=== slant_stream_tx ===
slant_stream_tx/layers.png
Two of the layers only.
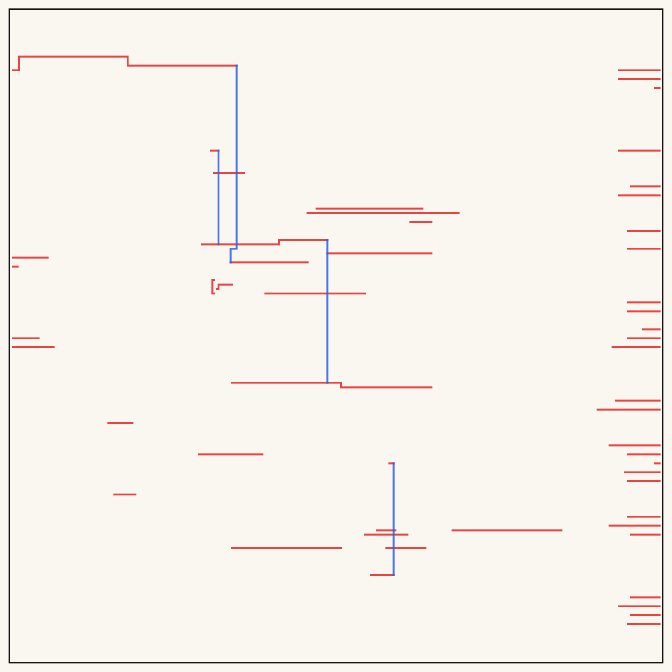

### config.mk
export PLATFORM = sky130hd
export DESIGN_NAME = slant_stream_tx
export DESIGN_NICKNAME = d
export VERILOG_FILES = /design/src/rtl/slant_stream_tx.sv
export SDC_FILE = /design/constraint.sdc
export NUM_CORES = 1
export LEC_CHECK = 0
export CAP_MARGIN = 20
export CELL_PAD_IN_SITES_DETAIL_PLACEMENT = 1
export CELL_PAD_IN_SITES_GLOBAL_PLACEMENT = 1
export CORE_MARGIN = 2
export CORE_UTILIZATION = 42
export CTS_CLUSTER_DIAMETER = 60
export DETAILED_ROUTE_END_ITERATION = 12
export GPL_TIMING_DRIVEN = 0
export HOLD_SLACK_MARGIN = 0.12
export PLACE_DENSITY = 0.8
export RECOVER_POWER = 50
export SKIP_CTS_REPAIR_TIMING = 1
export SLEW_MARGIN = 15
export SYNTH_ARGS = -nofsm -noshare
export SYNTH_HDL_FRONTEND = slang
export SYNTH_SLANG_ARGS = --single-unit
### constraint.sdc
create_clock -name Cclk -period 3.6 [get_ports Cclk]
set_input_delay 0.54 -clock Cclk [delete_from_list [all_inputs] [get_ports Cclk]]
set_output_delay 0.54 -clock Cclk [all_outputs]
set_load 0.02 [all_outputs]
### src/rtl/slant_stream_tx.sv
// slant_stream_tx: streams a V_ACTIVE x H_ACTIVE frame from frame memory as AXI4-Stream video.
// Optional colour-bar generator, enabled by `define SLANT_STREAM_TX_TPG_EN (adds pattern_sel).
module slant_stream_tx #(
   parameter int H_ACTIVE = 640,
   parameter int V_ACTIVE = 480,
   parameter int HBLANK   = 4
) (
   input  logic        Cclk,
   input  logic        rstn,
   input  logic        start,
   output logic        busy,
   output logic        frame_done,
   output logic        mem_rd_en,
   output logic [18:0] mem_rd_addr,
   input  logic [9:0]  mem_rd_data,
`ifdef SLANT_STREAM_TX_TPG_EN
   input  logic        pattern_sel,
`endif
   output logic [23:0] m_axis_video_tdata,
   output logic        m_axis_video_tvalid,
   input  logic        m_axis_video_tready,
   output logic        m_axis_video_tuser,
   output logic        m_axis_video_tlast
);

   localparam int XW = $clog2(H_ACTIVE + 1);
   localparam int YW = $clog2(V_ACTIVE + 1);
   localparam int GW = $clog2(HBLANK + 1);
   localparam int EW = 26;

   typedef enum logic [1:0] {IDLE, LINE, GAP, DONE} state_t;
   state_t state_reg, state_next;

   logic [XW-1:0] x_reg;
   logic [YW-1:0] y_reg;
   logic [GW-1:0] gap_reg;
   logic [18:0]   addr_reg;
   logic          inflight_reg, inf_user_reg, inf_last_reg;
   logic [1:0]    count_reg;
   logic          wr_ptr_reg, rd_ptr_reg;
   logic [EW-1:0] fifo_mem [2];
   logic [EW-1:0] in_word, head_word;
   logic [2:0]    used;
   logic          rd_issue, pop, tvalid, line_end, frame_end, tpg_mode;

`ifdef SLANT_STREAM_TX_TPG_EN
   localparam int BAR_W = (H_ACTIVE / 8 > 0) ? H_ACTIVE / 8 : 1;
   logic          tpg_mode_reg;
   logic [2:0]    inf_bar_reg;
   logic [XW-1:0] bar_full;
   logic [7:0]    bar_y;
   assign bar_full = x_reg / XW'(BAR_W);
   assign bar_y    = 8'hE0 - {inf_bar_reg, 5'b00000};
   assign tpg_mode = tpg_mode_reg;
`else
   assign tpg_mode = 1'b0;
`endif

   assign line_end  = (x_reg == XW'(H_ACTIVE - 1));
   assign frame_end = line_end && (y_reg == YW'(V_ACTIVE - 1));

   // Output stage falls through: a word arriving from memory is visible the same cycle
   // when the FIFO is empty, giving start-to-tvalid latency of two edges.
   assign tvalid = (count_reg != 2'd0) || inflight_reg;
   assign pop    = tvalid && m_axis_video_tready;

   always_comb begin
      in_word = {8'h00, mem_rd_data[9:5], 3'b000, mem_rd_data[4:0], 3'b000,
                 inf_user_reg, inf_last_reg};
`ifdef SLANT_STREAM_TX_TPG_EN
      if (tpg_mode_reg)
         in_word = {8'h00, 8'h80, bar_y, inf_user_reg, inf_last_reg};
`endif
   end

   always_comb begin
      if (count_reg != 2'd0)
         head_word = fifo_mem[rd_ptr_reg];
      else if (inflight_reg)
         head_word = in_word;
      else
         head_word = '0;
   end

   always_ff @(posedge Cclk or negedge rstn) begin
      if (!rstn)
         state_reg <= IDLE;
      else
         state_reg <= state_next;
   end

   // Occupancy after this edge; a read issued now lands one cycle later, so it must fit.
   always_comb begin
      state_next = state_reg;
      used       = 3'(count_reg) + 3'(inflight_reg) - 3'(pop);
      rd_issue   = (state_reg == LINE) && (used < 3'd2);
      frame_done = (state_reg == DONE) && pop &&
                   ((3'(count_reg) + 3'(inflight_reg)) == 3'd1);
      case (state_reg)
         IDLE:    if (start) state_next = LINE;
         LINE:    if (rd_issue && line_end) state_next = frame_end ? DONE : GAP;
         GAP:     if (gap_reg == GW'(HBLANK - 1)) state_next = LINE;
         DONE:    if (frame_done) state_next = IDLE;
         default: state_next = IDLE;
      endcase
   end

   always_ff @(posedge Cclk or negedge rstn) begin
      if (!rstn) begin
         x_reg        <= '0;
         y_reg        <= '0;
         gap_reg      <= '0;
         addr_reg     <= '0;
         inflight_reg <= 1'b0;
         inf_user_reg <= 1'b0;
         inf_last_reg <= 1'b0;
         count_reg    <= '0;
         wr_ptr_reg   <= 1'b0;
         rd_ptr_reg   <= 1'b0;
`ifdef SLANT_STREAM_TX_TPG_EN
         tpg_mode_reg <= 1'b0;
         inf_bar_reg  <= '0;
`endif
      end else begin
         inflight_reg <= rd_issue;
         inf_user_reg <= rd_issue && (x_reg == '0) && (y_reg == '0);
         inf_last_reg <= rd_issue && line_end;
         count_reg    <= used[1:0];
         if (inflight_reg) wr_ptr_reg <= ~wr_ptr_reg;
         if (pop)          rd_ptr_reg <= ~rd_ptr_reg;
         gap_reg <= (state_reg == GAP) ? gap_reg + 1'b1 : '0;
`ifdef SLANT_STREAM_TX_TPG_EN
         inf_bar_reg <= 3'(bar_full);
`endif
         if (state_reg == IDLE && start) begin
            addr_reg <= '0;
            x_reg    <= '0;
            y_reg    <= '0;
`ifdef SLANT_STREAM_TX_TPG_EN
            tpg_mode_reg <= pattern_sel;
`endif
         end else if (rd_issue) begin
            addr_reg <= addr_reg + 19'd1;
            if (line_end) begin
               x_reg <= '0;
               y_reg <= y_reg + 1'b1;
            end else begin
               x_reg <= x_reg + 1'b1;
            end
         end
      end
   end

   // Every arriving word is written; when it is consumed by bypass the read pointer skips it.
   always_ff @(posedge Cclk) begin
      if (inflight_reg)
         fifo_mem[wr_ptr_reg] <= in_word;
   end

   assign busy                = (state_reg != IDLE);
   assign mem_rd_en           = rd_issue && !tpg_mode;
   assign mem_rd_addr         = addr_reg;
   assign m_axis_video_tvalid = tvalid;
   assign m_axis_video_tdata  = head_word[25:2];
   assign m_axis_video_tuser  = head_word[1];
   assign m_axis_video_tlast  = head_word[0];

endmodule

=== mul_pipe ===
[config.mk]
export PLATFORM = sky130hd
export DESIGN_NAME = mul_pipe
export DESIGN_NICKNAME = d
export VERILOG_FILES = /design/src/rtl/mul_pipe.sv
export SDC_FILE = /design/constraint.sdc
export NUM_CORES = 2
export LEC_CHECK = 0
export CAP_MARGIN = 40
export CORE_ASPECT_RATIO = 0.9
export CORE_MARGIN = 2
export CORE_UTILIZATION = 43
export DETAILED_ROUTE_END_ITERATION = 16
export PLACE_DENSITY_LB_ADDON = 0.1
export SLEW_MARGIN = 0
export SYNTH_ARGS = -nofsm -noshare
export SYNTH_HDL_FRONTEND = slang
export SYNTH_SLANG_ARGS = --single-unit
[constraint.sdc]
create_clock -name clk -period 9.71 [get_ports clk]
set_input_delay 0.971 -clock clk [delete_from_list [all_inputs] [get_ports clk]]
set_output_delay 0.971 -clock clk [all_outputs]
set_load 0.02 [all_outputs]
[src/rtl/mul_pipe.sv]
// mul_pipe: pipelined (WIDTH+1)x(WIDTH+1) signed multiplier for RV32M.
//
// Implements MUL / MULH / MULHSU / MULHU at one op per cycle. Operands are
// extended to WIDTH+1 bits according to the op, expanded into sign-extended
// partial products, reduced by a 3:2 carry-save tree and resolved by a final
// carry-propagate add. Pipeline ranks:
//   rank 0           : registered raw operands, op and tag
//   rank 1           : registered carry-save sum/carry pair (STAGES >= 2)
//   ranks 2..STAGES-1: registered selected result (STAGES >= 3)
// With STAGES=1 the tree and CPA sit combinationally after rank 0.
//
// Ports:
//   clk        rising-edge clock
//   rst        synchronous active-high reset
//   flush      kill every in-flight op (and any op presented) this cycle
//   in_valid   op presented            in_ready   block can accept this cycle
//   in_op      00 MUL, 01 MULH, 10 MULHSU, 11 MULHU
//   in_a/in_b  rs1 / rs2 operands      in_tag     destination tag
//   out_valid  result presented        out_ready  consumer accepts result
//   out_result selected product half   out_tag    tag of presented result

module mul_pipe #(
    parameter int WIDTH  = 32,
    parameter int STAGES = 3,
    parameter int TAG_W  = 5
) (
    input  logic             clk,
    input  logic             rst,
    input  logic             flush,
    input  logic             in_valid,
    output logic             in_ready,
    input  logic [1:0]       in_op,
    input  logic [WIDTH-1:0] in_a,
    input  logic [WIDTH-1:0] in_b,
    input  logic [TAG_W-1:0] in_tag,
    output logic             out_valid,
    input  logic             out_ready,
    output logic [WIDTH-1:0] out_result,
    output logic [TAG_W-1:0] out_tag
);

    localparam int PW   = 2 * WIDTH;   // kept product width
    localparam int ROWS = WIDTH + 2;   // partial products + negation correction

    localparam logic [1:0] OP_MUL   = 2'b00;
    localparam logic [1:0] OP_MULHU = 2'b11;

    // ------------------------------------------------------------------
    // Datapath functions
    // ------------------------------------------------------------------

    // Signed (WIDTH+1)x(WIDTH+1) product, kept modulo 2^PW, returned as a
    // redundant {sum, carry} pair. The top partial product (weight of the
    // sign bit of b) is negative: it is added as its one's complement plus
    // a separate '1' correction row.
    function automatic logic [2*PW-1:0] csa_tree(input logic [WIDTH:0] a_ext,
                                                 input logic [WIDTH:0] b_ext);
        logic [PW-1:0] row [ROWS];
        logic [PW-1:0] a_w;
        logic [PW-1:0] x, y, z;
        int            n;
        int            ng;
        a_w = {{(WIDTH-1){a_ext[WIDTH]}}, a_ext};
        for (int i = 0; i < WIDTH; i++)
            row[i] = b_ext[i] ? (a_w << i) : '0;
        row[WIDTH]   = b_ext[WIDTH] ? ~(a_w << WIDTH) : '0;
        row[WIDTH+1] = PW'(b_ext[WIDTH]);
        // Each level turns every full group of three rows into two; rows
        // left over are passed through. In-place update is safe because a
        // group's outputs land at indices no later group still reads.
        n = ROWS;
        for (int lvl = 0; lvl < ROWS; lvl++) begin
            if (n > 2) begin
                ng = n / 3;
                for (int g = 0; g < ROWS / 3; g++) begin
                    if (g < ng) begin
                        x = row[3*g];
                        y = row[3*g+1];
                        z = row[3*g+2];
                        row[2*g]   = x ^ y ^ z;
                        row[2*g+1] = ((x & y) | (x & z) | (y & z)) << 1;
                    end
                end
                for (int k = 0; k < 2; k++) begin
                    if (3*ng + k < n)
                        row[2*ng+k] = row[3*ng+k];
                end
                n = n - ng;
            end
        end
        return {row[0], row[1]};
    endfunction

    function automatic logic [WIDTH-1:0] select_half(input logic [1:0]    op,
                                                     input logic [PW-1:0] p);
        return (op == OP_MUL) ? p[WIDTH-1:0] : p[PW-1:WIDTH];
    endfunction

    // ------------------------------------------------------------------
    // Handshake control
    // ------------------------------------------------------------------
    logic [STAGES-1:0] valid_q;
    logic              stall;

    assign out_valid = valid_q[STAGES-1];
    assign stall     = out_valid & ~out_ready;
    assign in_ready  = ~stall;

    // NOTE: sequential state uses non-blocking assignments so every rank
    // samples the previous rank's value from before the edge.
    always_ff @(posedge clk) begin
        if (rst) begin
            valid_q <= '0;
        end else if (flush) begin
            valid_q <= '0;
        end else if (!stall) begin
            valid_q[0] <= in_valid;
            for (int i = 1; i < STAGES; i++)
                valid_q[i] <= valid_q[i-1];
        end
    end

    // ------------------------------------------------------------------
    // Rank 0: raw operands
    // ------------------------------------------------------------------
    logic [WIDTH-1:0] r0_a, r0_b;
    logic [1:0]       r0_op;
    logic [TAG_W-1:0] r0_tag;

    // NOTE: datapath registers carry no reset; their contents only matter
    // while the matching valid bit is set, and outputs are gated below.
    always_ff @(posedge clk) begin
        if (!stall) begin
            r0_a   <= in_a;
            r0_b   <= in_b;
            r0_op  <= in_op;
            r0_tag <= in_tag;
        end
    end

    // a is unsigned only for MULHU; b is unsigned for MULHSU and MULHU.
    logic [WIDTH:0]     a_ext, b_ext;
    logic [2*PW-1:0]    tree_out;

    assign a_ext    = {(r0_op != OP_MULHU) & r0_a[WIDTH-1], r0_a};
    assign b_ext    = {~r0_op[1] & r0_b[WIDTH-1], r0_b};
    assign tree_out = csa_tree(a_ext, b_ext);

    logic [WIDTH-1:0] last_result;
    logic [TAG_W-1:0] last_tag;

    // ------------------------------------------------------------------
    // Remaining ranks
    // ------------------------------------------------------------------
    generate
        if (STAGES == 1) begin : g_one
            logic [PW-1:0] product;
            assign product     = tree_out[2*PW-1:PW] + tree_out[PW-1:0];
            assign last_result = select_half(r0_op, product);
            assign last_tag    = r0_tag;
        end else begin : g_multi
            logic [PW-1:0]    r1_sum, r1_carry, product;
            logic [1:0]       r1_op;
            logic [TAG_W-1:0] r1_tag;
            logic [WIDTH-1:0] cpa_result;

            always_ff @(posedge clk) begin
                if (!stall) begin
                    r1_sum   <= tree_out[2*PW-1:PW];
                    r1_carry <= tree_out[PW-1:0];
                    r1_op    <= r0_op;
                    r1_tag   <= r0_tag;
                end
            end

            assign product    = r1_sum + r1_carry;
            assign cpa_result = select_half(r1_op, product);

            if (STAGES == 2) begin : g_two
                assign last_result = cpa_result;
                assign last_tag    = r1_tag;
            end else begin : g_deep
                // Extra ranks follow the CPA so retiming can pull them back
                // into the adder and tree.
                logic [WIDTH-1:0] res_q [STAGES-2];
                logic [TAG_W-1:0] tag_q [STAGES-2];

                always_ff @(posedge clk) begin
                    if (!stall) begin
                        res_q[0] <= cpa_result;
                        tag_q[0] <= r1_tag;
                        for (int i = 1; i < STAGES - 2; i++) begin
                            res_q[i] <= res_q[i-1];
                            tag_q[i] <= tag_q[i-1];
                        end
                    end
                end

                assign last_result = res_q[STAGES-3];
                assign last_tag    = tag_q[STAGES-3];
            end
        end
    endgenerate

    // Gate the unreset datapath so idle outputs read zero.
    assign out_result = out_valid ? last_result : '0;
    assign out_tag    = out_valid ? last_tag    : '0;

endmodule

==> gallery <==
Ports around the boundary.
Pins as bars across the die edge, other pins in gray.
image #1
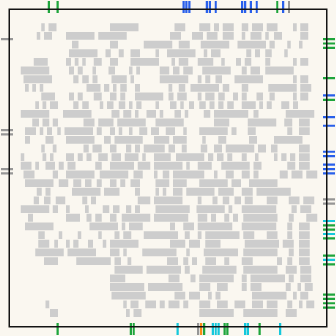
image #2
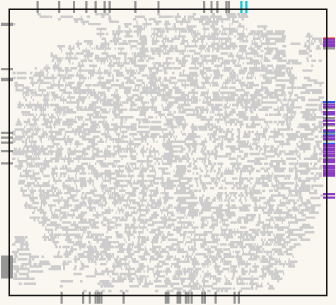
For mul_pipe, see image #2.
For slant_stream_tx, see image #1.

Key to image #2:
out_tag -> blue  # pins 5, direction output, edge right
out_result -> purple  # pins 32, direction output, edge right
in_op -> cyan  # pins 2, direction input, edge top
flush -> red  # pins 1, direction input, edge right
all pins by edge = 49 right, 28 left, 22 bottom, 16 top

mul_pipe/congestion_map.png
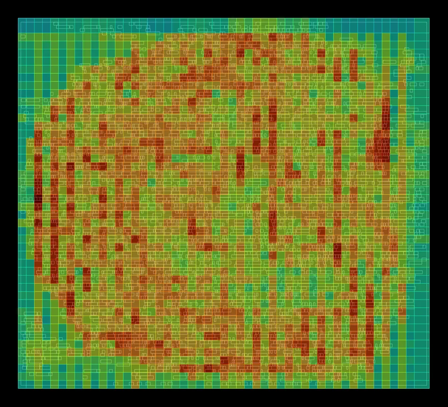
met3 capacity usage during global routing: 3.97%
Post-Route Utilization: 47.1%
total routing usage reported by global routing: 24.8%

==> notes.md, mul_pipe <==
Implementation numbers.

- The final routed DRC violation total is 0.
- The multi-input combinational cells in the finished layout cover a total of about 0.034 mm2.
- The global-route layer with the greatest usage is met1.
- The endpoint of the most critical setup path is g_multi.r1_sum[63].
- The worst hold path begins at g_multi.r1_tag[4].
- In this run the critical path is formed by buf_4, and2_1, buf_8, nand2_1, fa_1, inv_1, fa_1, inv_1, fa_1, a21o_1, o21ai_1, fa_1, fa_1, fa_1, xnor2_1, xnor2_1, xnor2_1, xnor2_1, xnor2_1, xnor2_1.
- The flow ran to the end, and the final reports show no timing, DRC or antenna violations.
- The proportion of netlist area held by the largest area contributor is 47.3%.
- The worst clock skew on the final layout is 23.8 ps.
- In the final layout, clock buffers and inverters account for 2.62% of the cell area.
- The dominant combinational cell family by area after synthesis is adder cells.
- The highest attainable clock frequency is between 100 and 150 MHz.
- The type of the worst min-delay path is register to register.
- The stage-log warning count is 32.
- The clock root buffer master is sky130_fd_sc_hd__clkbuf_16.
- The per-instance average area after synthesis is just over 10 um2.
- Among all stages on the critical path, the largest delay is contributed by sky130_fd_sc_hd__fa_1.
- Looking at the clock tree report, the maximum root-to-sink buffer count equals 3.
- In the final layout, flip-flops and latches occupy 0.00730 mm2.
- Measured against its own limit, the worst slew margin works out to 39.1%.
- The endpoint kind of the worst setup timing path is a register.
- The worst reg2reg path startpoint is r0_a[31].
slant_stream_tx/congestion_map.png
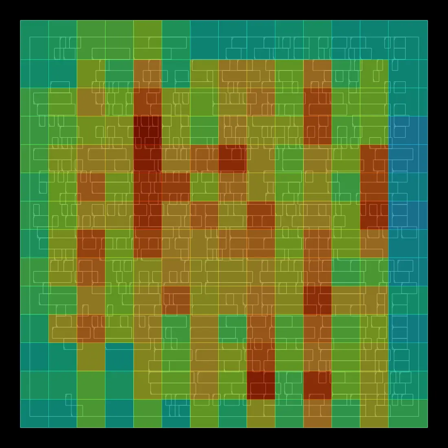
M2 GR Usage: 34.4%
met3 capacity usage during global routing: 4.36%
detail-routed net length per standard cell: 17.5 um
total routing usage reported by global routing: 20.5%

## Picture notes: slant_stream_tx/layers.png
M3 -> red  # wire length 409 um
M4 -> blue  # wire length 83.9 um

==> notes.md, slant_stream_tx <==
Implementation numbers.

- The uppermost metal layer occupied by signal nets is met4.
- For this run the aggregate overflow at the end of global routing stands at 0.
- The main area contributors are sky130_fd_sc_hd__dfrtp_1, sky130_fd_sc_hd__edfxtp_1, sky130_fd_sc_hd__nand3_1, sky130_fd_sc_hd__o21ai_0, sky130_fd_sc_hd__ha_1.
- The floorplan step set the die width to 99.3 um.
- The largest driver fanout on the critical path is 11.
- Yosys mapped a number of flops with a built-in enable equal to 24.
- The type of the worst min-delay path is register to register.
- The multiplexer area fraction after synthesis is 3.15%.
- The synthesized design devotes to its leading area cell type 32.8% of total area.
- The area of the multi-input gates is approximately 0.0016 mm2.
- The layout contains a multi-input combinational cell count of 255.
- The flow reports an fmax of 290 MHz.
- The worst clock skew on the final layout is between 8 and 9 ps.
- The post-detailed-route via-to-cell ratio is 5.57.
- Looking at the max-slew report, the worst-margin pin has a slew of approximately 1500 ps.
- The fraction of synthesized cell area in xor and xnor cells is 3.48%.
- The run finished with clean final reports.
- In this run, placement finished with an instance count of ~540.
- The endpoint kind of the worst setup timing path is a primary output.
- The last timing report of the flow puts the setup violation total at 0.

=== stereo_mux_scheduler_flat ===
File: config.mk
export PLATFORM = sky130hd
export DESIGN_NAME = stereo_mux_scheduler_flat
export DESIGN_NICKNAME = d
export VERILOG_FILES = /design/src/rtl/stereo_mux_scheduler_pkg.sv /design/src/rtl/stereo_mux_scheduler_if.sv /design/src/rtl/multiplexer_2_10bit.sv /design/src/rtl/stereo_mux_scheduler.sv /design/src/flat_wrapper.sv
export SDC_FILE = /design/constraint.sdc
export NUM_CORES = 1
export LEC_CHECK = 0
export CORE_ASPECT_RATIO = 1.4
export CORE_MARGIN = 1
export CORE_UTILIZATION = 33
export CTS_CLUSTER_DIAMETER = 50
export DETAILED_ROUTE_END_ITERATION = 8
export GPL_TIMING_DRIVEN = 0
export HOLD_SLACK_MARGIN = 0.08
export PLACE_DENSITY = 0.59
export REMOVE_ABC_BUFFERS = 1
export SLEW_MARGIN = 10
export SYNTH_ARGS = -nofsm -noshare
export SYNTH_HDL_FRONTEND = slang
export SYNTH_SLANG_ARGS = --single-unit
File: constraint.sdc
create_clock -name clk -period 4.2 [get_ports clk]
set_input_delay 0.63 -clock clk [delete_from_list [all_inputs] [get_ports clk]]
set_output_delay 0.63 -clock clk [all_outputs]
set_load 0.03 [all_outputs]
File: src/rtl/stereo_mux_scheduler_pkg.sv
// Shared stereo-stage definitions: channel encoding, slot FSM states, sample width.
package stereo_mux_scheduler_pkg;

   localparam int SAMPLE_W = 10;

   localparam logic CH_L = 1'b0;
   localparam logic CH_R = 1'b1;

   typedef enum logic {
      ST_EMPTY = 1'b0,
      ST_FULL  = 1'b1
   } state_t;

endpackage

File: src/rtl/stereo_mux_scheduler_if.sv
// Left/right sample sources, output slot and status signals of the stereo mux scheduler.
interface stereo_mux_scheduler_if #(
   parameter int WIDTH = stereo_mux_scheduler_pkg::SAMPLE_W
);
   logic             l_valid;
   logic [WIDTH-1:0] l_data;
   logic             l_ready;
   logic             r_valid;
   logic [WIDTH-1:0] r_data;
   logic             r_ready;
   logic             out_valid;
   logic [WIDTH-1:0] out_data;
   logic             out_chan;
   logic             out_ready;
   logic             err_timeout;
   logic [7:0]       skip_count;

   // master: sources and downstream consumer; slave: the scheduler
   modport master (
      output l_valid, l_data, input l_ready,
      output r_valid, r_data, input r_ready,
      input  out_valid, out_data, out_chan,
      output out_ready,
      input  err_timeout, skip_count
   );

   modport slave (
      input  l_valid, l_data, output l_ready,
      input  r_valid, r_data, output r_ready,
      output out_valid, out_data, out_chan,
      input  out_ready,
      output err_timeout, skip_count
   );
endinterface

File: src/rtl/multiplexer_2_10bit.sv
// Shared 2:1 sample selector: i_sel=0 picks i_a (left), i_sel=1 picks i_b (right).
module multiplexer_2_10bit
   import stereo_mux_scheduler_pkg::*;
#(
   parameter int WIDTH = SAMPLE_W
) (
   input  logic             i_sel,
   input  logic [WIDTH-1:0] i_a,
   input  logic [WIDTH-1:0] i_b,
   output logic [WIDTH-1:0] o_y
);

   genvar gi;
   generate
      for (gi = 0; gi < WIDTH; gi++) begin : g_bit
         assign o_y[gi] = (i_sel == CH_R) ? i_b[gi] : i_a[gi];
      end
   endgenerate

endmodule

File: src/rtl/stereo_mux_scheduler.sv
// Arbitrates left/right sample sources into a single-entry output slot, with strict
// L/R interleave (timeout skip of a stalled channel) or round-robin arbitration.
module stereo_mux_scheduler
   import stereo_mux_scheduler_pkg::*;
#(
   parameter int WIDTH      = SAMPLE_W,
   parameter int STRICT_ALT = 1,
   parameter int TIMEOUT    = 255
) (
   input  logic                   clk,
   input  logic                   reset,
   stereo_mux_scheduler_if.slave  bus
);

   localparam logic [8:0] LP_TIMEOUT = 9'(TIMEOUT);

   state_t           r_state;
   state_t           w_state_next;
   logic             r_expect;
   logic             r_last;
   logic [7:0]       r_cnt;
   logic [WIDTH-1:0] r_out_data;
   logic             r_out_chan;
   logic             r_err;
   logic [7:0]       r_skip;

   logic             w_slot_free;
   logic             w_grant_l;
   logic             w_grant_r;
   logic             w_accept;
   logic             w_sel;
   logic             w_exp_valid;
   logic             w_oth_valid;
   logic             w_cnt_inc;
   logic             w_hit;
   logic [WIDTH-1:0] w_mux;

   assign w_slot_free = (r_state == ST_EMPTY) | bus.out_ready;

   always_comb begin
      w_grant_l   = 1'b0;
      w_grant_r   = 1'b0;
      w_exp_valid = 1'b0;
      w_oth_valid = 1'b0;
      w_cnt_inc   = 1'b0;
      if (STRICT_ALT != 0) begin
         w_grant_l   = w_slot_free & bus.l_valid & (r_expect == CH_L);
         w_grant_r   = w_slot_free & bus.r_valid & (r_expect == CH_R);
         w_exp_valid = (r_expect == CH_L) ? bus.l_valid : bus.r_valid;
         w_oth_valid = (r_expect == CH_L) ? bus.r_valid : bus.l_valid;
         w_cnt_inc   = w_slot_free & ~w_exp_valid & w_oth_valid;
      end else if (w_slot_free) begin
         if (bus.l_valid && bus.r_valid) begin
            w_grant_l = (r_last == CH_R);
            w_grant_r = (r_last == CH_L);
         end else begin
            w_grant_l = bus.l_valid;
            w_grant_r = bus.r_valid;
         end
      end
   end

   // A timeout cycle never grants: the expected channel is by definition not valid
   assign w_hit    = w_cnt_inc & (({1'b0, r_cnt} + 9'd1) == LP_TIMEOUT);
   assign w_accept = w_grant_l | w_grant_r;

   always_comb begin
      w_sel = (STRICT_ALT != 0) ? r_expect : r_last;
      if (w_grant_r)
         w_sel = CH_R;
      else if (w_grant_l)
         w_sel = CH_L;
   end

   multiplexer_2_10bit #(.WIDTH(WIDTH)) u_sample_mux (
      .i_sel (w_sel),
      .i_a   (bus.l_data),
      .i_b   (bus.r_data),
      .o_y   (w_mux)
   );

   always_ff @(posedge clk or posedge reset) begin
      if (reset)
         r_state <= ST_EMPTY;
      else
         r_state <= w_state_next;
   end

   always_comb begin
      w_state_next = r_state;
      case (r_state)
         ST_EMPTY: if (w_accept) w_state_next = ST_FULL;
         ST_FULL:  if (!w_accept && bus.out_ready) w_state_next = ST_EMPTY;
         default:  w_state_next = ST_EMPTY;
      endcase
   end

   always_ff @(posedge clk or posedge reset) begin
      if (reset) begin
         r_expect   <= CH_L;
         r_last     <= CH_R;
         r_cnt      <= 8'd0;
         r_out_data <= '0;
         r_out_chan <= CH_L;
         r_err      <= 1'b0;
         r_skip     <= 8'd0;
      end else begin
         r_err <= w_hit;
         if (w_accept) begin
            r_out_data <= w_mux;
            r_out_chan <= w_sel;
            r_expect   <= ~r_expect;
            r_last     <= w_sel;
            r_cnt      <= 8'd0;
         end else if (w_hit) begin
            r_expect <= ~r_expect;
            r_cnt    <= 8'd0;
            if (r_skip != 8'hFF)
               r_skip <= r_skip + 8'd1;
         end else if (w_cnt_inc) begin
            r_cnt <= r_cnt + 8'd1;
         end
      end
   end

   assign bus.l_ready     = w_grant_l;
   assign bus.r_ready     = w_grant_r;
   assign bus.out_valid   = (r_state == ST_FULL);
   assign bus.out_data    = r_out_data;
   assign bus.out_chan    = r_out_chan;
   assign bus.err_timeout = r_err;
   assign bus.skip_count  = r_skip;

endmodule

File: src/flat_wrapper.sv
// flat-port wrapper written by rule: the top's interface ports become plain ports
module stereo_mux_scheduler_flat import stereo_mux_scheduler_pkg::*;
#(
   parameter int WIDTH      = SAMPLE_W,
   parameter int STRICT_ALT = 1,
   parameter int TIMEOUT    = 255
)
  (clk, reset, bus_l_valid, bus_l_data, bus_l_ready, bus_r_valid, bus_r_data, bus_r_ready, bus_out_valid, bus_out_data, bus_out_chan, bus_out_ready, bus_err_timeout, bus_skip_count);
  stereo_mux_scheduler_if #(.WIDTH(WIDTH)) bus_i ();
  input  logic clk;
  input  logic reset;
  input wire logic [$bits(bus_i.l_valid)-1:0] bus_l_valid;
  input wire logic [$bits(bus_i.l_data)-1:0] bus_l_data;
  output wire logic [$bits(bus_i.l_ready)-1:0] bus_l_ready;
  input wire logic [$bits(bus_i.r_valid)-1:0] bus_r_valid;
  input wire logic [$bits(bus_i.r_data)-1:0] bus_r_data;
  output wire logic [$bits(bus_i.r_ready)-1:0] bus_r_ready;
  output wire logic [$bits(bus_i.out_valid)-1:0] bus_out_valid;
  output wire logic [$bits(bus_i.out_data)-1:0] bus_out_data;
  output wire logic [$bits(bus_i.out_chan)-1:0] bus_out_chan;
  input wire logic [$bits(bus_i.out_ready)-1:0] bus_out_ready;
  output wire logic [$bits(bus_i.err_timeout)-1:0] bus_err_timeout;
  output wire logic [$bits(bus_i.skip_count)-1:0] bus_skip_count;
  assign bus_i.l_valid = bus_l_valid;
  assign bus_i.l_data = bus_l_data;
  assign bus_l_ready = bus_i.l_ready;
  assign bus_i.r_valid = bus_r_valid;
  assign bus_i.r_data = bus_r_data;
  assign bus_r_ready = bus_i.r_ready;
  assign bus_out_valid = bus_i.out_valid;
  assign bus_out_data = bus_i.out_data;
  assign bus_out_chan = bus_i.out_chan;
  assign bus_i.out_ready = bus_out_ready;
  assign bus_err_timeout = bus_i.err_timeout;
  assign bus_skip_count = bus_i.skip_count;
  stereo_mux_scheduler #(.WIDTH(WIDTH), .STRICT_ALT(STRICT_ALT), .TIMEOUT(TIMEOUT)) u_core (.clk(clk), .reset(reset), .bus(bus_i));
endmodule
=== mbist_fail_log ===
## config.mk

```make
export PLATFORM = sky130hd
export DESIGN_NAME = mbist_fail_log
export DESIGN_NICKNAME = d
export VERILOG_FILES = /design/src/rtl/mbist_pkg.sv /design/src/rtl/mbist_fail_fifo.sv /design/src/rtl/mbist_fail_log.sv
export SDC_FILE = /design/constraint.sdc
export NUM_CORES = 1
export LEC_CHECK = 0
export CORE_UTILIZATION = 64
export CTS_BUF_LIST = sky130_fd_sc_hd__clkbuf_8
export DETAILED_ROUTE_END_ITERATION = 8
export PLACE_DENSITY = 0.87
export SLEW_MARGIN = 0
export SYNTH_ARGS = -nofsm -noshare
export SYNTH_HDL_FRONTEND = slang
export SYNTH_SLANG_ARGS = --single-unit
```

## constraint.sdc

```tcl
create_clock -name clk -period 3.68 [get_ports clk]
set_clock_uncertainty 0.2 [all_clocks]
set_input_delay 0.736 -clock clk [delete_from_list [all_inputs] [get_ports clk]]
set_output_delay 0.736 -clock clk [all_outputs]
set_load 0.05 [all_outputs]
```

## src/rtl/mbist_pkg.sv

```systemverilog
// Shared definitions for the MBIST fail-log block: FSM encodings,
// counter/element widths and a saturating-increment helper.
package mbist_pkg;

    typedef enum logic [1:0] {
        IDLE = 2'b00,
        LOG  = 2'b01,
        DONE = 2'b10
    } state_e;

    localparam int CNT_W  = 8;
    localparam int ELEM_W = 3;

    localparam logic [CNT_W-1:0] CNT_MAX = {CNT_W{1'b1}};
    localparam logic [CNT_W-1:0] CNT_ONE = {{(CNT_W-1){1'b0}}, 1'b1};

    // Increment that sticks at the all-ones value instead of wrapping.
    function automatic logic [CNT_W-1:0] sat_inc(input logic [CNT_W-1:0] value);
        logic [CNT_W-1:0] result;
        if (value == CNT_MAX) begin
            result = value;
        end else begin
            result = value + CNT_ONE;
        end
        return result;
    endfunction

endpackage

```

## src/rtl/mbist_fail_fifo.sv

```systemverilog
// Synchronous show-ahead FIFO holding fail-log entries. The head entry
// and its valid flag are registered, so the consumer sees a new entry one
// cycle after it is pushed and the head stays put until it is popped.
module mbist_fail_fifo #(
    parameter int W     = 10,
    parameter int DEPTH = 4
) (
    input  logic         clk,
    input  logic         rst,
    input  logic         clear,
    input  logic         push,
    input  logic         pop,
    input  logic [W-1:0] din,
    output logic         full,
    output logic         head_valid,
    output logic [W-1:0] head_data
);

    localparam int AW = $clog2(DEPTH);

    localparam logic [AW:0] PTR_ZERO = {(AW+1){1'b0}};
    localparam logic [AW:0] PTR_ONE  = {{AW{1'b0}}, 1'b1};

    logic [W-1:0] mem_r [DEPTH];
    logic [AW:0]  wr_ptr_r;
    logic [AW:0]  rd_ptr_r;
    logic [AW:0]  wr_ptr_n_s;
    logic [AW:0]  rd_ptr_n_s;
    logic         empty_s;
    logic         full_s;
    logic         push_ok_s;
    logic         pop_ok_s;
    logic [W-1:0] head_data_r;
    logic         head_valid_r;
    logic [W-1:0] head_data_n_s;

    // Occupancy flags, qualified push/pop and next pointers / next head entry.
    always_comb begin
        empty_s       = (wr_ptr_r == rd_ptr_r);
        full_s        = (wr_ptr_r[AW] != rd_ptr_r[AW]) &&
                        (wr_ptr_r[AW-1:0] == rd_ptr_r[AW-1:0]);
        pop_ok_s      = pop && !empty_s && !clear;
        // A push into a full FIFO is accepted when a pop frees a slot this cycle.
        push_ok_s     = push && !clear && (!full_s || pop_ok_s);
        wr_ptr_n_s    = wr_ptr_r;
        rd_ptr_n_s    = rd_ptr_r;
        head_data_n_s = head_data_r;
        if (clear) begin
            wr_ptr_n_s    = PTR_ZERO;
            rd_ptr_n_s    = PTR_ZERO;
            head_data_n_s = {W{1'b0}};
        end else begin
            wr_ptr_n_s = push_ok_s ? (wr_ptr_r + PTR_ONE) : wr_ptr_r;
            rd_ptr_n_s = pop_ok_s  ? (rd_ptr_r + PTR_ONE) : rd_ptr_r;
            if (wr_ptr_n_s == rd_ptr_n_s) begin
                head_data_n_s = head_data_r;
            end else if (push_ok_s && (wr_ptr_r[AW-1:0] == rd_ptr_n_s[AW-1:0])) begin
                // The slot becoming the head is being written right now.
                head_data_n_s = din;
            end else begin
                head_data_n_s = mem_r[rd_ptr_n_s[AW-1:0]];
            end
        end
    end

    // Entry storage; no reset needed because only the registered head is observed.
    always_ff @(posedge clk) begin
        if (push_ok_s) begin
            mem_r[wr_ptr_r[AW-1:0]] <= din;
        end
    end

    // Pointers and registered head entry.
    always_ff @(posedge clk or posedge rst) begin
        if (rst) begin
            wr_ptr_r     <= PTR_ZERO;
            rd_ptr_r     <= PTR_ZERO;
            head_valid_r <= 1'b0;
            head_data_r  <= {W{1'b0}};
        end else begin
            wr_ptr_r     <= wr_ptr_n_s;
            rd_ptr_r     <= rd_ptr_n_s;
            head_valid_r <= (wr_ptr_n_s != rd_ptr_n_s);
            head_data_r  <= head_data_n_s;
        end
    end

    assign full       = full_s;
    assign head_valid = head_valid_r;
    assign head_data  = head_data_r;

endmodule

```

## src/rtl/mbist_fail_log.sv

```systemverilog
// MBIST fail logger: tracks the test session with a small FSM, counts
// comparator mismatches, filters back-to-back duplicate failures and
// queues distinct failures in a show-ahead FIFO for a downstream reader.
module mbist_fail_log
    import mbist_pkg::*;
#(
    parameter int ADDR  = 6,
    parameter int DEPTH = 4
) (
    input  logic              clk,
    input  logic              rst,
    input  logic              mode,
    input  logic              fail_valid,
    input  logic [ADDR-1:0]   fail_addr,
    input  logic              fail_exp,
    input  logic [ELEM_W-1:0] fail_elem,
    input  logic              bist_done,
    input  logic              log_ready,
    output logic              log_valid,
    output logic [ADDR-1:0]   log_addr,
    output logic              log_exp,
    output logic [ELEM_W-1:0] log_elem,
    output logic [CNT_W-1:0]  fail_cnt,
    output logic              overflow,
    output logic              diag_done
);

    localparam int ENTRY_W = ADDR + 1 + ELEM_W;

    state_e             state_r;
    state_e             state_n_s;
    logic               mode_q_r;
    logic [CNT_W-1:0]   fail_cnt_r;
    logic               overflow_r;
    logic               diag_done_r;
    logic [ADDR-1:0]    last_addr_r;
    logic [ELEM_W-1:0]  last_elem_r;
    logic               last_valid_r;

    logic               mode_rise_s;
    logic               start_s;
    logic               fail_s;
    logic               dup_s;
    logic               push_s;
    logic               pop_s;
    logic               wrote_s;
    logic               drop_s;
    logic               fifo_full_s;
    logic               head_valid_s;
    logic [ENTRY_W-1:0] head_data_s;
    logic [ENTRY_W-1:0] din_s;

    // Session control, duplicate filter and push/pop/drop decisions.
    always_comb begin
        mode_rise_s = mode && !mode_q_r;
        start_s     = mode_rise_s && ((state_r == IDLE) || (state_r == DONE));
        fail_s      = (state_r == LOG) && fail_valid;
        dup_s       = last_valid_r && (last_addr_r == fail_addr) &&
                      (last_elem_r == fail_elem);
        pop_s       = head_valid_s && log_ready;
        push_s      = fail_s && !dup_s;
        wrote_s     = push_s && (!fifo_full_s || pop_s);
        drop_s      = push_s && fifo_full_s && !pop_s;
        din_s       = {fail_addr, fail_exp, fail_elem};
        state_n_s   = state_r;
        case (state_r)
            IDLE: begin
                if (start_s) begin
                    state_n_s = LOG;
                end else begin
                    state_n_s = IDLE;
                end
            end
            LOG: begin
                if (!mode) begin
                    state_n_s = IDLE;
                end else if (bist_done) begin
                    state_n_s = DONE;
                end else begin
                    state_n_s = LOG;
                end
            end
            DONE: begin
                if (start_s) begin
                    state_n_s = LOG;
                end else begin
                    state_n_s = DONE;
                end
            end
            default: begin
                state_n_s = IDLE;
            end
        endcase
    end

    // FSM state, counters, sticky overflow and duplicate-filter register.
    always_ff @(posedge clk or posedge rst) begin
        if (rst) begin
            state_r      <= IDLE;
            // Held high so a mode level present across reset is not seen as a rise.
            mode_q_r     <= 1'b1;
            fail_cnt_r   <= {CNT_W{1'b0}};
            overflow_r   <= 1'b0;
            diag_done_r  <= 1'b0;
            last_addr_r  <= {ADDR{1'b0}};
            last_elem_r  <= {ELEM_W{1'b0}};
            last_valid_r <= 1'b0;
        end else begin
            state_r     <= state_n_s;
            mode_q_r    <= mode;
            diag_done_r <= (state_n_s == DONE);
            if (start_s) begin
                fail_cnt_r   <= {CNT_W{1'b0}};
                overflow_r   <= 1'b0;
                last_valid_r <= 1'b0;
            end else begin
                if (fail_s) begin
                    fail_cnt_r <= sat_inc(fail_cnt_r);
                end
                if (drop_s) begin
                    overflow_r <= 1'b1;
                end
                if (wrote_s) begin
                    last_addr_r  <= fail_addr;
                    last_elem_r  <= fail_elem;
                    last_valid_r <= 1'b1;
                end
            end
        end
    end

    mbist_fail_fifo #(
        .W     (ENTRY_W),
        .DEPTH (DEPTH)
    ) u_fifo (
        .clk        (clk),
        .rst        (rst),
        .clear      (start_s),
        .push       (push_s),
        .pop        (pop_s),
        .din        (din_s),
        .full       (fifo_full_s),
        .head_valid (head_valid_s),
        .head_data  (head_data_s)
    );

    assign log_valid = head_valid_s;
    assign log_addr  = head_data_s[ENTRY_W-1 -: ADDR];
    assign log_exp   = head_data_s[ELEM_W];
    assign log_elem  = head_data_s[ELEM_W-1:0];
    assign fail_cnt  = fail_cnt_r;
    assign overflow  = overflow_r;
    assign diag_done = diag_done_r;

endmodule

```

=== alu_arbiter ===
## src/rtl/alu_pkg.sv

```systemverilog
// alu_pkg: definitions shared by the ALU arbiter and its ALU.
//   - ALU operation select encodings (ALU_ADD .. ALU_NOT)
//   - arbiter FSM state type
//   - sel_legal(): reports whether an op select is one the ALU implements
package alu_pkg;

  localparam logic [2:0] ALU_ADD = 3'b000;
  localparam logic [2:0] ALU_SUB = 3'b001;
  localparam logic [2:0] ALU_AND = 3'b010;
  localparam logic [2:0] ALU_OR  = 3'b011;
  localparam logic [2:0] ALU_NOT = 3'b100;

  typedef enum logic [1:0] {
    ST_IDLE = 2'd0,
    ST_EXEC = 2'd1,
    ST_RESP = 2'd2
  } state_t;

  // Codes above ALU_NOT (101, 110, 111) are unassigned.
  function automatic logic sel_legal(input logic [2:0] sel);
    return (sel <= ALU_NOT);
  endfunction

endpackage

```

## src/rtl/alu_arbiter_alu.sv

```systemverilog
// alu: 32-bit combinational ALU.
// Ports:
//   opA, opB  in  32  operands
//   sel       in   3  operation select (see alu_pkg)
//   res       out 32  result (0 for an illegal select)
//   z, c, v   out  1  zero, carry/borrow and signed-overflow flags
//                     (all 0 for an illegal select)
module alu
  import alu_pkg::*;
(
  input  logic [31:0] opA,
  input  logic [31:0] opB,
  input  logic [2:0]  sel,
  output logic [31:0] res,
  output logic        z,
  output logic        c,
  output logic        v
);

  logic [32:0] sum;
  logic [32:0] diff;

  // Both 33-bit results are formed up front; bit 32 is the carry for ADD
  // and the borrow for SUB.
  always_comb begin
    sum  = {1'b0, opA} + {1'b0, opB};
    diff = {1'b0, opA} - {1'b0, opB};
    res  = 32'd0;
    c    = 1'b0;
    v    = 1'b0;
    case (sel)
      ALU_ADD: begin
        res = sum[31:0];
        c   = sum[32];
        v   = (opA[31] == opB[31]) && (sum[31] != opA[31]);
      end
      ALU_SUB: begin
        res = diff[31:0];
        c   = diff[32];
        v   = (opA[31] != opB[31]) && (diff[31] != opA[31]);
      end
      ALU_AND: res = opA & opB;
      ALU_OR:  res = opA | opB;
      ALU_NOT: res = ~opA;
      default: res = 32'd0;
    endcase
    // An illegal select leaves res at 0 but must still report z=0.
    z = sel_legal(sel) && (res == 32'd0);
  end

endmodule

```

## src/rtl/alu_arbiter.sv

```systemverilog
// alu_arbiter: time-shares one ALU between two requesters.
// A grant latches the winner's operands, the next cycle (EXEC) registers
// the ALU outputs into the response registers, and the response is then
// held in RESP until the consumer takes it.
// Ports:
//   clk, rst              clock, synchronous active-high reset
//   req_valid[1:0]        requester i has an operation
//   req_ready[1:0]        requester i accepted this cycle (one-hot or 0)
//   req_opA/req_opB[63:0] operand A/B of requester i at [32i+31:32i]
//   req_sel[5:0]          op select of requester i at [3i+2:3i]
//   rsp_valid/rsp_ready   response handshake
//   rsp_id                requester that issued the response
//   rsp_res, rsp_z/c/v    ALU result and flags
//   rsp_err               select was illegal
// Parameter RR: 1 = round-robin, 0 = requester 0 has fixed priority.
module alu_arbiter
  import alu_pkg::*;
#(
  parameter int RR = 1
) (
  input  logic        clk,
  input  logic        rst,
  input  logic [1:0]  req_valid,
  output logic [1:0]  req_ready,
  input  logic [63:0] req_opA,
  input  logic [63:0] req_opB,
  input  logic [5:0]  req_sel,
  output logic        rsp_valid,
  input  logic        rsp_ready,
  output logic        rsp_id,
  output logic [31:0] rsp_res,
  output logic        rsp_z,
  output logic        rsp_c,
  output logic        rsp_v,
  output logic        rsp_err
);

  state_t      state;
  logic        last_grant;
  logic [31:0] op_a;
  logic [31:0] op_b;
  logic [2:0]  op_sel;
  logic        op_id;

  logic        can_grant;
  logic        accept;
  logic        grant_id;

  logic [31:0] alu_res;
  logic        alu_z;
  logic        alu_c;
  logic        alu_v;

  alu u_alu (
    .opA (op_a),
    .opB (op_b),
    .sel (op_sel),
    .res (alu_res),
    .z   (alu_z),
    .c   (alu_c),
    .v   (alu_v)
  );

  // Grant selection. With a single valid requester, ~req_valid[0] picks it
  // directly; that same expression also gives fixed priority to requester 0.
  // Only round-robin contention consults last_grant, so a requester that
  // withdraws before winning leaves the rotation untouched.
  always_comb begin
    can_grant = !rst && ((state == ST_IDLE) ||
                         ((state == ST_RESP) && rsp_ready));
    accept    = can_grant && (req_valid != 2'b00);
    if ((RR != 0) && (req_valid == 2'b11)) begin
      grant_id = ~last_grant;
    end else begin
      grant_id = ~req_valid[0];
    end
    req_ready = 2'b00;
    if (accept) begin
      req_ready = grant_id ? 2'b10 : 2'b01;
    end
  end

  always_ff @(posedge clk) begin
    if (rst) begin
      state      <= ST_IDLE;
      last_grant <= 1'b1;
      op_a       <= 32'd0;
      op_b       <= 32'd0;
      op_sel     <= 3'd0;
      op_id      <= 1'b0;
      rsp_valid  <= 1'b0;
      rsp_id     <= 1'b0;
      rsp_res    <= 32'd0;
      rsp_z      <= 1'b0;
      rsp_c      <= 1'b0;
      rsp_v      <= 1'b0;
      rsp_err    <= 1'b0;
    end else begin
      // accept is only ever true in IDLE or in RESP with rsp_ready, so the
      // operand capture is shared by both grant points.
      if (accept) begin
        op_a       <= grant_id ? req_opA[63:32] : req_opA[31:0];
        op_b       <= grant_id ? req_opB[63:32] : req_opB[31:0];
        op_sel     <= grant_id ? req_sel[5:3]   : req_sel[2:0];
        op_id      <= grant_id;
        last_grant <= grant_id;
      end
      case (state)
        ST_IDLE: begin
          if (accept) state <= ST_EXEC;
        end
        ST_EXEC: begin
          rsp_res   <= alu_res;
          rsp_z     <= alu_z;
          rsp_c     <= alu_c;
          rsp_v     <= alu_v;
          rsp_err   <= !sel_legal(op_sel);
          rsp_id    <= op_id;
          rsp_valid <= 1'b1;
          state     <= ST_RESP;
        end
        ST_RESP: begin
          if (rsp_ready) begin
            rsp_valid <= 1'b0;
            state     <= accept ? ST_EXEC : ST_IDLE;
          end
        end
        default: state <= ST_IDLE;
      endcase
    end
  end

endmodule

```

## config.mk

```make
export PLATFORM = sky130hd
export DESIGN_NAME = alu_arbiter
export DESIGN_NICKNAME = d
export VERILOG_FILES = /design/src/rtl/alu_pkg.sv /design/src/rtl/alu_arbiter_alu.sv /design/src/rtl/alu_arbiter.sv
export SDC_FILE = /design/constraint.sdc
export NUM_CORES = 1
export LEC_CHECK = 0
export ABC_CLOCK_PERIOD_IN_PS = 7600
export CORE_ASPECT_RATIO = 1.1
export CORE_MARGIN = 2
export CORE_UTILIZATION = 35
export DETAILED_ROUTE_END_ITERATION = 10
export SLEW_MARGIN = 20
export SYNTH_ARGS = -nofsm -noshare
export SYNTH_HDL_FRONTEND = slang
export SYNTH_HIERARCHICAL = 1
export SYNTH_SLANG_ARGS = --single-unit
```

## constraint.sdc

```tcl
create_clock -name clk -period 7.6 [get_ports clk]
set_input_delay 1.14 -clock clk [delete_from_list [all_inputs] [get_ports clk]]
set_output_delay 1.14 -clock clk [all_outputs]
set_load 0.05 [all_outputs]
```


==> notes/layouts.md <==
Pictures saved along the way, in no particular order.

Metal 3.
Plate I
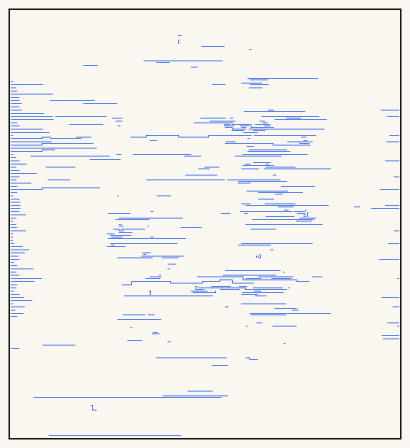
Plate II
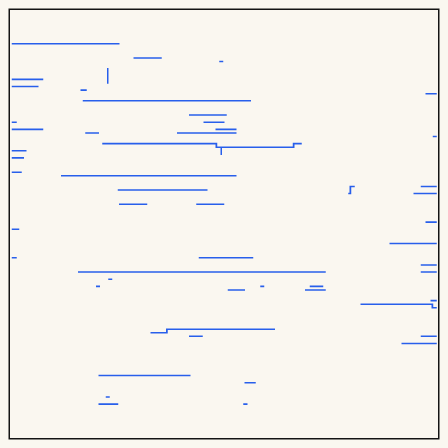
Plate III
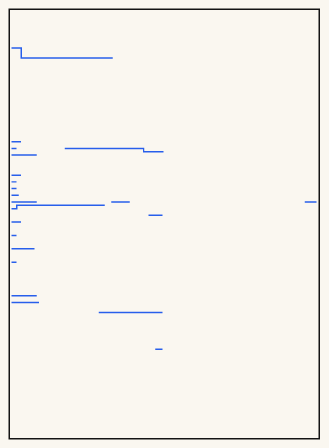
Plate I: alu_arbiter
Plate III: stereo_mux_scheduler_flat
Plate II: mbist_fail_log

Key to Plate I:
share of all routed wire = 7.4%
wire length on this layer = 2830 um
nets with wire on the layer = 235
longest straight run = 80.0 um

stereo_mux_scheduler_flat/congestion_map.png
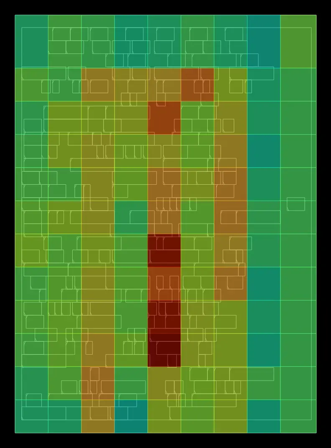
M2 GR Usage: 24.2%
layer with the highest usage: met2

==> notes.md, stereo_mux_scheduler_flat <==
Implementation numbers.

- The primary flip-flop cell chosen by synthesis mapping is sky130_fd_sc_hd__dfrtp_1.
- Summing all flip-flop and latch instances after layout gives 751 um2.
- The net switching power is roughly 540 uW.
- Multi-input gates account for 37.9% of the area.
- Per the post-place timing report, worst setup slack is 1190 ps.
- The final routed DRC violation total is 0.
- The layout summary lists the proportion of cells stronger than drive strength 1 as 13.6%.
- The flow ran to the end, and the final reports show no timing, DRC or antenna violations.
- The instance area after placement is 0.00222 mm2.
- The gate count after technology mapping is between 150 and 200.
- The number of different library cells used by synthesis comes to around 48.
- The origin of the worst min-delay path is u_core.bus.skip_count[7].
- The worst reg2reg path startpoint is u_core.r_expect.
- The areal power density over the cells is 574 mW/mm2.
- The cell type that accounts for the most area after synthesis is sky130_fd_sc_hd__dfrtp_1.
- The number of clock-tree buffers in the layout is 7.
- The proportion of netlist area held by the largest area contributor is 44.2%.
- Static timing analysis puts the maximum clock frequency at 335 MHz.
- The critical path in this run is classified as primary input to primary output.
- TritonCTS built the clock tree.
- The uppermost metal layer occupied by signal nets is met4.
- Post-CTS repair ended up resizing 0 cells.
- The switching share of power is 40.9%.
- The final setup slack of the worst path is between 1000 and 1500 ps.
- The post-detailed-route via-to-cell ratio is 4.84.
- In the post-synthesis netlist, the cell with the most instances is sky130_fd_sc_hd__dfrtp_1.
- After legalization and detailed placement, the total HPWL measured 2590 um.
- Per the layout area report, the combinational gate area comes to 873 um2.
- The launching element of the worst setup path is bus_out_ready.
- In the global route stage, met3 resource usage came out at 3.40%.
- Overall routing resource usage recorded by global route was 14.2%.
- The setup check on the worst reg-to-reg path leaves a slack of 1820 ps.
- Cells fill 46.9% of the core in the end.
- Across the run, the number of max-cap violations was 0.
- The initial utilization of the core area, before any placement, comes to 34.6%.
- The number of buffers other than clock buffers in the final layout is about 48.
- Warnings raised by the tools during the run amount to 26.
- The worst hold path terminates at u_core.bus.skip_count[7].
- The standard-cell row count is 30.
- Setup repair after global routing left no endpoint under its margin.
- Combinational logic is responsible for 43.1% of the overall power.
- The minimum clock period after layout is 2990 ps.
- The combinational power reported by the tool is about 570 uW.
- Per the synth stats, the proportion of register bits with asynchronous set or reset is 100%.
- The sequential fraction of total cell area is about 33%.
- Per STA, the worst path is made up of clkdlybuf4s50_1, and2b_2, nor3b_1, clkdlybuf4s50_1.
- Among the non-sequential cells, simple AND/OR/NAND/NOR gates take the most area.
- The relative slew slack is 39.3%.
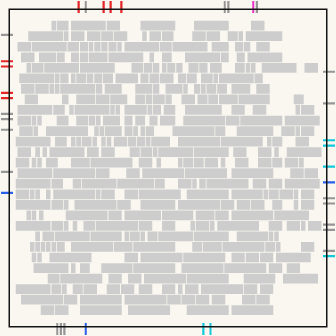
mbist_fail_log/pinout.png
Pins as bars across the die edge, other pins in gray.
bist_done -> magenta  # pins 1, direction input, edge top
log_addr -> cyan  # pins 6, direction output, edge 4 right, 2 bottom
fail_cnt -> red  # pins 8, direction output, edge 4 left, 4 top
fail_elem -> blue  # pins 3, direction input, edge 1 bottom, 1 right, 1 left
all pins by edge = 12 right, 10 left, 9 top, 6 bottom

==> notes.md, mbist_fail_log <==
Implementation numbers.

- The flow ran to the end, and the final reports show no timing, DRC or antenna violations.
- Among all stages on the critical path, the largest delay is contributed by sky130_fd_sc_hd__clkdlybuf4s50_1.
- The net count after synthesis is 350.
- The number of sequential storage elements is around 80.
- The async set-or-reset flop fraction in the synthesized netlist is about 50%.
- The adder and majority cell fraction of the synthesized area is 1.85%.
- After floorplanning, the die was sized to cover between 0.006 and 0.007 mm2.
- The sequential power reported by the tool is 1150 uW.
- In the detailed route, the total length drawn on met2 is 3980 um.
- The number of global-route vias before repair is ~2700.
- CTS reports a maximum clock tree buffer depth of 2.
- The final weighted congestion in routability-driven placement is just over 0.8.
- The part of the total power dissipated in sequential elements is 39.4%.
- The area of all placed cells without fillers is 0.00474 mm2.
- For this block, the initial DRC count from the detailed router was between 150 and 200.
- The final number of max-transition violations is 0.
- The combinational power reported by the tool is roughly 1100 uW.
- The total routing usage reported by global routing is between 20% and 30%.
- The remaining global-route overflow is 0.
- The cell depth of the worst flop-to-flop path is 8.
- The max-slew check reports its worst relative slack as 58.6%.
- The synthesis run shows multiplexers occupying 18.9% of the cell area.
- TritonCTS built the clock tree.
- The die is 81.6 um tall.
- The final net count is just under 400.
- The register-to-register setup slack is between 800 and 900 ps.
- The cell type with the largest total area after synthesis is sky130_fd_sc_hd__edfxtp_1.
- The placed cell count is 438.
- The dominant combinational cell family by area after synthesis is multiplexers.
- Of the post-synthesis cell area, the dominant cell type holds 29.6%.
- The power share of the clock group is 21.9%.
- The leakage power is 0.00184 uW.
- Port buffering added 36 buffers.
- The wire length reported by the detailed router is approximately 8200 um.
alu_arbiter/congestion_map.png
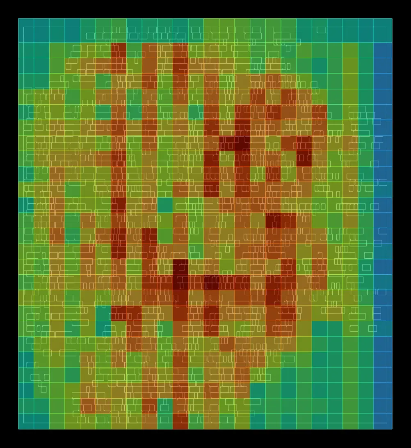
met3 capacity usage during global routing: 3.39%
GR met1 Demand/Resource: 34.3%

alu_arbiter/layers.png
Two of the layers only.
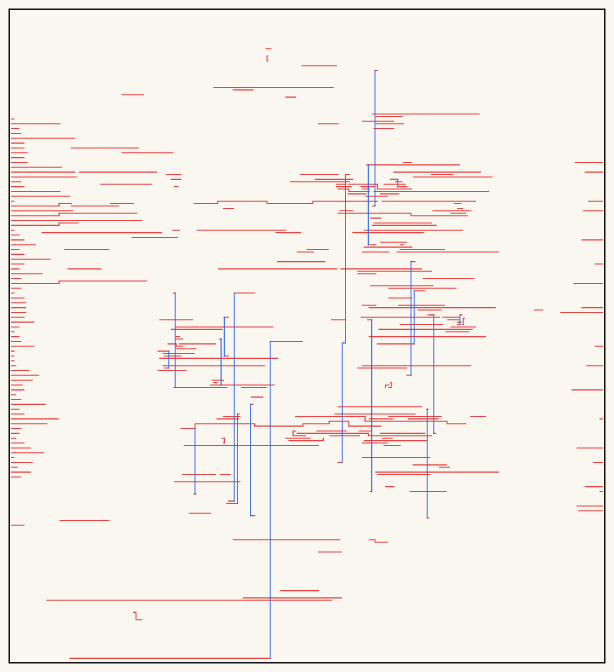
M3 -> red  # wire length 2830 um
M4 -> blue  # wire length 584 um

==> notes.md, alu_arbiter <==
Implementation numbers.

- The pin count of the biggest net entering global routing is 72.
- The run reported a max-capacitance violation count of 0.
- The flow ran to the end, and the final reports show no timing, DRC or antenna violations.
- The async set-or-reset flop fraction in the synthesized netlist is 0%.
- Setup slack on the worst path after placement came out at 2810 ps.
- The destination of the worst register-to-register timing path is rsp_z.
- The chip area from the yosys synthesis statistics is 0.0102 mm2.
- Yosys reports that the most numerous cell types are sky130_fd_sc_hd__nand2_1, sky130_fd_sc_hd__a21oi_1, sky130_fd_sc_hd__dfxtp_1.
- Counting tap cells, the placed design contains a total of 1831 instances.
- Measured on the finished design, the core utilization comes to 43.2%.
- For reference, full adder, half adder and majority cells occupy 13.1% of the area reported after synthesis.
- The clock H-tree reported by CTS has 3 levels.
- At the end of the flow, the number of nets in the layout was 1719.
- In this run the biggest area consumer among cell types represents between 20% and 30% of the synthesized area.
- Per the detail_route log, met3 wirelength is 2830 um.
- The sum of met2 wire segment lengths after detailed routing is 17300 um.

=== ex_divider ===
## config.mk

```make
export PLATFORM = sky130hd
export DESIGN_NAME = ex_divider
export DESIGN_NICKNAME = d
export VERILOG_FILES = /design/src/rtl/ex_divider_pkg.sv /design/src/rtl/ex_divider_div_step.sv /design/src/rtl/ex_divider.sv
export SDC_FILE = /design/constraint.sdc
export NUM_CORES = 1
export LEC_CHECK = 0
export CAP_MARGIN = 5
export CORE_MARGIN = 4
export CORE_UTILIZATION = 45
export DETAILED_ROUTE_END_ITERATION = 7
export PLACE_DENSITY_LB_ADDON = 0.08
export RECOVER_POWER = 25
export SLEW_MARGIN = 20
export SYNTH_ARGS = -nofsm -noshare
export SYNTH_HDL_FRONTEND = slang
export SYNTH_HIERARCHICAL = 1
export SYNTH_SLANG_ARGS = --single-unit
```

## constraint.sdc

```tcl
create_clock -name clk -period 9.4 [get_ports clk]
set_input_delay 0.94 -clock clk [delete_from_list [all_inputs] [get_ports clk]]
set_output_delay 0.94 -clock clk [all_outputs]
set_load 0.01 [all_outputs]
```

## src/rtl/ex_divider_pkg.sv

```systemverilog
// Shared constants and types for the EX-stage iterative divider.
// Op encodings, FSM states and per-radix iteration counts.
package ex_divider_pkg;

   localparam logic [1:0] DIV_OP_DIV  = 2'b00;
   localparam logic [1:0] DIV_OP_DIVU = 2'b01;
   localparam logic [1:0] DIV_OP_REM  = 2'b10;
   localparam logic [1:0] DIV_OP_REMU = 2'b11;

   typedef enum logic [1:0] {
      DIV_IDLE = 2'd0,
      DIV_BUSY = 2'd1,
      DIV_DONE = 2'd2
   } div_state_e;

   localparam logic [6:0] DIV_ITER_R2   = 7'd64;
   localparam logic [6:0] DIV_ITER_R2_W = 7'd32;
   localparam logic [6:0] DIV_ITER_R4   = 7'd32;
   localparam logic [6:0] DIV_ITER_R4_W = 7'd16;

   function automatic logic div_is_signed(input logic [1:0] op);
      return ~op[0];
   endfunction

   function automatic logic div_is_rem(input logic [1:0] op);
      return op[1];
   endfunction

endpackage

```

## src/rtl/ex_divider_div_step.sv

```systemverilog
// One combinational restoring-division step.
// The quotient bit is returned separately; sr_o has a 0 in its LSB.
module div_step #(
   parameter int W = 64
) (
   input  logic [W-1:0] rem_i,
   input  logic [W-1:0] sr_i,
   input  logic [W-1:0] dvs_i,
   output logic [W-1:0] rem_o,
   output logic [W-1:0] sr_o,
   output logic         q_o
);

   logic [W:0] shifted;
   logic [W:0] diff;

   // shift in the next dividend bit and trial-subtract the divisor
   always_comb begin
      shifted = {rem_i, sr_i[W-1]};
      diff    = shifted - {1'b0, dvs_i};
      q_o     = ~diff[W];
      rem_o   = q_o ? diff[W-1:0] : shifted[W-1:0];
      sr_o    = {sr_i[W-2:0], 1'b0};
   end

endmodule

```

## src/rtl/ex_divider.sv

```systemverilog
// Iterative RV64M divider for the EX stage (DIV/DIVU/REM/REMU + W forms).
// Define DIV_RADIX4_EN to retire two quotient bits per cycle.
module ex_divider
   import ex_divider_pkg::*;
#(
   parameter int XLEN = 64
) (
   input  logic            clk,
   input  logic            rst,
   input  logic            start_i,
   input  logic [1:0]      op_i,
   input  logic            word_i,
   input  logic [XLEN-1:0] src1_i,
   input  logic [XLEN-1:0] src2_i,
   input  logic            kill_i,
   output logic            stall_req_o,
   output logic            done_o,
   output logic [XLEN-1:0] result_o
);

`ifdef DIV_RADIX4_EN
   localparam logic [6:0] ITER   = DIV_ITER_R4;
   localparam logic [6:0] ITER_W = DIV_ITER_R4_W;
`else
   localparam logic [6:0] ITER   = DIV_ITER_R2;
   localparam logic [6:0] ITER_W = DIV_ITER_R2_W;
`endif

   localparam logic [XLEN-1:0] MIN_NEG = {1'b1, {(XLEN-1){1'b0}}};

   div_state_e      state_q, state_d;
   logic [1:0]      op_q, op_d;
   logic            word_q, word_d;
   logic            negq_q, negq_d;
   logic            negr_q, negr_d;
   logic [XLEN-1:0] rem_q, rem_d;
   logic [XLEN-1:0] sr_q, sr_d;
   logic [XLEN-1:0] dvs_q, dvs_d;
   logic [6:0]      cnt_q, cnt_d;
   logic [XLEN-1:0] result_q, result_d;
   logic            done_q, done_d;

   logic            sgn;
   logic [XLEN-1:0] a_ext, b_ext, a_mag, b_mag, a_res;
   logic            a_neg, b_neg, b_zero, ovf;

   logic [XLEN-1:0] s1_rem, s1_sr, sr_mid;
   logic            q1;
   logic [XLEN-1:0] nx_rem, nx_sr;
   logic [XLEN-1:0] q_fix, r_fix, sel;

   div_step #(.W(XLEN)) u_step0 (
      .rem_i (rem_q),
      .sr_i  (sr_q),
      .dvs_i (dvs_q),
      .rem_o (s1_rem),
      .sr_o  (s1_sr),
      .q_o   (q1)
   );

   assign sr_mid = s1_sr | XLEN'(q1);

`ifdef DIV_RADIX4_EN
   logic [XLEN-1:0] s2_sr;
   logic            q2;

   div_step #(.W(XLEN)) u_step1 (
      .rem_i (s1_rem),
      .sr_i  (sr_mid),
      .dvs_i (dvs_q),
      .rem_o (nx_rem),
      .sr_o  (s2_sr),
      .q_o   (q2)
   );

   assign nx_sr = s2_sr | XLEN'(q2);
`else
   assign nx_rem = s1_rem;
   assign nx_sr  = sr_mid;
`endif

   // operand preparation and special-case detection for the op in EX
   always_comb begin
      sgn   = div_is_signed(op_i);
      a_ext = src1_i;
      b_ext = src2_i;
      if (word_i) begin
         a_ext = {{(XLEN-32){sgn & src1_i[31]}}, src1_i[31:0]};
         b_ext = {{(XLEN-32){sgn & src2_i[31]}}, src2_i[31:0]};
      end
      a_neg  = sgn & a_ext[XLEN-1];
      b_neg  = sgn & b_ext[XLEN-1];
      a_mag  = a_neg ? (~a_ext + 1'b1) : a_ext;
      b_mag  = b_neg ? (~b_ext + 1'b1) : b_ext;
      a_res  = word_i ? {{(XLEN-32){src1_i[31]}}, src1_i[31:0]} : src1_i;
      b_zero = word_i ? (src2_i[31:0] == 32'd0) : (src2_i == '0);
      if (word_i)
         ovf = sgn & (src1_i[31:0] == 32'h8000_0000)
               & (src2_i[31:0] == 32'hFFFF_FFFF);
      else
         ovf = sgn & (src1_i == MIN_NEG) & (src2_i == '1);
   end

   // sign fixup of the final step's quotient and remainder
   always_comb begin
      q_fix = (negq_q && dvs_q != '0) ? (~nx_sr + 1'b1) : nx_sr;
      r_fix = negr_q ? (~nx_rem + 1'b1) : nx_rem;
      sel   = div_is_rem(op_q) ? r_fix : q_fix;
      if (word_q)
         sel = {{(XLEN-32){sel[31]}}, sel[31:0]};
   end

   // next-state logic for the IDLE/BUSY/DONE sequencer
   always_comb begin
      state_d  = state_q;
      op_d     = op_q;
      word_d   = word_q;
      negq_d   = negq_q;
      negr_d   = negr_q;
      rem_d    = rem_q;
      sr_d     = sr_q;
      dvs_d    = dvs_q;
      cnt_d    = cnt_q;
      result_d = result_q;
      done_d   = 1'b0;
      if (kill_i) begin
         state_d = DIV_IDLE;
      end else begin
         unique case (state_q)
            DIV_IDLE: begin
               if (start_i) begin
                  op_d   = op_i;
                  word_d = word_i;
                  negq_d = a_neg ^ b_neg;
                  negr_d = a_neg;
                  rem_d  = '0;
                  sr_d   = word_i ? {a_mag[31:0], {(XLEN-32){1'b0}}} : a_mag;
                  dvs_d  = b_mag;
                  cnt_d  = word_i ? ITER_W : ITER;
                  if (b_zero) begin
                     state_d  = DIV_DONE;
                     done_d   = 1'b1;
                     result_d = div_is_rem(op_i) ? a_res : '1;
                  end else if (ovf) begin
                     state_d  = DIV_DONE;
                     done_d   = 1'b1;
                     result_d = div_is_rem(op_i) ? '0 : a_res;
                  end else begin
                     state_d = DIV_BUSY;
                  end
               end
            end
            DIV_BUSY: begin
               rem_d = nx_rem;
               sr_d  = nx_sr;
               cnt_d = cnt_q - 7'd1;
               if (cnt_q == 7'd1) begin
                  state_d  = DIV_DONE;
                  done_d   = 1'b1;
                  result_d = sel;
               end
            end
            DIV_DONE: state_d = DIV_IDLE;
            default:  state_d = DIV_IDLE;
         endcase
      end
   end

   // state and registered outputs
   always_ff @(posedge clk or posedge rst) begin
      if (rst) begin
         state_q  <= DIV_IDLE;
         op_q     <= DIV_OP_DIV;
         word_q   <= 1'b0;
         negq_q   <= 1'b0;
         negr_q   <= 1'b0;
         rem_q    <= '0;
         sr_q     <= '0;
         dvs_q    <= '0;
         cnt_q    <= '0;
         result_q <= '0;
         done_q   <= 1'b0;
      end else begin
         state_q  <= state_d;
         op_q     <= op_d;
         word_q   <= word_d;
         negq_q   <= negq_d;
         negr_q   <= negr_d;
         rem_q    <= rem_d;
         sr_q     <= sr_d;
         dvs_q    <= dvs_d;
         cnt_q    <= cnt_d;
         result_q <= result_d;
         done_q   <= done_d;
      end
   end

   assign stall_req_o = start_i & ~done_q & ~kill_i & ~rst;
   assign done_o      = done_q;
   assign result_o    = result_q;

endmodule

```

=== harmonic_sequencer ===
**src/rtl/harmonic_sequencer_pkg.sv**
```systemverilog
// Shared definitions for the additive-oscillator sample sequencer and its
// DAC-side companions: state encoding, default framing constants, limit clamp.
package harmonic_sequencer_pkg;

   typedef enum logic [2:0] {
      ST_INIT,
      ST_START,
      ST_STEP,
      ST_DRAIN,
      ST_DONE,
      ST_CLEAR,
      ST_READY
   } seq_state_e;

   localparam int DEF_SAMPLE_INTERVAL = 1500;
   localparam int DEF_ACC_W           = 32;

   // A zero request still produces the fundamental; anything above the cap is clamped.
   function automatic logic [7:0] eff_limit(input logic [7:0] req, input logic [7:0] max_h);
      if (req == 8'd0) return 8'd1;
      if (req > max_h) return max_h;
      return req;
   endfunction

endpackage

```
**src/rtl/sample_tick_timer.sv**
```systemverilog
// Free-running modulo counter; o_Tick is high for the single wrap cycle.
// Shared with the ADC/DAC framing logic.
module sample_tick_timer
   import harmonic_sequencer_pkg::*;
#(
   parameter int INTERVAL = DEF_SAMPLE_INTERVAL
) (
   input  logic i_Clock,
   input  logic i_Reset_n,
   output logic o_Tick
);

   localparam int              CNT_W = (INTERVAL > 1) ? $clog2(INTERVAL) : 1;
   localparam logic [CNT_W-1:0] LAST  = CNT_W'(INTERVAL - 1);

   logic [CNT_W-1:0] cnt_q;
   logic [CNT_W-1:0] cnt_d;

   assign o_Tick = (cnt_q == LAST);
   assign cnt_d  = o_Tick ? '0 : cnt_q + CNT_W'(1);

   always_ff @(posedge i_Clock or negedge i_Reset_n) begin
      if (!i_Reset_n) cnt_q <= '0;
      else            cnt_q <= cnt_d;
   end

endmodule

```
**src/rtl/harmonic_sequencer.sv**
```systemverilog
// Per-sample harmonic loop: hands each harmonic to a scaling adder, collects
// the adder totals and fires the DAC send on the sample tick.
//
// state | meaning
// INIT  | capture harmonic limit and routing mode for this sample
// START | wait for sample value and target adder, issue harmonic
// STEP  | advance harmonic, step scaler; adders get a cycle to drop ready
// DRAIN | idle cycle after the last issue
// DONE  | wait for all adders idle, latch totals
// CLEAR | clear adder accumulators
// READY | wait for sample tick, send to DAC
module harmonic_sequencer
   import harmonic_sequencer_pkg::*;
#(
   parameter int MAX_HARMONICS   = 64,
   parameter int CHANNELS        = 2,
   parameter int SAMPLE_INTERVAL = DEF_SAMPLE_INTERVAL,
   parameter int ACC_W           = DEF_ACC_W
) (
   input  logic                      i_Clock,
   input  logic                      i_Reset_n,
   input  logic [7:0]                i_Harmonic_Limit,
   input  logic                      i_Mode,
   input  logic                      i_Sample_Ready,
   input  logic                      i_Freq_Too_High,
   input  logic [CHANNELS-1:0]       i_Adder_Ready,
   input  logic [CHANNELS*ACC_W-1:0] i_Adder_Total,
   output logic [7:0]                o_Harmonic,
   output logic                      o_Next_Sample,
   output logic [CHANNELS-1:0]       o_Adder_Start,
   output logic                      o_Adder_Clear,
   output logic                      o_Mult_Start,
   output logic                      o_Mult_Restart,
   output logic [CHANNELS*ACC_W-1:0] o_Sample_Out,
   output logic                      o_DAC_Send,
   output logic                      o_Overrun,
   output logic [7:0]                o_Overrun_Count
);

   localparam logic [7:0] MAX8 = 8'(MAX_HARMONICS);
   localparam logic [7:0] CH8  = 8'(CHANNELS);

   seq_state_e                state_q;
   logic [7:0]                limit_q;
   logic                      mode_q;
   logic [7:0]                harm_q;
   logic                      next_sample_q;
   logic [CHANNELS-1:0]       adder_start_q;
   logic                      adder_clear_q;
   logic                      mult_start_q;
   logic                      mult_restart_q;
   logic [CHANNELS*ACC_W-1:0] sample_out_q;
   logic                      dac_send_q;
   logic                      overrun_q;
   logic [7:0]                ovr_cnt_q;

   logic                tick;
   logic [7:0]          lim_eff;
   logic [7:0]          ch_full;
   logic [CHANNELS-1:0] ch_oh;
   logic                ch_ready;
   logic                last_h;

   sample_tick_timer #(
      .INTERVAL (SAMPLE_INTERVAL)
   ) u_tick (
      .i_Clock   (i_Clock),
      .i_Reset_n (i_Reset_n),
      .o_Tick    (tick)
   );

   always_comb begin
      lim_eff = eff_limit(i_Harmonic_Limit, MAX8);
      ch_full = mode_q ? 8'd0 : (harm_q % CH8);
      ch_oh   = '0;
      for (int i = 0; i < CHANNELS; i++) ch_oh[i] = (ch_full == 8'(i));
      ch_ready = |(ch_oh & i_Adder_Ready);
      last_h   = (harm_q == limit_q - 8'd1);
   end

   always_ff @(posedge i_Clock or negedge i_Reset_n) begin
      if (!i_Reset_n) begin
         state_q        <= ST_INIT;
         limit_q        <= '0;
         mode_q         <= 1'b0;
         harm_q         <= '0;
         next_sample_q  <= 1'b0;
         adder_start_q  <= '0;
         adder_clear_q  <= 1'b0;
         mult_start_q   <= 1'b0;
         mult_restart_q <= 1'b0;
         sample_out_q   <= '0;
         dac_send_q     <= 1'b0;
         overrun_q      <= 1'b0;
         ovr_cnt_q      <= '0;
      end else begin
         next_sample_q  <= 1'b0;
         adder_start_q  <= '0;
         adder_clear_q  <= 1'b0;
         mult_start_q   <= 1'b0;
         mult_restart_q <= 1'b0;
         dac_send_q     <= 1'b0;
         overrun_q      <= 1'b0;

         // A tick outside READY is lost; the send slips to the following tick.
         if (tick && state_q != ST_READY) begin
            overrun_q <= 1'b1;
            if (ovr_cnt_q != 8'hFF) ovr_cnt_q <= ovr_cnt_q + 8'd1;
         end

         unique case (state_q)
            ST_INIT: begin
               limit_q <= lim_eff;
               mode_q  <= i_Mode;
               state_q <= ST_START;
            end
            ST_START: begin
               if (i_Sample_Ready && ch_ready) begin
                  next_sample_q <= 1'b1;
                  adder_start_q <= ch_oh;
                  state_q       <= (last_h || i_Freq_Too_High) ? ST_DRAIN : ST_STEP;
               end
            end
            ST_STEP: begin
               harm_q       <= harm_q + 8'd1;
               mult_start_q <= 1'b1;
               state_q      <= ST_START;
            end
            ST_DRAIN: state_q <= ST_DONE;
            ST_DONE: begin
               if (&i_Adder_Ready) begin
                  sample_out_q <= i_Adder_Total;
                  state_q      <= ST_CLEAR;
               end
            end
            ST_CLEAR: begin
               adder_clear_q <= 1'b1;
               state_q       <= ST_READY;
            end
            ST_READY: begin
               if (tick) begin
                  dac_send_q     <= 1'b1;
                  mult_restart_q <= 1'b1;
                  harm_q         <= '0;
                  state_q        <= ST_INIT;
               end
            end
            default: state_q <= ST_INIT;
         endcase
      end
   end

   assign o_Harmonic      = harm_q;
   assign o_Next_Sample   = next_sample_q;
   assign o_Adder_Start   = adder_start_q;
   assign o_Adder_Clear   = adder_clear_q;
   assign o_Mult_Start    = mult_start_q;
   assign o_Mult_Restart  = mult_restart_q;
   assign o_Sample_Out    = sample_out_q;
   assign o_DAC_Send      = dac_send_q;
   assign o_Overrun       = overrun_q;
   assign o_Overrun_Count = ovr_cnt_q;

endmodule

```
**config.mk**
```make
export PLATFORM = sky130hd
export DESIGN_NAME = harmonic_sequencer
export DESIGN_NICKNAME = d
export VERILOG_FILES = /design/src/rtl/harmonic_sequencer_pkg.sv /design/src/rtl/sample_tick_timer.sv /design/src/rtl/harmonic_sequencer.sv
export SDC_FILE = /design/constraint.sdc
export NUM_CORES = 1
export LEC_CHECK = 0
export CAP_MARGIN = 30
export CELL_PAD_IN_SITES_DETAIL_PLACEMENT = 1
export CELL_PAD_IN_SITES_GLOBAL_PLACEMENT = 1
export CORE_MARGIN = 2
export CORE_UTILIZATION = 31
export CTS_CLUSTER_SIZE = 12
export DETAILED_ROUTE_END_ITERATION = 7
export GPL_TIMING_DRIVEN = 0
export PLACE_DENSITY = 0.85
export SLEW_MARGIN = 30
export SYNTH_ARGS = -nofsm -noshare
export SYNTH_HDL_FRONTEND = slang
export SYNTH_SLANG_ARGS = --single-unit
```
**constraint.sdc**
```tcl
create_clock -name i_Clock -period 1.9 [get_ports i_Clock]
set_clock_uncertainty 0.05 [all_clocks]
set_input_delay 0.38 -clock i_Clock [delete_from_list [all_inputs] [get_ports i_Clock]]
set_output_delay 0.38 -clock i_Clock [all_outputs]
set_load 0.01 [all_outputs]
```
=== ctrl_sequencer_flat ===
[config.mk]
export PLATFORM = sky130hd
export DESIGN_NAME = ctrl_sequencer_flat
export DESIGN_NICKNAME = d
export VERILOG_FILES = /design/src/rtl/ctrl_sequencer_if.sv /design/src/rtl/ctrl_sequencer.sv /design/src/flat_wrapper.sv
export SDC_FILE = /design/constraint.sdc
export NUM_CORES = 1
export LEC_CHECK = 0
export CORE_MARGIN = 8
export CORE_UTILIZATION = 25
export DETAILED_ROUTE_END_ITERATION = 6
export GPL_ROUTABILITY_DRIVEN = 0
export MAX_ROUTING_LAYER = met4
export PLACE_DENSITY = 0.49
export SLEW_MARGIN = 40
export SYNTH_ARGS = -nofsm -noshare
export SYNTH_HDL_FRONTEND = slang
export SYNTH_SLANG_ARGS = --single-unit
[constraint.sdc]
create_clock -name clk -period 5.5 [get_ports clk]
set_input_delay 1.1 -clock clk [delete_from_list [all_inputs] [get_ports clk]]
set_output_delay 1.1 -clock clk [all_outputs]
set_load 0.02 [all_outputs]
[src/rtl/ctrl_sequencer_if.sv]
// Control bundle between the fetch/decode/execute/writeback sequencer and the
// 16-bit datapath: instruction fetch, register-file strobes, ALU and immediate controls.
interface ctrl_sequencer_if #(
    parameter int PC_W = 8
);
    logic [15:0]     instr;
    logic            instr_valid;
    logic            alu_zero;
    logic [PC_W-1:0] pc;
    logic [2:0]      readreg1;
    logic [2:0]      readreg2;
    logic [2:0]      writereg;
    logic            en;
    logic            regen;
    logic [3:0]      alu_op;
    logic [15:0]     imm;
    logic            imm_sel;
    logic            halted;
    logic            illegal;

    modport master (
        input  instr, instr_valid, alu_zero,
        output pc, readreg1, readreg2, writereg, en, regen,
               alu_op, imm, imm_sel, halted, illegal
    );

    modport slave (
        output instr, instr_valid, alu_zero,
        input  pc, readreg1, readreg2, writereg, en, regen,
               alu_op, imm, imm_sel, halted, illegal
    );
endinterface

[src/rtl/ctrl_sequencer.sv]
// Four-phase FETCH/DECODE/EXECUTE/WRITEBACK controller for the 8-register RISC datapath.
// Owns the PC, branches and HALT; all outputs decode from state, ir and pc only.
module ctrl_sequencer #(
    parameter int PC_W = 8
) (
    input  logic               clk,
    input  logic               rst,
    ctrl_sequencer_if.master   bus
);

    typedef enum logic [2:0] {
        ST_FETCH,
        ST_DECODE,
        ST_EXECUTE,
        ST_WRITEBACK,
        ST_HALT
    } state_t;

    localparam logic [3:0] OP_LDI  = 4'h8;
    localparam logic [3:0] OP_BEQZ = 4'h9;
    localparam logic [3:0] OP_JMP  = 4'hA;
    localparam logic [3:0] OP_HALT = 4'hF;

    state_t          state_q, state_d;
    logic [15:0]     ir_q, ir_d;
    logic [PC_W-1:0] pc_q, pc_d;
    logic            taken_q, taken_d;

    logic [3:0]      op;
    logic [2:0]      rd, rs1, rs2;
    logic            is_alu, is_ldi, is_beqz, is_jmp, is_halt, is_illegal, writes_rd;
    logic [PC_W-1:0] br_off;
    logic [PC_W-1:0] pc_inc;
    logic [15:0]     imm_ext;

    logic [2:0]      readreg1_out, readreg2_out, writereg_out;
    logic            en_out, regen_out, imm_sel_out, halted_out, illegal_out;
    logic [3:0]      alu_op_out;
    logic [15:0]     imm_out;

    assign op  = ir_q[15:12];
    assign rd  = ir_q[11:9];
    assign rs1 = ir_q[8:6];
    assign rs2 = ir_q[5:3];

    assign is_alu     = (op >= 4'h1) && (op <= 4'h7);
    assign is_ldi     = (op == OP_LDI);
    assign is_beqz    = (op == OP_BEQZ);
    assign is_jmp     = (op == OP_JMP);
    assign is_halt    = (op == OP_HALT);
    assign is_illegal = (op >= 4'hB) && (op <= 4'hE);
    assign writes_rd  = is_alu || is_ldi;

    assign imm_ext = {{7{ir_q[8]}}, ir_q[8:0]};
    assign pc_inc  = pc_q + PC_W'(1);

    // Branch offset is a signed 6-bit field; PC arithmetic simply wraps at 2^PC_W.
    always_comb begin
        br_off      = {PC_W{ir_q[5]}};
        br_off[5:0] = ir_q[5:0];
    end

    always_ff @(posedge clk or posedge rst) begin
        if (rst) begin
            state_q <= ST_FETCH;
            ir_q    <= '0;
            pc_q    <= '0;
            taken_q <= 1'b0;
        end else begin
            state_q <= state_d;
            ir_q    <= ir_d;
            pc_q    <= pc_d;
            taken_q <= taken_d;
        end
    end

    always_comb begin
        state_d = state_q;
        unique case (state_q)
            ST_FETCH:     if (bus.instr_valid) state_d = ST_DECODE;
            ST_DECODE:    state_d = is_halt ? ST_HALT : ST_EXECUTE;
            ST_EXECUTE:   state_d = ST_WRITEBACK;
            ST_WRITEBACK: state_d = ST_FETCH;
            ST_HALT:      state_d = ST_HALT;
            default:      state_d = ST_FETCH;
        endcase
    end

    // alu_zero is only meaningful at the end of EXECUTE, so it is latched there and
    // consumed by the PC update at the end of WRITEBACK.
    always_comb begin
        ir_d    = ir_q;
        pc_d    = pc_q;
        taken_d = taken_q;
        if (state_q == ST_FETCH && bus.instr_valid) begin
            ir_d    = bus.instr;
            taken_d = 1'b0;
        end
        if (state_q == ST_EXECUTE && is_beqz) begin
            taken_d = bus.alu_zero;
        end
        if (state_q == ST_WRITEBACK) begin
            if (is_jmp) begin
                pc_d = ir_q[PC_W-1:0];
            end else if (is_beqz && taken_q) begin
                pc_d = pc_inc + br_off;
            end else begin
                pc_d = pc_inc;
            end
        end
    end

    always_comb begin
        readreg1_out = 3'd0;
        readreg2_out = 3'd0;
        writereg_out = 3'd0;
        en_out       = 1'b0;
        regen_out    = 1'b0;
        alu_op_out   = 4'd0;
        imm_out      = 16'd0;
        imm_sel_out  = 1'b0;
        halted_out   = 1'b0;
        illegal_out  = 1'b0;
        unique case (state_q)
            ST_FETCH: begin
            end
            ST_DECODE: begin
                readreg1_out = rs1;
                readreg2_out = rs2;
                en_out       = 1'b1;
                illegal_out  = is_illegal;
            end
            ST_EXECUTE: begin
                readreg1_out = rs1;
                readreg2_out = rs2;
                alu_op_out   = is_alu ? op : 4'd0;
                imm_out      = is_ldi ? imm_ext : 16'd0;
                imm_sel_out  = is_ldi;
            end
            ST_WRITEBACK: begin
                readreg1_out = rs1;
                readreg2_out = rs2;
                writereg_out = rd;
                alu_op_out   = is_alu ? op : 4'd0;
                imm_out      = is_ldi ? imm_ext : 16'd0;
                imm_sel_out  = is_ldi;
                en_out       = writes_rd;
                regen_out    = writes_rd;
            end
            ST_HALT: begin
                halted_out = 1'b1;
            end
            default: begin
            end
        endcase
    end

    assign bus.pc       = pc_q;
    assign bus.readreg1 = readreg1_out;
    assign bus.readreg2 = readreg2_out;
    assign bus.writereg = writereg_out;
    assign bus.en       = en_out;
    assign bus.regen    = regen_out;
    assign bus.alu_op   = alu_op_out;
    assign bus.imm      = imm_out;
    assign bus.imm_sel  = imm_sel_out;
    assign bus.halted   = halted_out;
    assign bus.illegal  = illegal_out;

endmodule

[src/flat_wrapper.sv]
// flat-port wrapper written by rule: the top's interface ports become plain ports
module ctrl_sequencer_flat 
#(
    parameter int PC_W = 8
)
  (clk, rst, bus_instr, bus_instr_valid, bus_alu_zero, bus_pc, bus_readreg1, bus_readreg2, bus_writereg, bus_en, bus_regen, bus_alu_op, bus_imm, bus_imm_sel, bus_halted, bus_illegal);
  ctrl_sequencer_if #(.PC_W(PC_W)) bus_i ();
  input  logic clk;
  input  logic rst;
  input wire logic [$bits(bus_i.instr)-1:0] bus_instr;
  input wire logic [$bits(bus_i.instr_valid)-1:0] bus_instr_valid;
  input wire logic [$bits(bus_i.alu_zero)-1:0] bus_alu_zero;
  output wire logic [$bits(bus_i.pc)-1:0] bus_pc;
  output wire logic [$bits(bus_i.readreg1)-1:0] bus_readreg1;
  output wire logic [$bits(bus_i.readreg2)-1:0] bus_readreg2;
  output wire logic [$bits(bus_i.writereg)-1:0] bus_writereg;
  output wire logic [$bits(bus_i.en)-1:0] bus_en;
  output wire logic [$bits(bus_i.regen)-1:0] bus_regen;
  output wire logic [$bits(bus_i.alu_op)-1:0] bus_alu_op;
  output wire logic [$bits(bus_i.imm)-1:0] bus_imm;
  output wire logic [$bits(bus_i.imm_sel)-1:0] bus_imm_sel;
  output wire logic [$bits(bus_i.halted)-1:0] bus_halted;
  output wire logic [$bits(bus_i.illegal)-1:0] bus_illegal;
  assign bus_i.instr = bus_instr;
  assign bus_i.instr_valid = bus_instr_valid;
  assign bus_i.alu_zero = bus_alu_zero;
  assign bus_pc = bus_i.pc;
  assign bus_readreg1 = bus_i.readreg1;
  assign bus_readreg2 = bus_i.readreg2;
  assign bus_writereg = bus_i.writereg;
  assign bus_en = bus_i.en;
  assign bus_regen = bus_i.regen;
  assign bus_alu_op = bus_i.alu_op;
  assign bus_imm = bus_i.imm;
  assign bus_imm_sel = bus_i.imm_sel;
  assign bus_halted = bus_i.halted;
  assign bus_illegal = bus_i.illegal;
  ctrl_sequencer #(.PC_W(PC_W)) u_core (.clk(clk), .rst(rst), .bus(bus_i));
endmodule
=== ram8_ctrl ===
==> config.mk <==
export PLATFORM = sky130hd
export DESIGN_NAME = ram8_ctrl
export DESIGN_NICKNAME = d
export VERILOG_FILES = /design/src/rtl/hack_pkg.sv /design/src/rtl/mux8way16.sv /design/src/rtl/register16.sv /design/src/rtl/ram8_ctrl.sv
export SDC_FILE = /design/constraint.sdc
export NUM_CORES = 1
export LEC_CHECK = 0
export ABC_AREA = 0
export CORE_MARGIN = 5
export CORE_UTILIZATION = 60
export CTS_CLUSTER_DIAMETER = 50
export DETAILED_ROUTE_END_ITERATION = 7
export PLACE_DENSITY = 0.86
export REMOVE_ABC_BUFFERS = 1
export SLEW_MARGIN = 20
export SYNTH_ARGS = -nofsm -noshare
export SYNTH_HDL_FRONTEND = slang
export SYNTH_HIERARCHICAL = 1
export SYNTH_SLANG_ARGS = --single-unit
==> constraint.sdc <==
create_clock -name clk -period 2.55 [get_ports clk]
set_clock_uncertainty 0.1 [all_clocks]
set_input_delay 0.6375 -clock clk [delete_from_list [all_inputs] [get_ports clk]]
set_output_delay 0.6375 -clock clk [all_outputs]
set_load 0.005 [all_outputs]
==> src/rtl/hack_pkg.sv <==
// Shared types for the Hack memory hierarchy: word/address types,
// RAM8 controller state encoding and bank depth.
package hack_pkg;

    typedef logic [15:0] word_t;
    typedef logic [2:0]  addr8_t;

    typedef enum logic {
        IDLE  = 1'b0,
        CLEAR = 1'b1
    } ram_state_e;

    localparam int RAM8_DEPTH = 8;

endpackage

==> src/rtl/mux8way16.sv <==
// 8-way 16-bit combinational selector used as the RAM8 read path.
module mux8way16
    import hack_pkg::*;
(
    input  word_t [RAM8_DEPTH-1:0] data_i,
    input  addr8_t                 sel_i,
    output word_t                  out_o
);

    // Two-level tree mirroring the Hack Mux4Way16/Mux16 structure.
    word_t lo_sel;
    word_t hi_sel;

    always_comb begin
        lo_sel = data_i[{1'b0, sel_i[1:0]}];
        hi_sel = data_i[{1'b1, sel_i[1:0]}];
        out_o  = sel_i[2] ? hi_sel : lo_sel;
    end

endmodule

==> src/rtl/register16.sv <==
// 16-bit Hack register: captures d_i on a rising edge when load_i is high,
// asynchronously cleared to zero by rst_n.
module register16
    import hack_pkg::*;
(
    input  logic  clk,
    input  logic  rst_n,
    input  logic  load_i,
    input  word_t d_i,
    output word_t q_o
);

    word_t data_q;

    always_ff @(posedge clk or negedge rst_n) begin
        if (!rst_n) begin
            data_q <= '0;
        end else if (load_i) begin
            data_q <= d_i;
        end
    end

    assign q_o = data_q;

endmodule

==> src/rtl/ram8_ctrl.sv <==
// 8 x 16 Hack memory bank with a combinational read port and a clear-sweep
// FSM that zeroes the bank one word per cycle through the single write port.
module ram8_ctrl
    import hack_pkg::*;
#(
    parameter word_t CLEAR_VAL = 16'h0000
) (
    input  logic   clk,
    input  logic   rst_n,
    input  word_t  in,
    input  addr8_t address,
    input  logic   load,
    input  logic   clear,
    output word_t  out,
    output logic   ready,
    output logic   busy,
    output logic   done
);

    ram_state_e state_q;
    addr8_t     ptr_q;
    logic       done_q;

    logic                   wr_en;
    addr8_t                 wr_addr;
    word_t                  wr_data;
    logic  [RAM8_DEPTH-1:0] word_load;
    word_t [RAM8_DEPTH-1:0] word_q;

    // During a sweep the FSM owns the write port; CPU loads are dropped.
    always_comb begin
        wr_en   = load;
        wr_addr = address;
        wr_data = in;
        if (state_q == CLEAR) begin
            wr_en   = 1'b1;
            wr_addr = ptr_q;
            wr_data = CLEAR_VAL;
        end
    end

    generate
        for (genvar gi = 0; gi < RAM8_DEPTH; gi++) begin : g_word
            assign word_load[gi] = wr_en && (wr_addr == addr8_t'(gi));

            register16 u_word (
                .clk    (clk),
                .rst_n  (rst_n),
                .load_i (word_load[gi]),
                .d_i    (wr_data),
                .q_o    (word_q[gi])
            );
        end
    endgenerate

    mux8way16 u_read_mux (
        .data_i (word_q),
        .sel_i  (address),
        .out_o  (out)
    );

    always_ff @(posedge clk or negedge rst_n) begin
        if (!rst_n) begin
            state_q <= IDLE;
            ptr_q   <= '0;
            done_q  <= 1'b0;
        end else begin
            done_q <= 1'b0;
            unique case (state_q)
                IDLE: begin
                    if (clear) begin
                        state_q <= CLEAR;
                        ptr_q   <= '0;
                    end
                end
                CLEAR: begin
                    ptr_q <= ptr_q + 3'd1;
                    if (ptr_q == addr8_t'(RAM8_DEPTH - 1)) begin
                        state_q <= IDLE;
                        done_q  <= 1'b1;
                    end
                end
                default: state_q <= IDLE;
            endcase
        end
    end

    assign ready = (state_q == IDLE);
    assign busy  = (state_q == CLEAR);
    assign done  = done_q;

endmodule

harmonic_sequencer/layers.png
Two of the layers only.
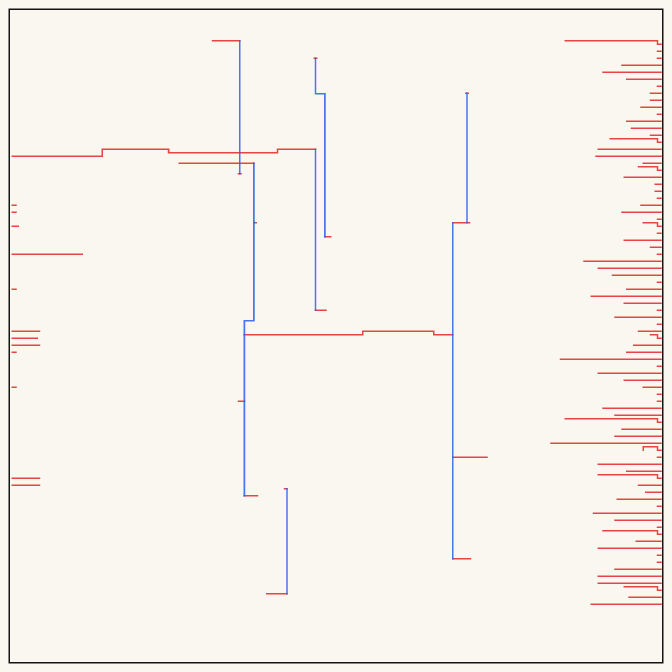
M4 -> blue  # wire length 271 um
M3 -> red  # wire length 727 um

harmonic_sequencer/ff_map.png
Other sequential cells in the stronger gray, the rest of the logic in the fainter gray.
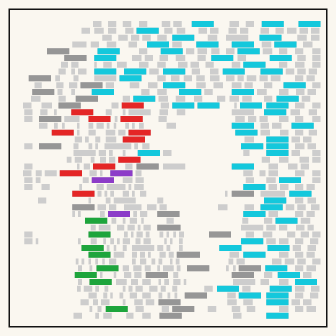
state_q -> purple  # placed flops 3
limit_q -> green  # placed flops 8, where bottom left
o_Sample_Out -> cyan  # placed flops 64
u_tick.cnt_q -> red  # placed flops 11

==> notes.md, harmonic_sequencer <==
Implementation numbers.

- Synthesis instantiated 46 different standard cells from the library.
- Endpoints with negative setup slack in the final report add up to 0.
- The fraction of synthesized cell area in xor and xnor cells is 5.44%.
- The tap cell count is 184.
- The number of buffers and inverters on the critical path is 1.
- The total routing usage reported by global routing is 16.2%.
- The layout report lists the multi-input gate area as between 0.0015 and 0.002 mm2.
- The share of cells above drive strength 1 is 22.0%.
- The run finished with clean final reports.
- The number of cells in the finished layout apart from fillers is ~740.
- In this run the deepest clock path goes through 2 buffers.
- The endpoint of the most critical setup path is o_Harmonic[3].
- The multiplexer area fraction after synthesis is 15.9%.
- The number of fill cells in the layout is 1547.
- The area fraction in and, or, nand and nor cells after synthesis is 11.6%.
- The critical path arrival is approximately 1400 ps.
- The first TritonRoute pass finished after 4 iterations.
- Overall power consumption after layout is estimated at 9720 uW.
- Yosys mapped a number of flops with a built-in enable equal to 0.
- The per-instance average area after synthesis is between 10 and 15 um2.
- During synthesis, Yosys emitted a total of 0 warnings.
- Grouping non-sequential cells by family puts the most area in multiplexers.
- The global-route layer with the greatest usage is met2.
- In this run the static leakage power is 0.00303 uW.
- The final-layout clock-cell area share is 4.12%.
ram8_ctrl/pinout.png
Pins as bars across the die edge, other pins in gray.
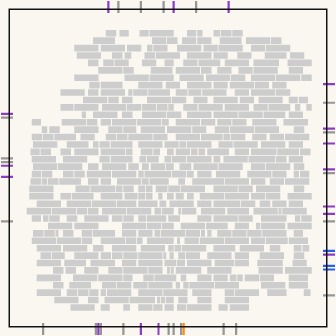
address -> blue  # pins 3, direction input, edge right
load -> orange  # pins 1, direction input, edge bottom
out -> purple  # pins 16, direction output, edge 7 right, 3 left, 3 top, 3 bottom
all pins by edge = 15 right, 13 bottom, 7 left, 7 top

==> notes.md, ram8_ctrl <==
Implementation numbers.

- The standard-cell row count is 38.
- Counting the buffers created by CTS gives 17.
- The internal power is between 6000 and 7000 uW.
- The area overhead of the layout relative to synthesis is 21.9%.
- The register-to-register setup slack is 330 ps.
- The critical path arrival is 1920 ps.
- The endpoint kind of the worst setup timing path is a primary output.
- The mapped netlist covers 0.00674 mm2.
- On met3, the global router reports a usage of 7.10%.
- The worst setup path is of the primary input to primary output kind.
- The number of synthesized register bits is around 130.
- The sum of met2 wire segment lengths after detailed routing is around 8000 um.
- The repair_antennas step left the layout with diodes totalling 0.
- The hold violation count in the final report is 0.
- The depth of the CTS H-tree is 4.
- The count of flip-flops with a built-in enable after synthesis is 0.
- The switching share of power is between 30 and 40%.
- The type of the worst min-delay path is primary input to asynchronous set/reset pin.
- The run finished, with violations left.
- Entering global routing, the biggest net connects 51 pins.
- Setup slack on the critical path of the routed design comes to -111 ps.
- In this run the standard cell core region covers 0.0109 mm2.
- The final weighted congestion in routability-driven placement is 0.770.
- The number of clock-tree buffers in the layout is 24.
- The transition time recorded at the tightest slew-check pin is about 690 ps.
- The top-level I/O count is 42.
- The critical path data required time is around 1800 ps.
- The biggest power consumer among the groups is combinational logic.
- The global-route track usage on met1 is 32.5%.
- The detailed router reports a met3 wire length of 947 um.
- The global router reports that the layer with the highest usage is met2.
- The category of cells accounting for the largest share of critical-path delay is multiplexers.
- The end-of-flow timing check tallies setup violations at 12.
- Buffers placed on the I/O ports in this run total between 40 and 50.
- The share of the core area taken by cells at floorplan is 61.6%.
- The horizontal die dimension is around 120 um.
- The most frequently used library cell after synthesis is sky130_fd_sc_hd__dfrtp_1.
- The cell type with the largest total area after synthesis is sky130_fd_sc_hd__dfrtp_1.
- The final reports fail on setup timing.
- The clock-pin slew of the registers on the worst-case setup and hold paths is 50 ps.
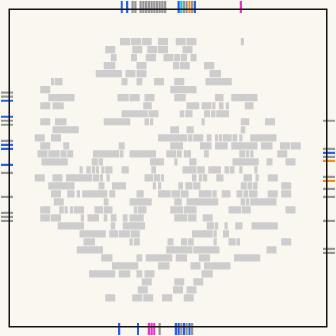
ctrl_sequencer_flat/pinout.png
Pins as bars across the die edge, other pins in gray.
bus_readreg2 -> orange  # pins 3, direction output, edge 2 right, 1 top
bus_instr -> blue  # pins 16, direction input, edge 6 bottom, 5 left, 4 top, 1 right
bus_alu_op -> magenta  # pins 4, direction output, edge 3 bottom, 1 top
bus_imm_sel -> cyan  # pins 1, direction output, edge top

==> notes.md, ctrl_sequencer_flat <==
Implementation numbers.

- The total sequential power is 460 uW.
- The flow ran to the end, and the final reports show no timing, DRC or antenna violations.
- The number of synthesized register bits is 28.
- The detailed-route wire length on metal 1 is 2670 um.
- The number of gates resized after cts is 0.
- The initial antenna violation count is 0.
- Yosys shows that the main logic family after synthesis is simple AND/OR/NAND/NOR gates.
- In the hold timing report, the worst path depth is 1.
- The highest attainable clock frequency is 271 MHz.
- Row generation in the floorplan step produced 33 rows.
- The adder and majority cell fraction of the synthesized area is between 6 and 7%.
- The number of global-route vias before repair is approximately 1800.
- The floorplan step set the die height to 107 um.
- The most critical setup path has its startpoint at u_core.state_q[1].
- Compared with the post-synthesis result, the final layout area differs by 34.5%.
- The flow inserted around 110 tap cells.
- In this run, distinct cell masters in the synthesized netlist total 52.
- During I/O placement, the number of pins put on the boundary was 62.
- The flip-flop count of the largest register after layout is 16.
- The sequential cells in the finished layout cover a total of 701 um2.
- The wire-length estimate of the detail-placed layout is 4440 um.
- In the Yosys report the total cell count is roughly 220.
- The destination of the worst register-to-register timing path is u_core.bus.pc[7].
- The share of total power dissipated in the clock network is approximately 10%.
- Across the whole layout, storage elements make up between 20 and 25% of the cell area.
- The biggest power consumer among the groups is combinational logic.
- Buffers placed on the I/O ports in this run total 60.
- CTS placed an instance of sky130_fd_sc_hd__clkbuf_8 at the clock tree root.
- Across all setup checks in the final design, the least slack found is 1800 ps.
- TritonCTS reports the number of clock sinks as 28.
- The detailed router used layers up to and including met4.
- The number of buffers and inverters on the critical path is 1.
- In this run the worst path has a maximum fanout of 15.
- Per the cell usage report, the commonest logic cell in the layout is sky130_fd_sc_hd__clkdlybuf4s50_1.
- For the worst reg-to-reg path, the startpoint reported by OpenROAD is u_core.bus.pc[0].
- The startpoint kind of the worst setup timing path is a register.
ex_divider/m3.png
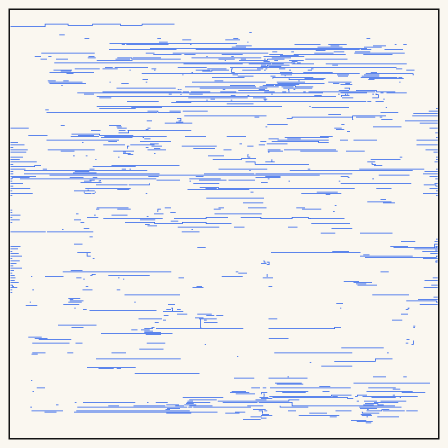
main direction = horizontal
nets with wire on the layer = 492
wire length on this layer = 8950 um
longest straight run = 152 um
share of all routed wire = 8.7%

ex_divider/ff_map.png
Other sequential cells in the stronger gray, the rest of the logic in the fainter gray.
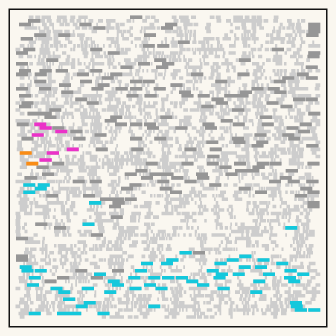
dvs_q -> cyan  # placed flops 64, where a horizontal strip, bottom
cnt_q -> magenta  # placed flops 7, where left middle
state_q -> orange  # placed flops 2
not colored = 197

==> notes.md, ex_divider <==
Implementation numbers.

- The flow ran to the end, but the final reports show violations.
- The checks that failed: capacitance limit, slew limit.
- The uppermost metal layer occupied by signal nets is met5.
- The type of the worst setup path is register to register.
- Summing the areas of all xor and xnor instances in the mapped netlist gives 10.1% of the synthesized area.
- The share of total power dissipated in combinational logic is 49.4%.
- The data-path buffer share of cell area in the final layout is roughly 8.6%.
- Summing all non-filler instances in the final layout gives an area of between 0.02 and 0.03 mm2.
- Summing the areas of all compound-gate instances in the mapped netlist gives 26.6% of the synthesized area.
- The clock tree synthesis step divided the H-tree into 2 levels.
- Data on the critical path arrives at its endpoint at slightly below 8000 ps.
- Leaving out filler cells and counting taps, the final layout contains 4061.
- The sequential power reported by the tool is around 1900 uW.
- The initial antenna violation count is 10.
- The filler cells instantiated in the layout total 5274.
- On met2, the global router reports a usage of a little over half.
- The final number of max-transition violations is 205.
- The register-to-register setup slack is roughly 1900 ps.
- The number of gates resized after cts is 0.
- The maximum vdd ir drop is 187 uV.
- The number of max-cap violations is 2.
- The final-layout worst hold slack is 479 ps.
- Per the synth log, the flip-flop and latch total comes to 270.
- Sequential cells were found to cover 27.7% of the synthesized design area.
- OpenSTA, run right after detailed placement, puts the worst setup slack at 2190 ps.
- The number of clock-tree buffers in the layout is 52.
- On met1, the global router reports a usage of 46.3%.
- Registers take 0.00676 mm2.


==> notes/layouts.md <==
Pictures saved along the way, in no particular order.

Track usage over the die.
(a)
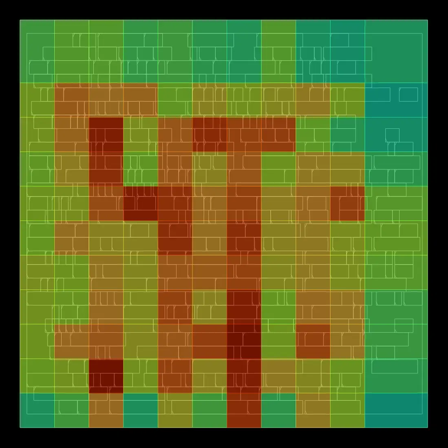
(b)
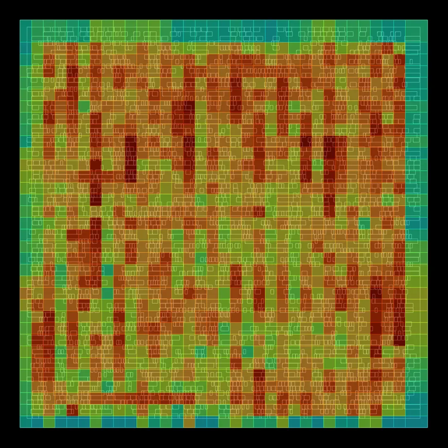
(c)
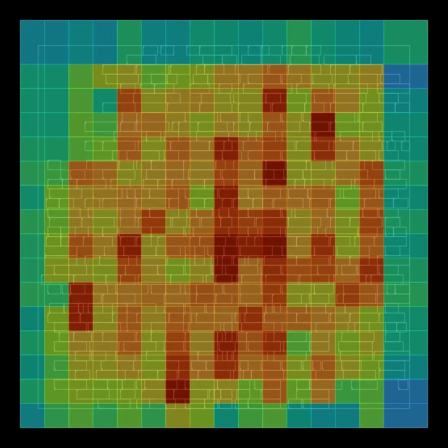
(d)
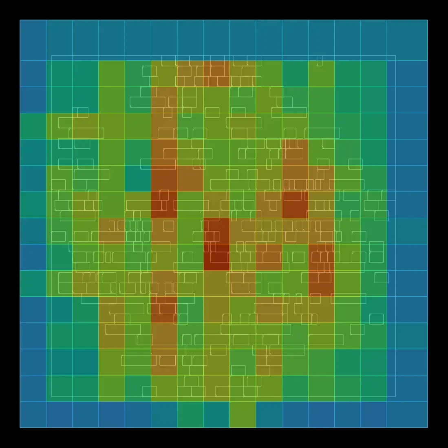
(e)
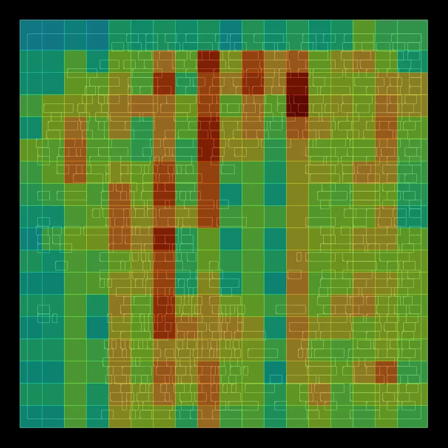
- highest track usage: (b)
- lowest track usage: (d)
(b) -> ex_divider
(e) -> harmonic_sequencer
(a) -> mbist_fail_log
(c) -> ram8_ctrl
(d) -> ctrl_sequencer_flat


==> screenshots <==
Signal wires by layer.
Two of the layers only.
picture 1
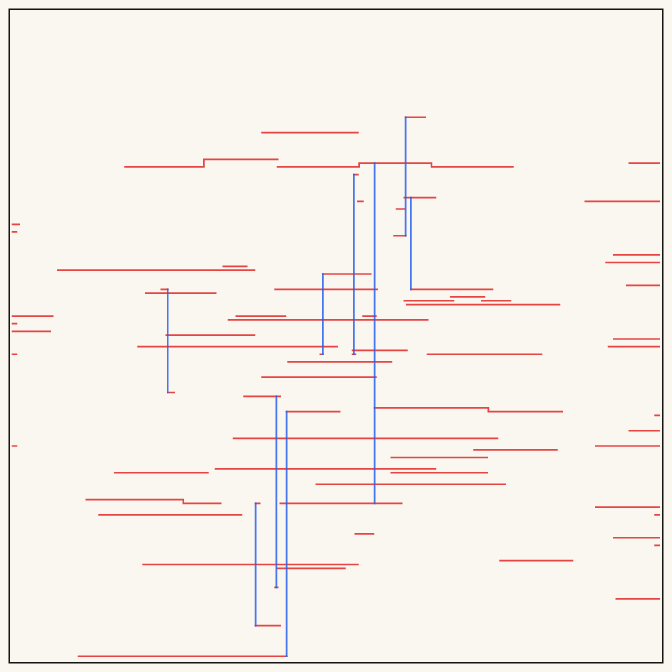
picture 2
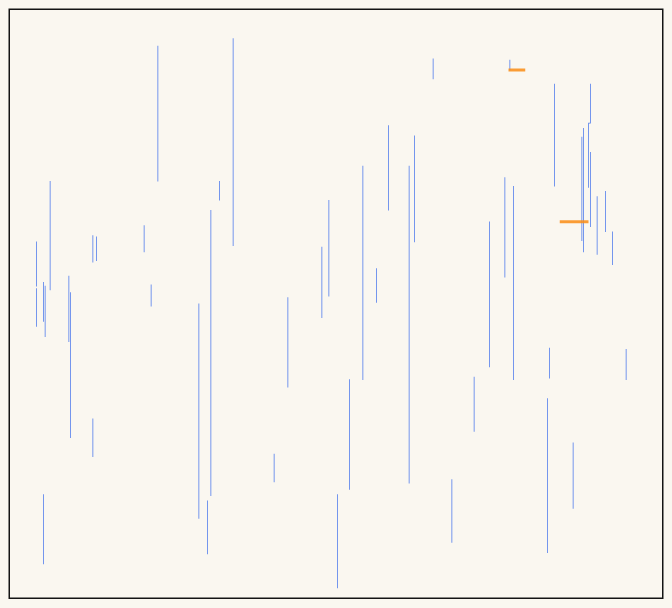
picture 3
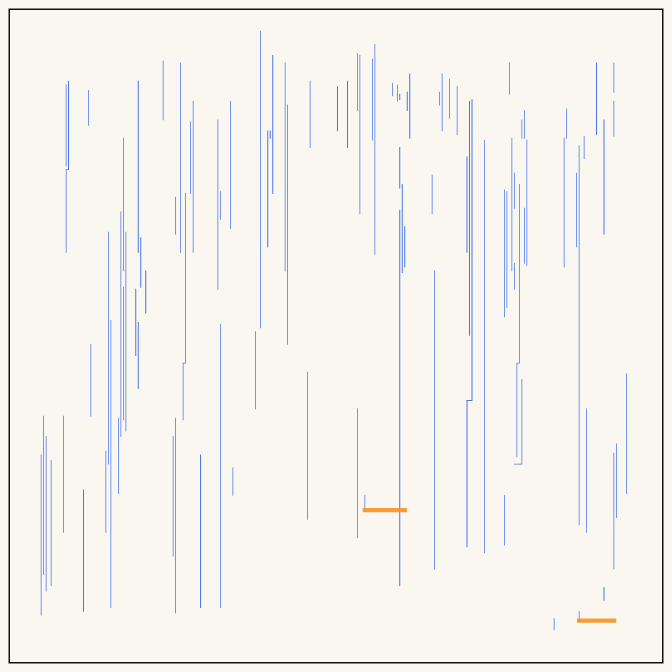
picture 4
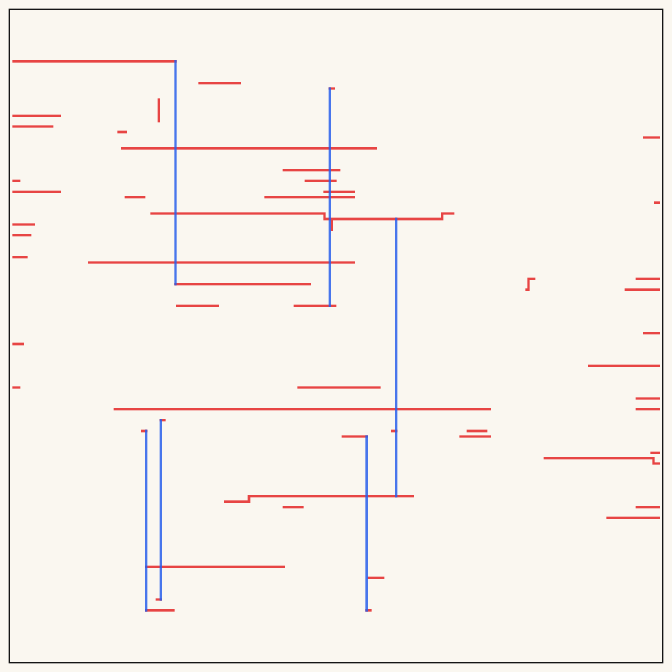
- most wire: picture 2
- least wire: picture 4
Picture 1 comes from ram8_ctrl.
Picture 4 comes from mbist_fail_log.
Picture 3 comes from ex_divider.
Picture 2 comes from mul_pipe.

Power figures rest on the tool's default switching activity, not on a simulated workload.
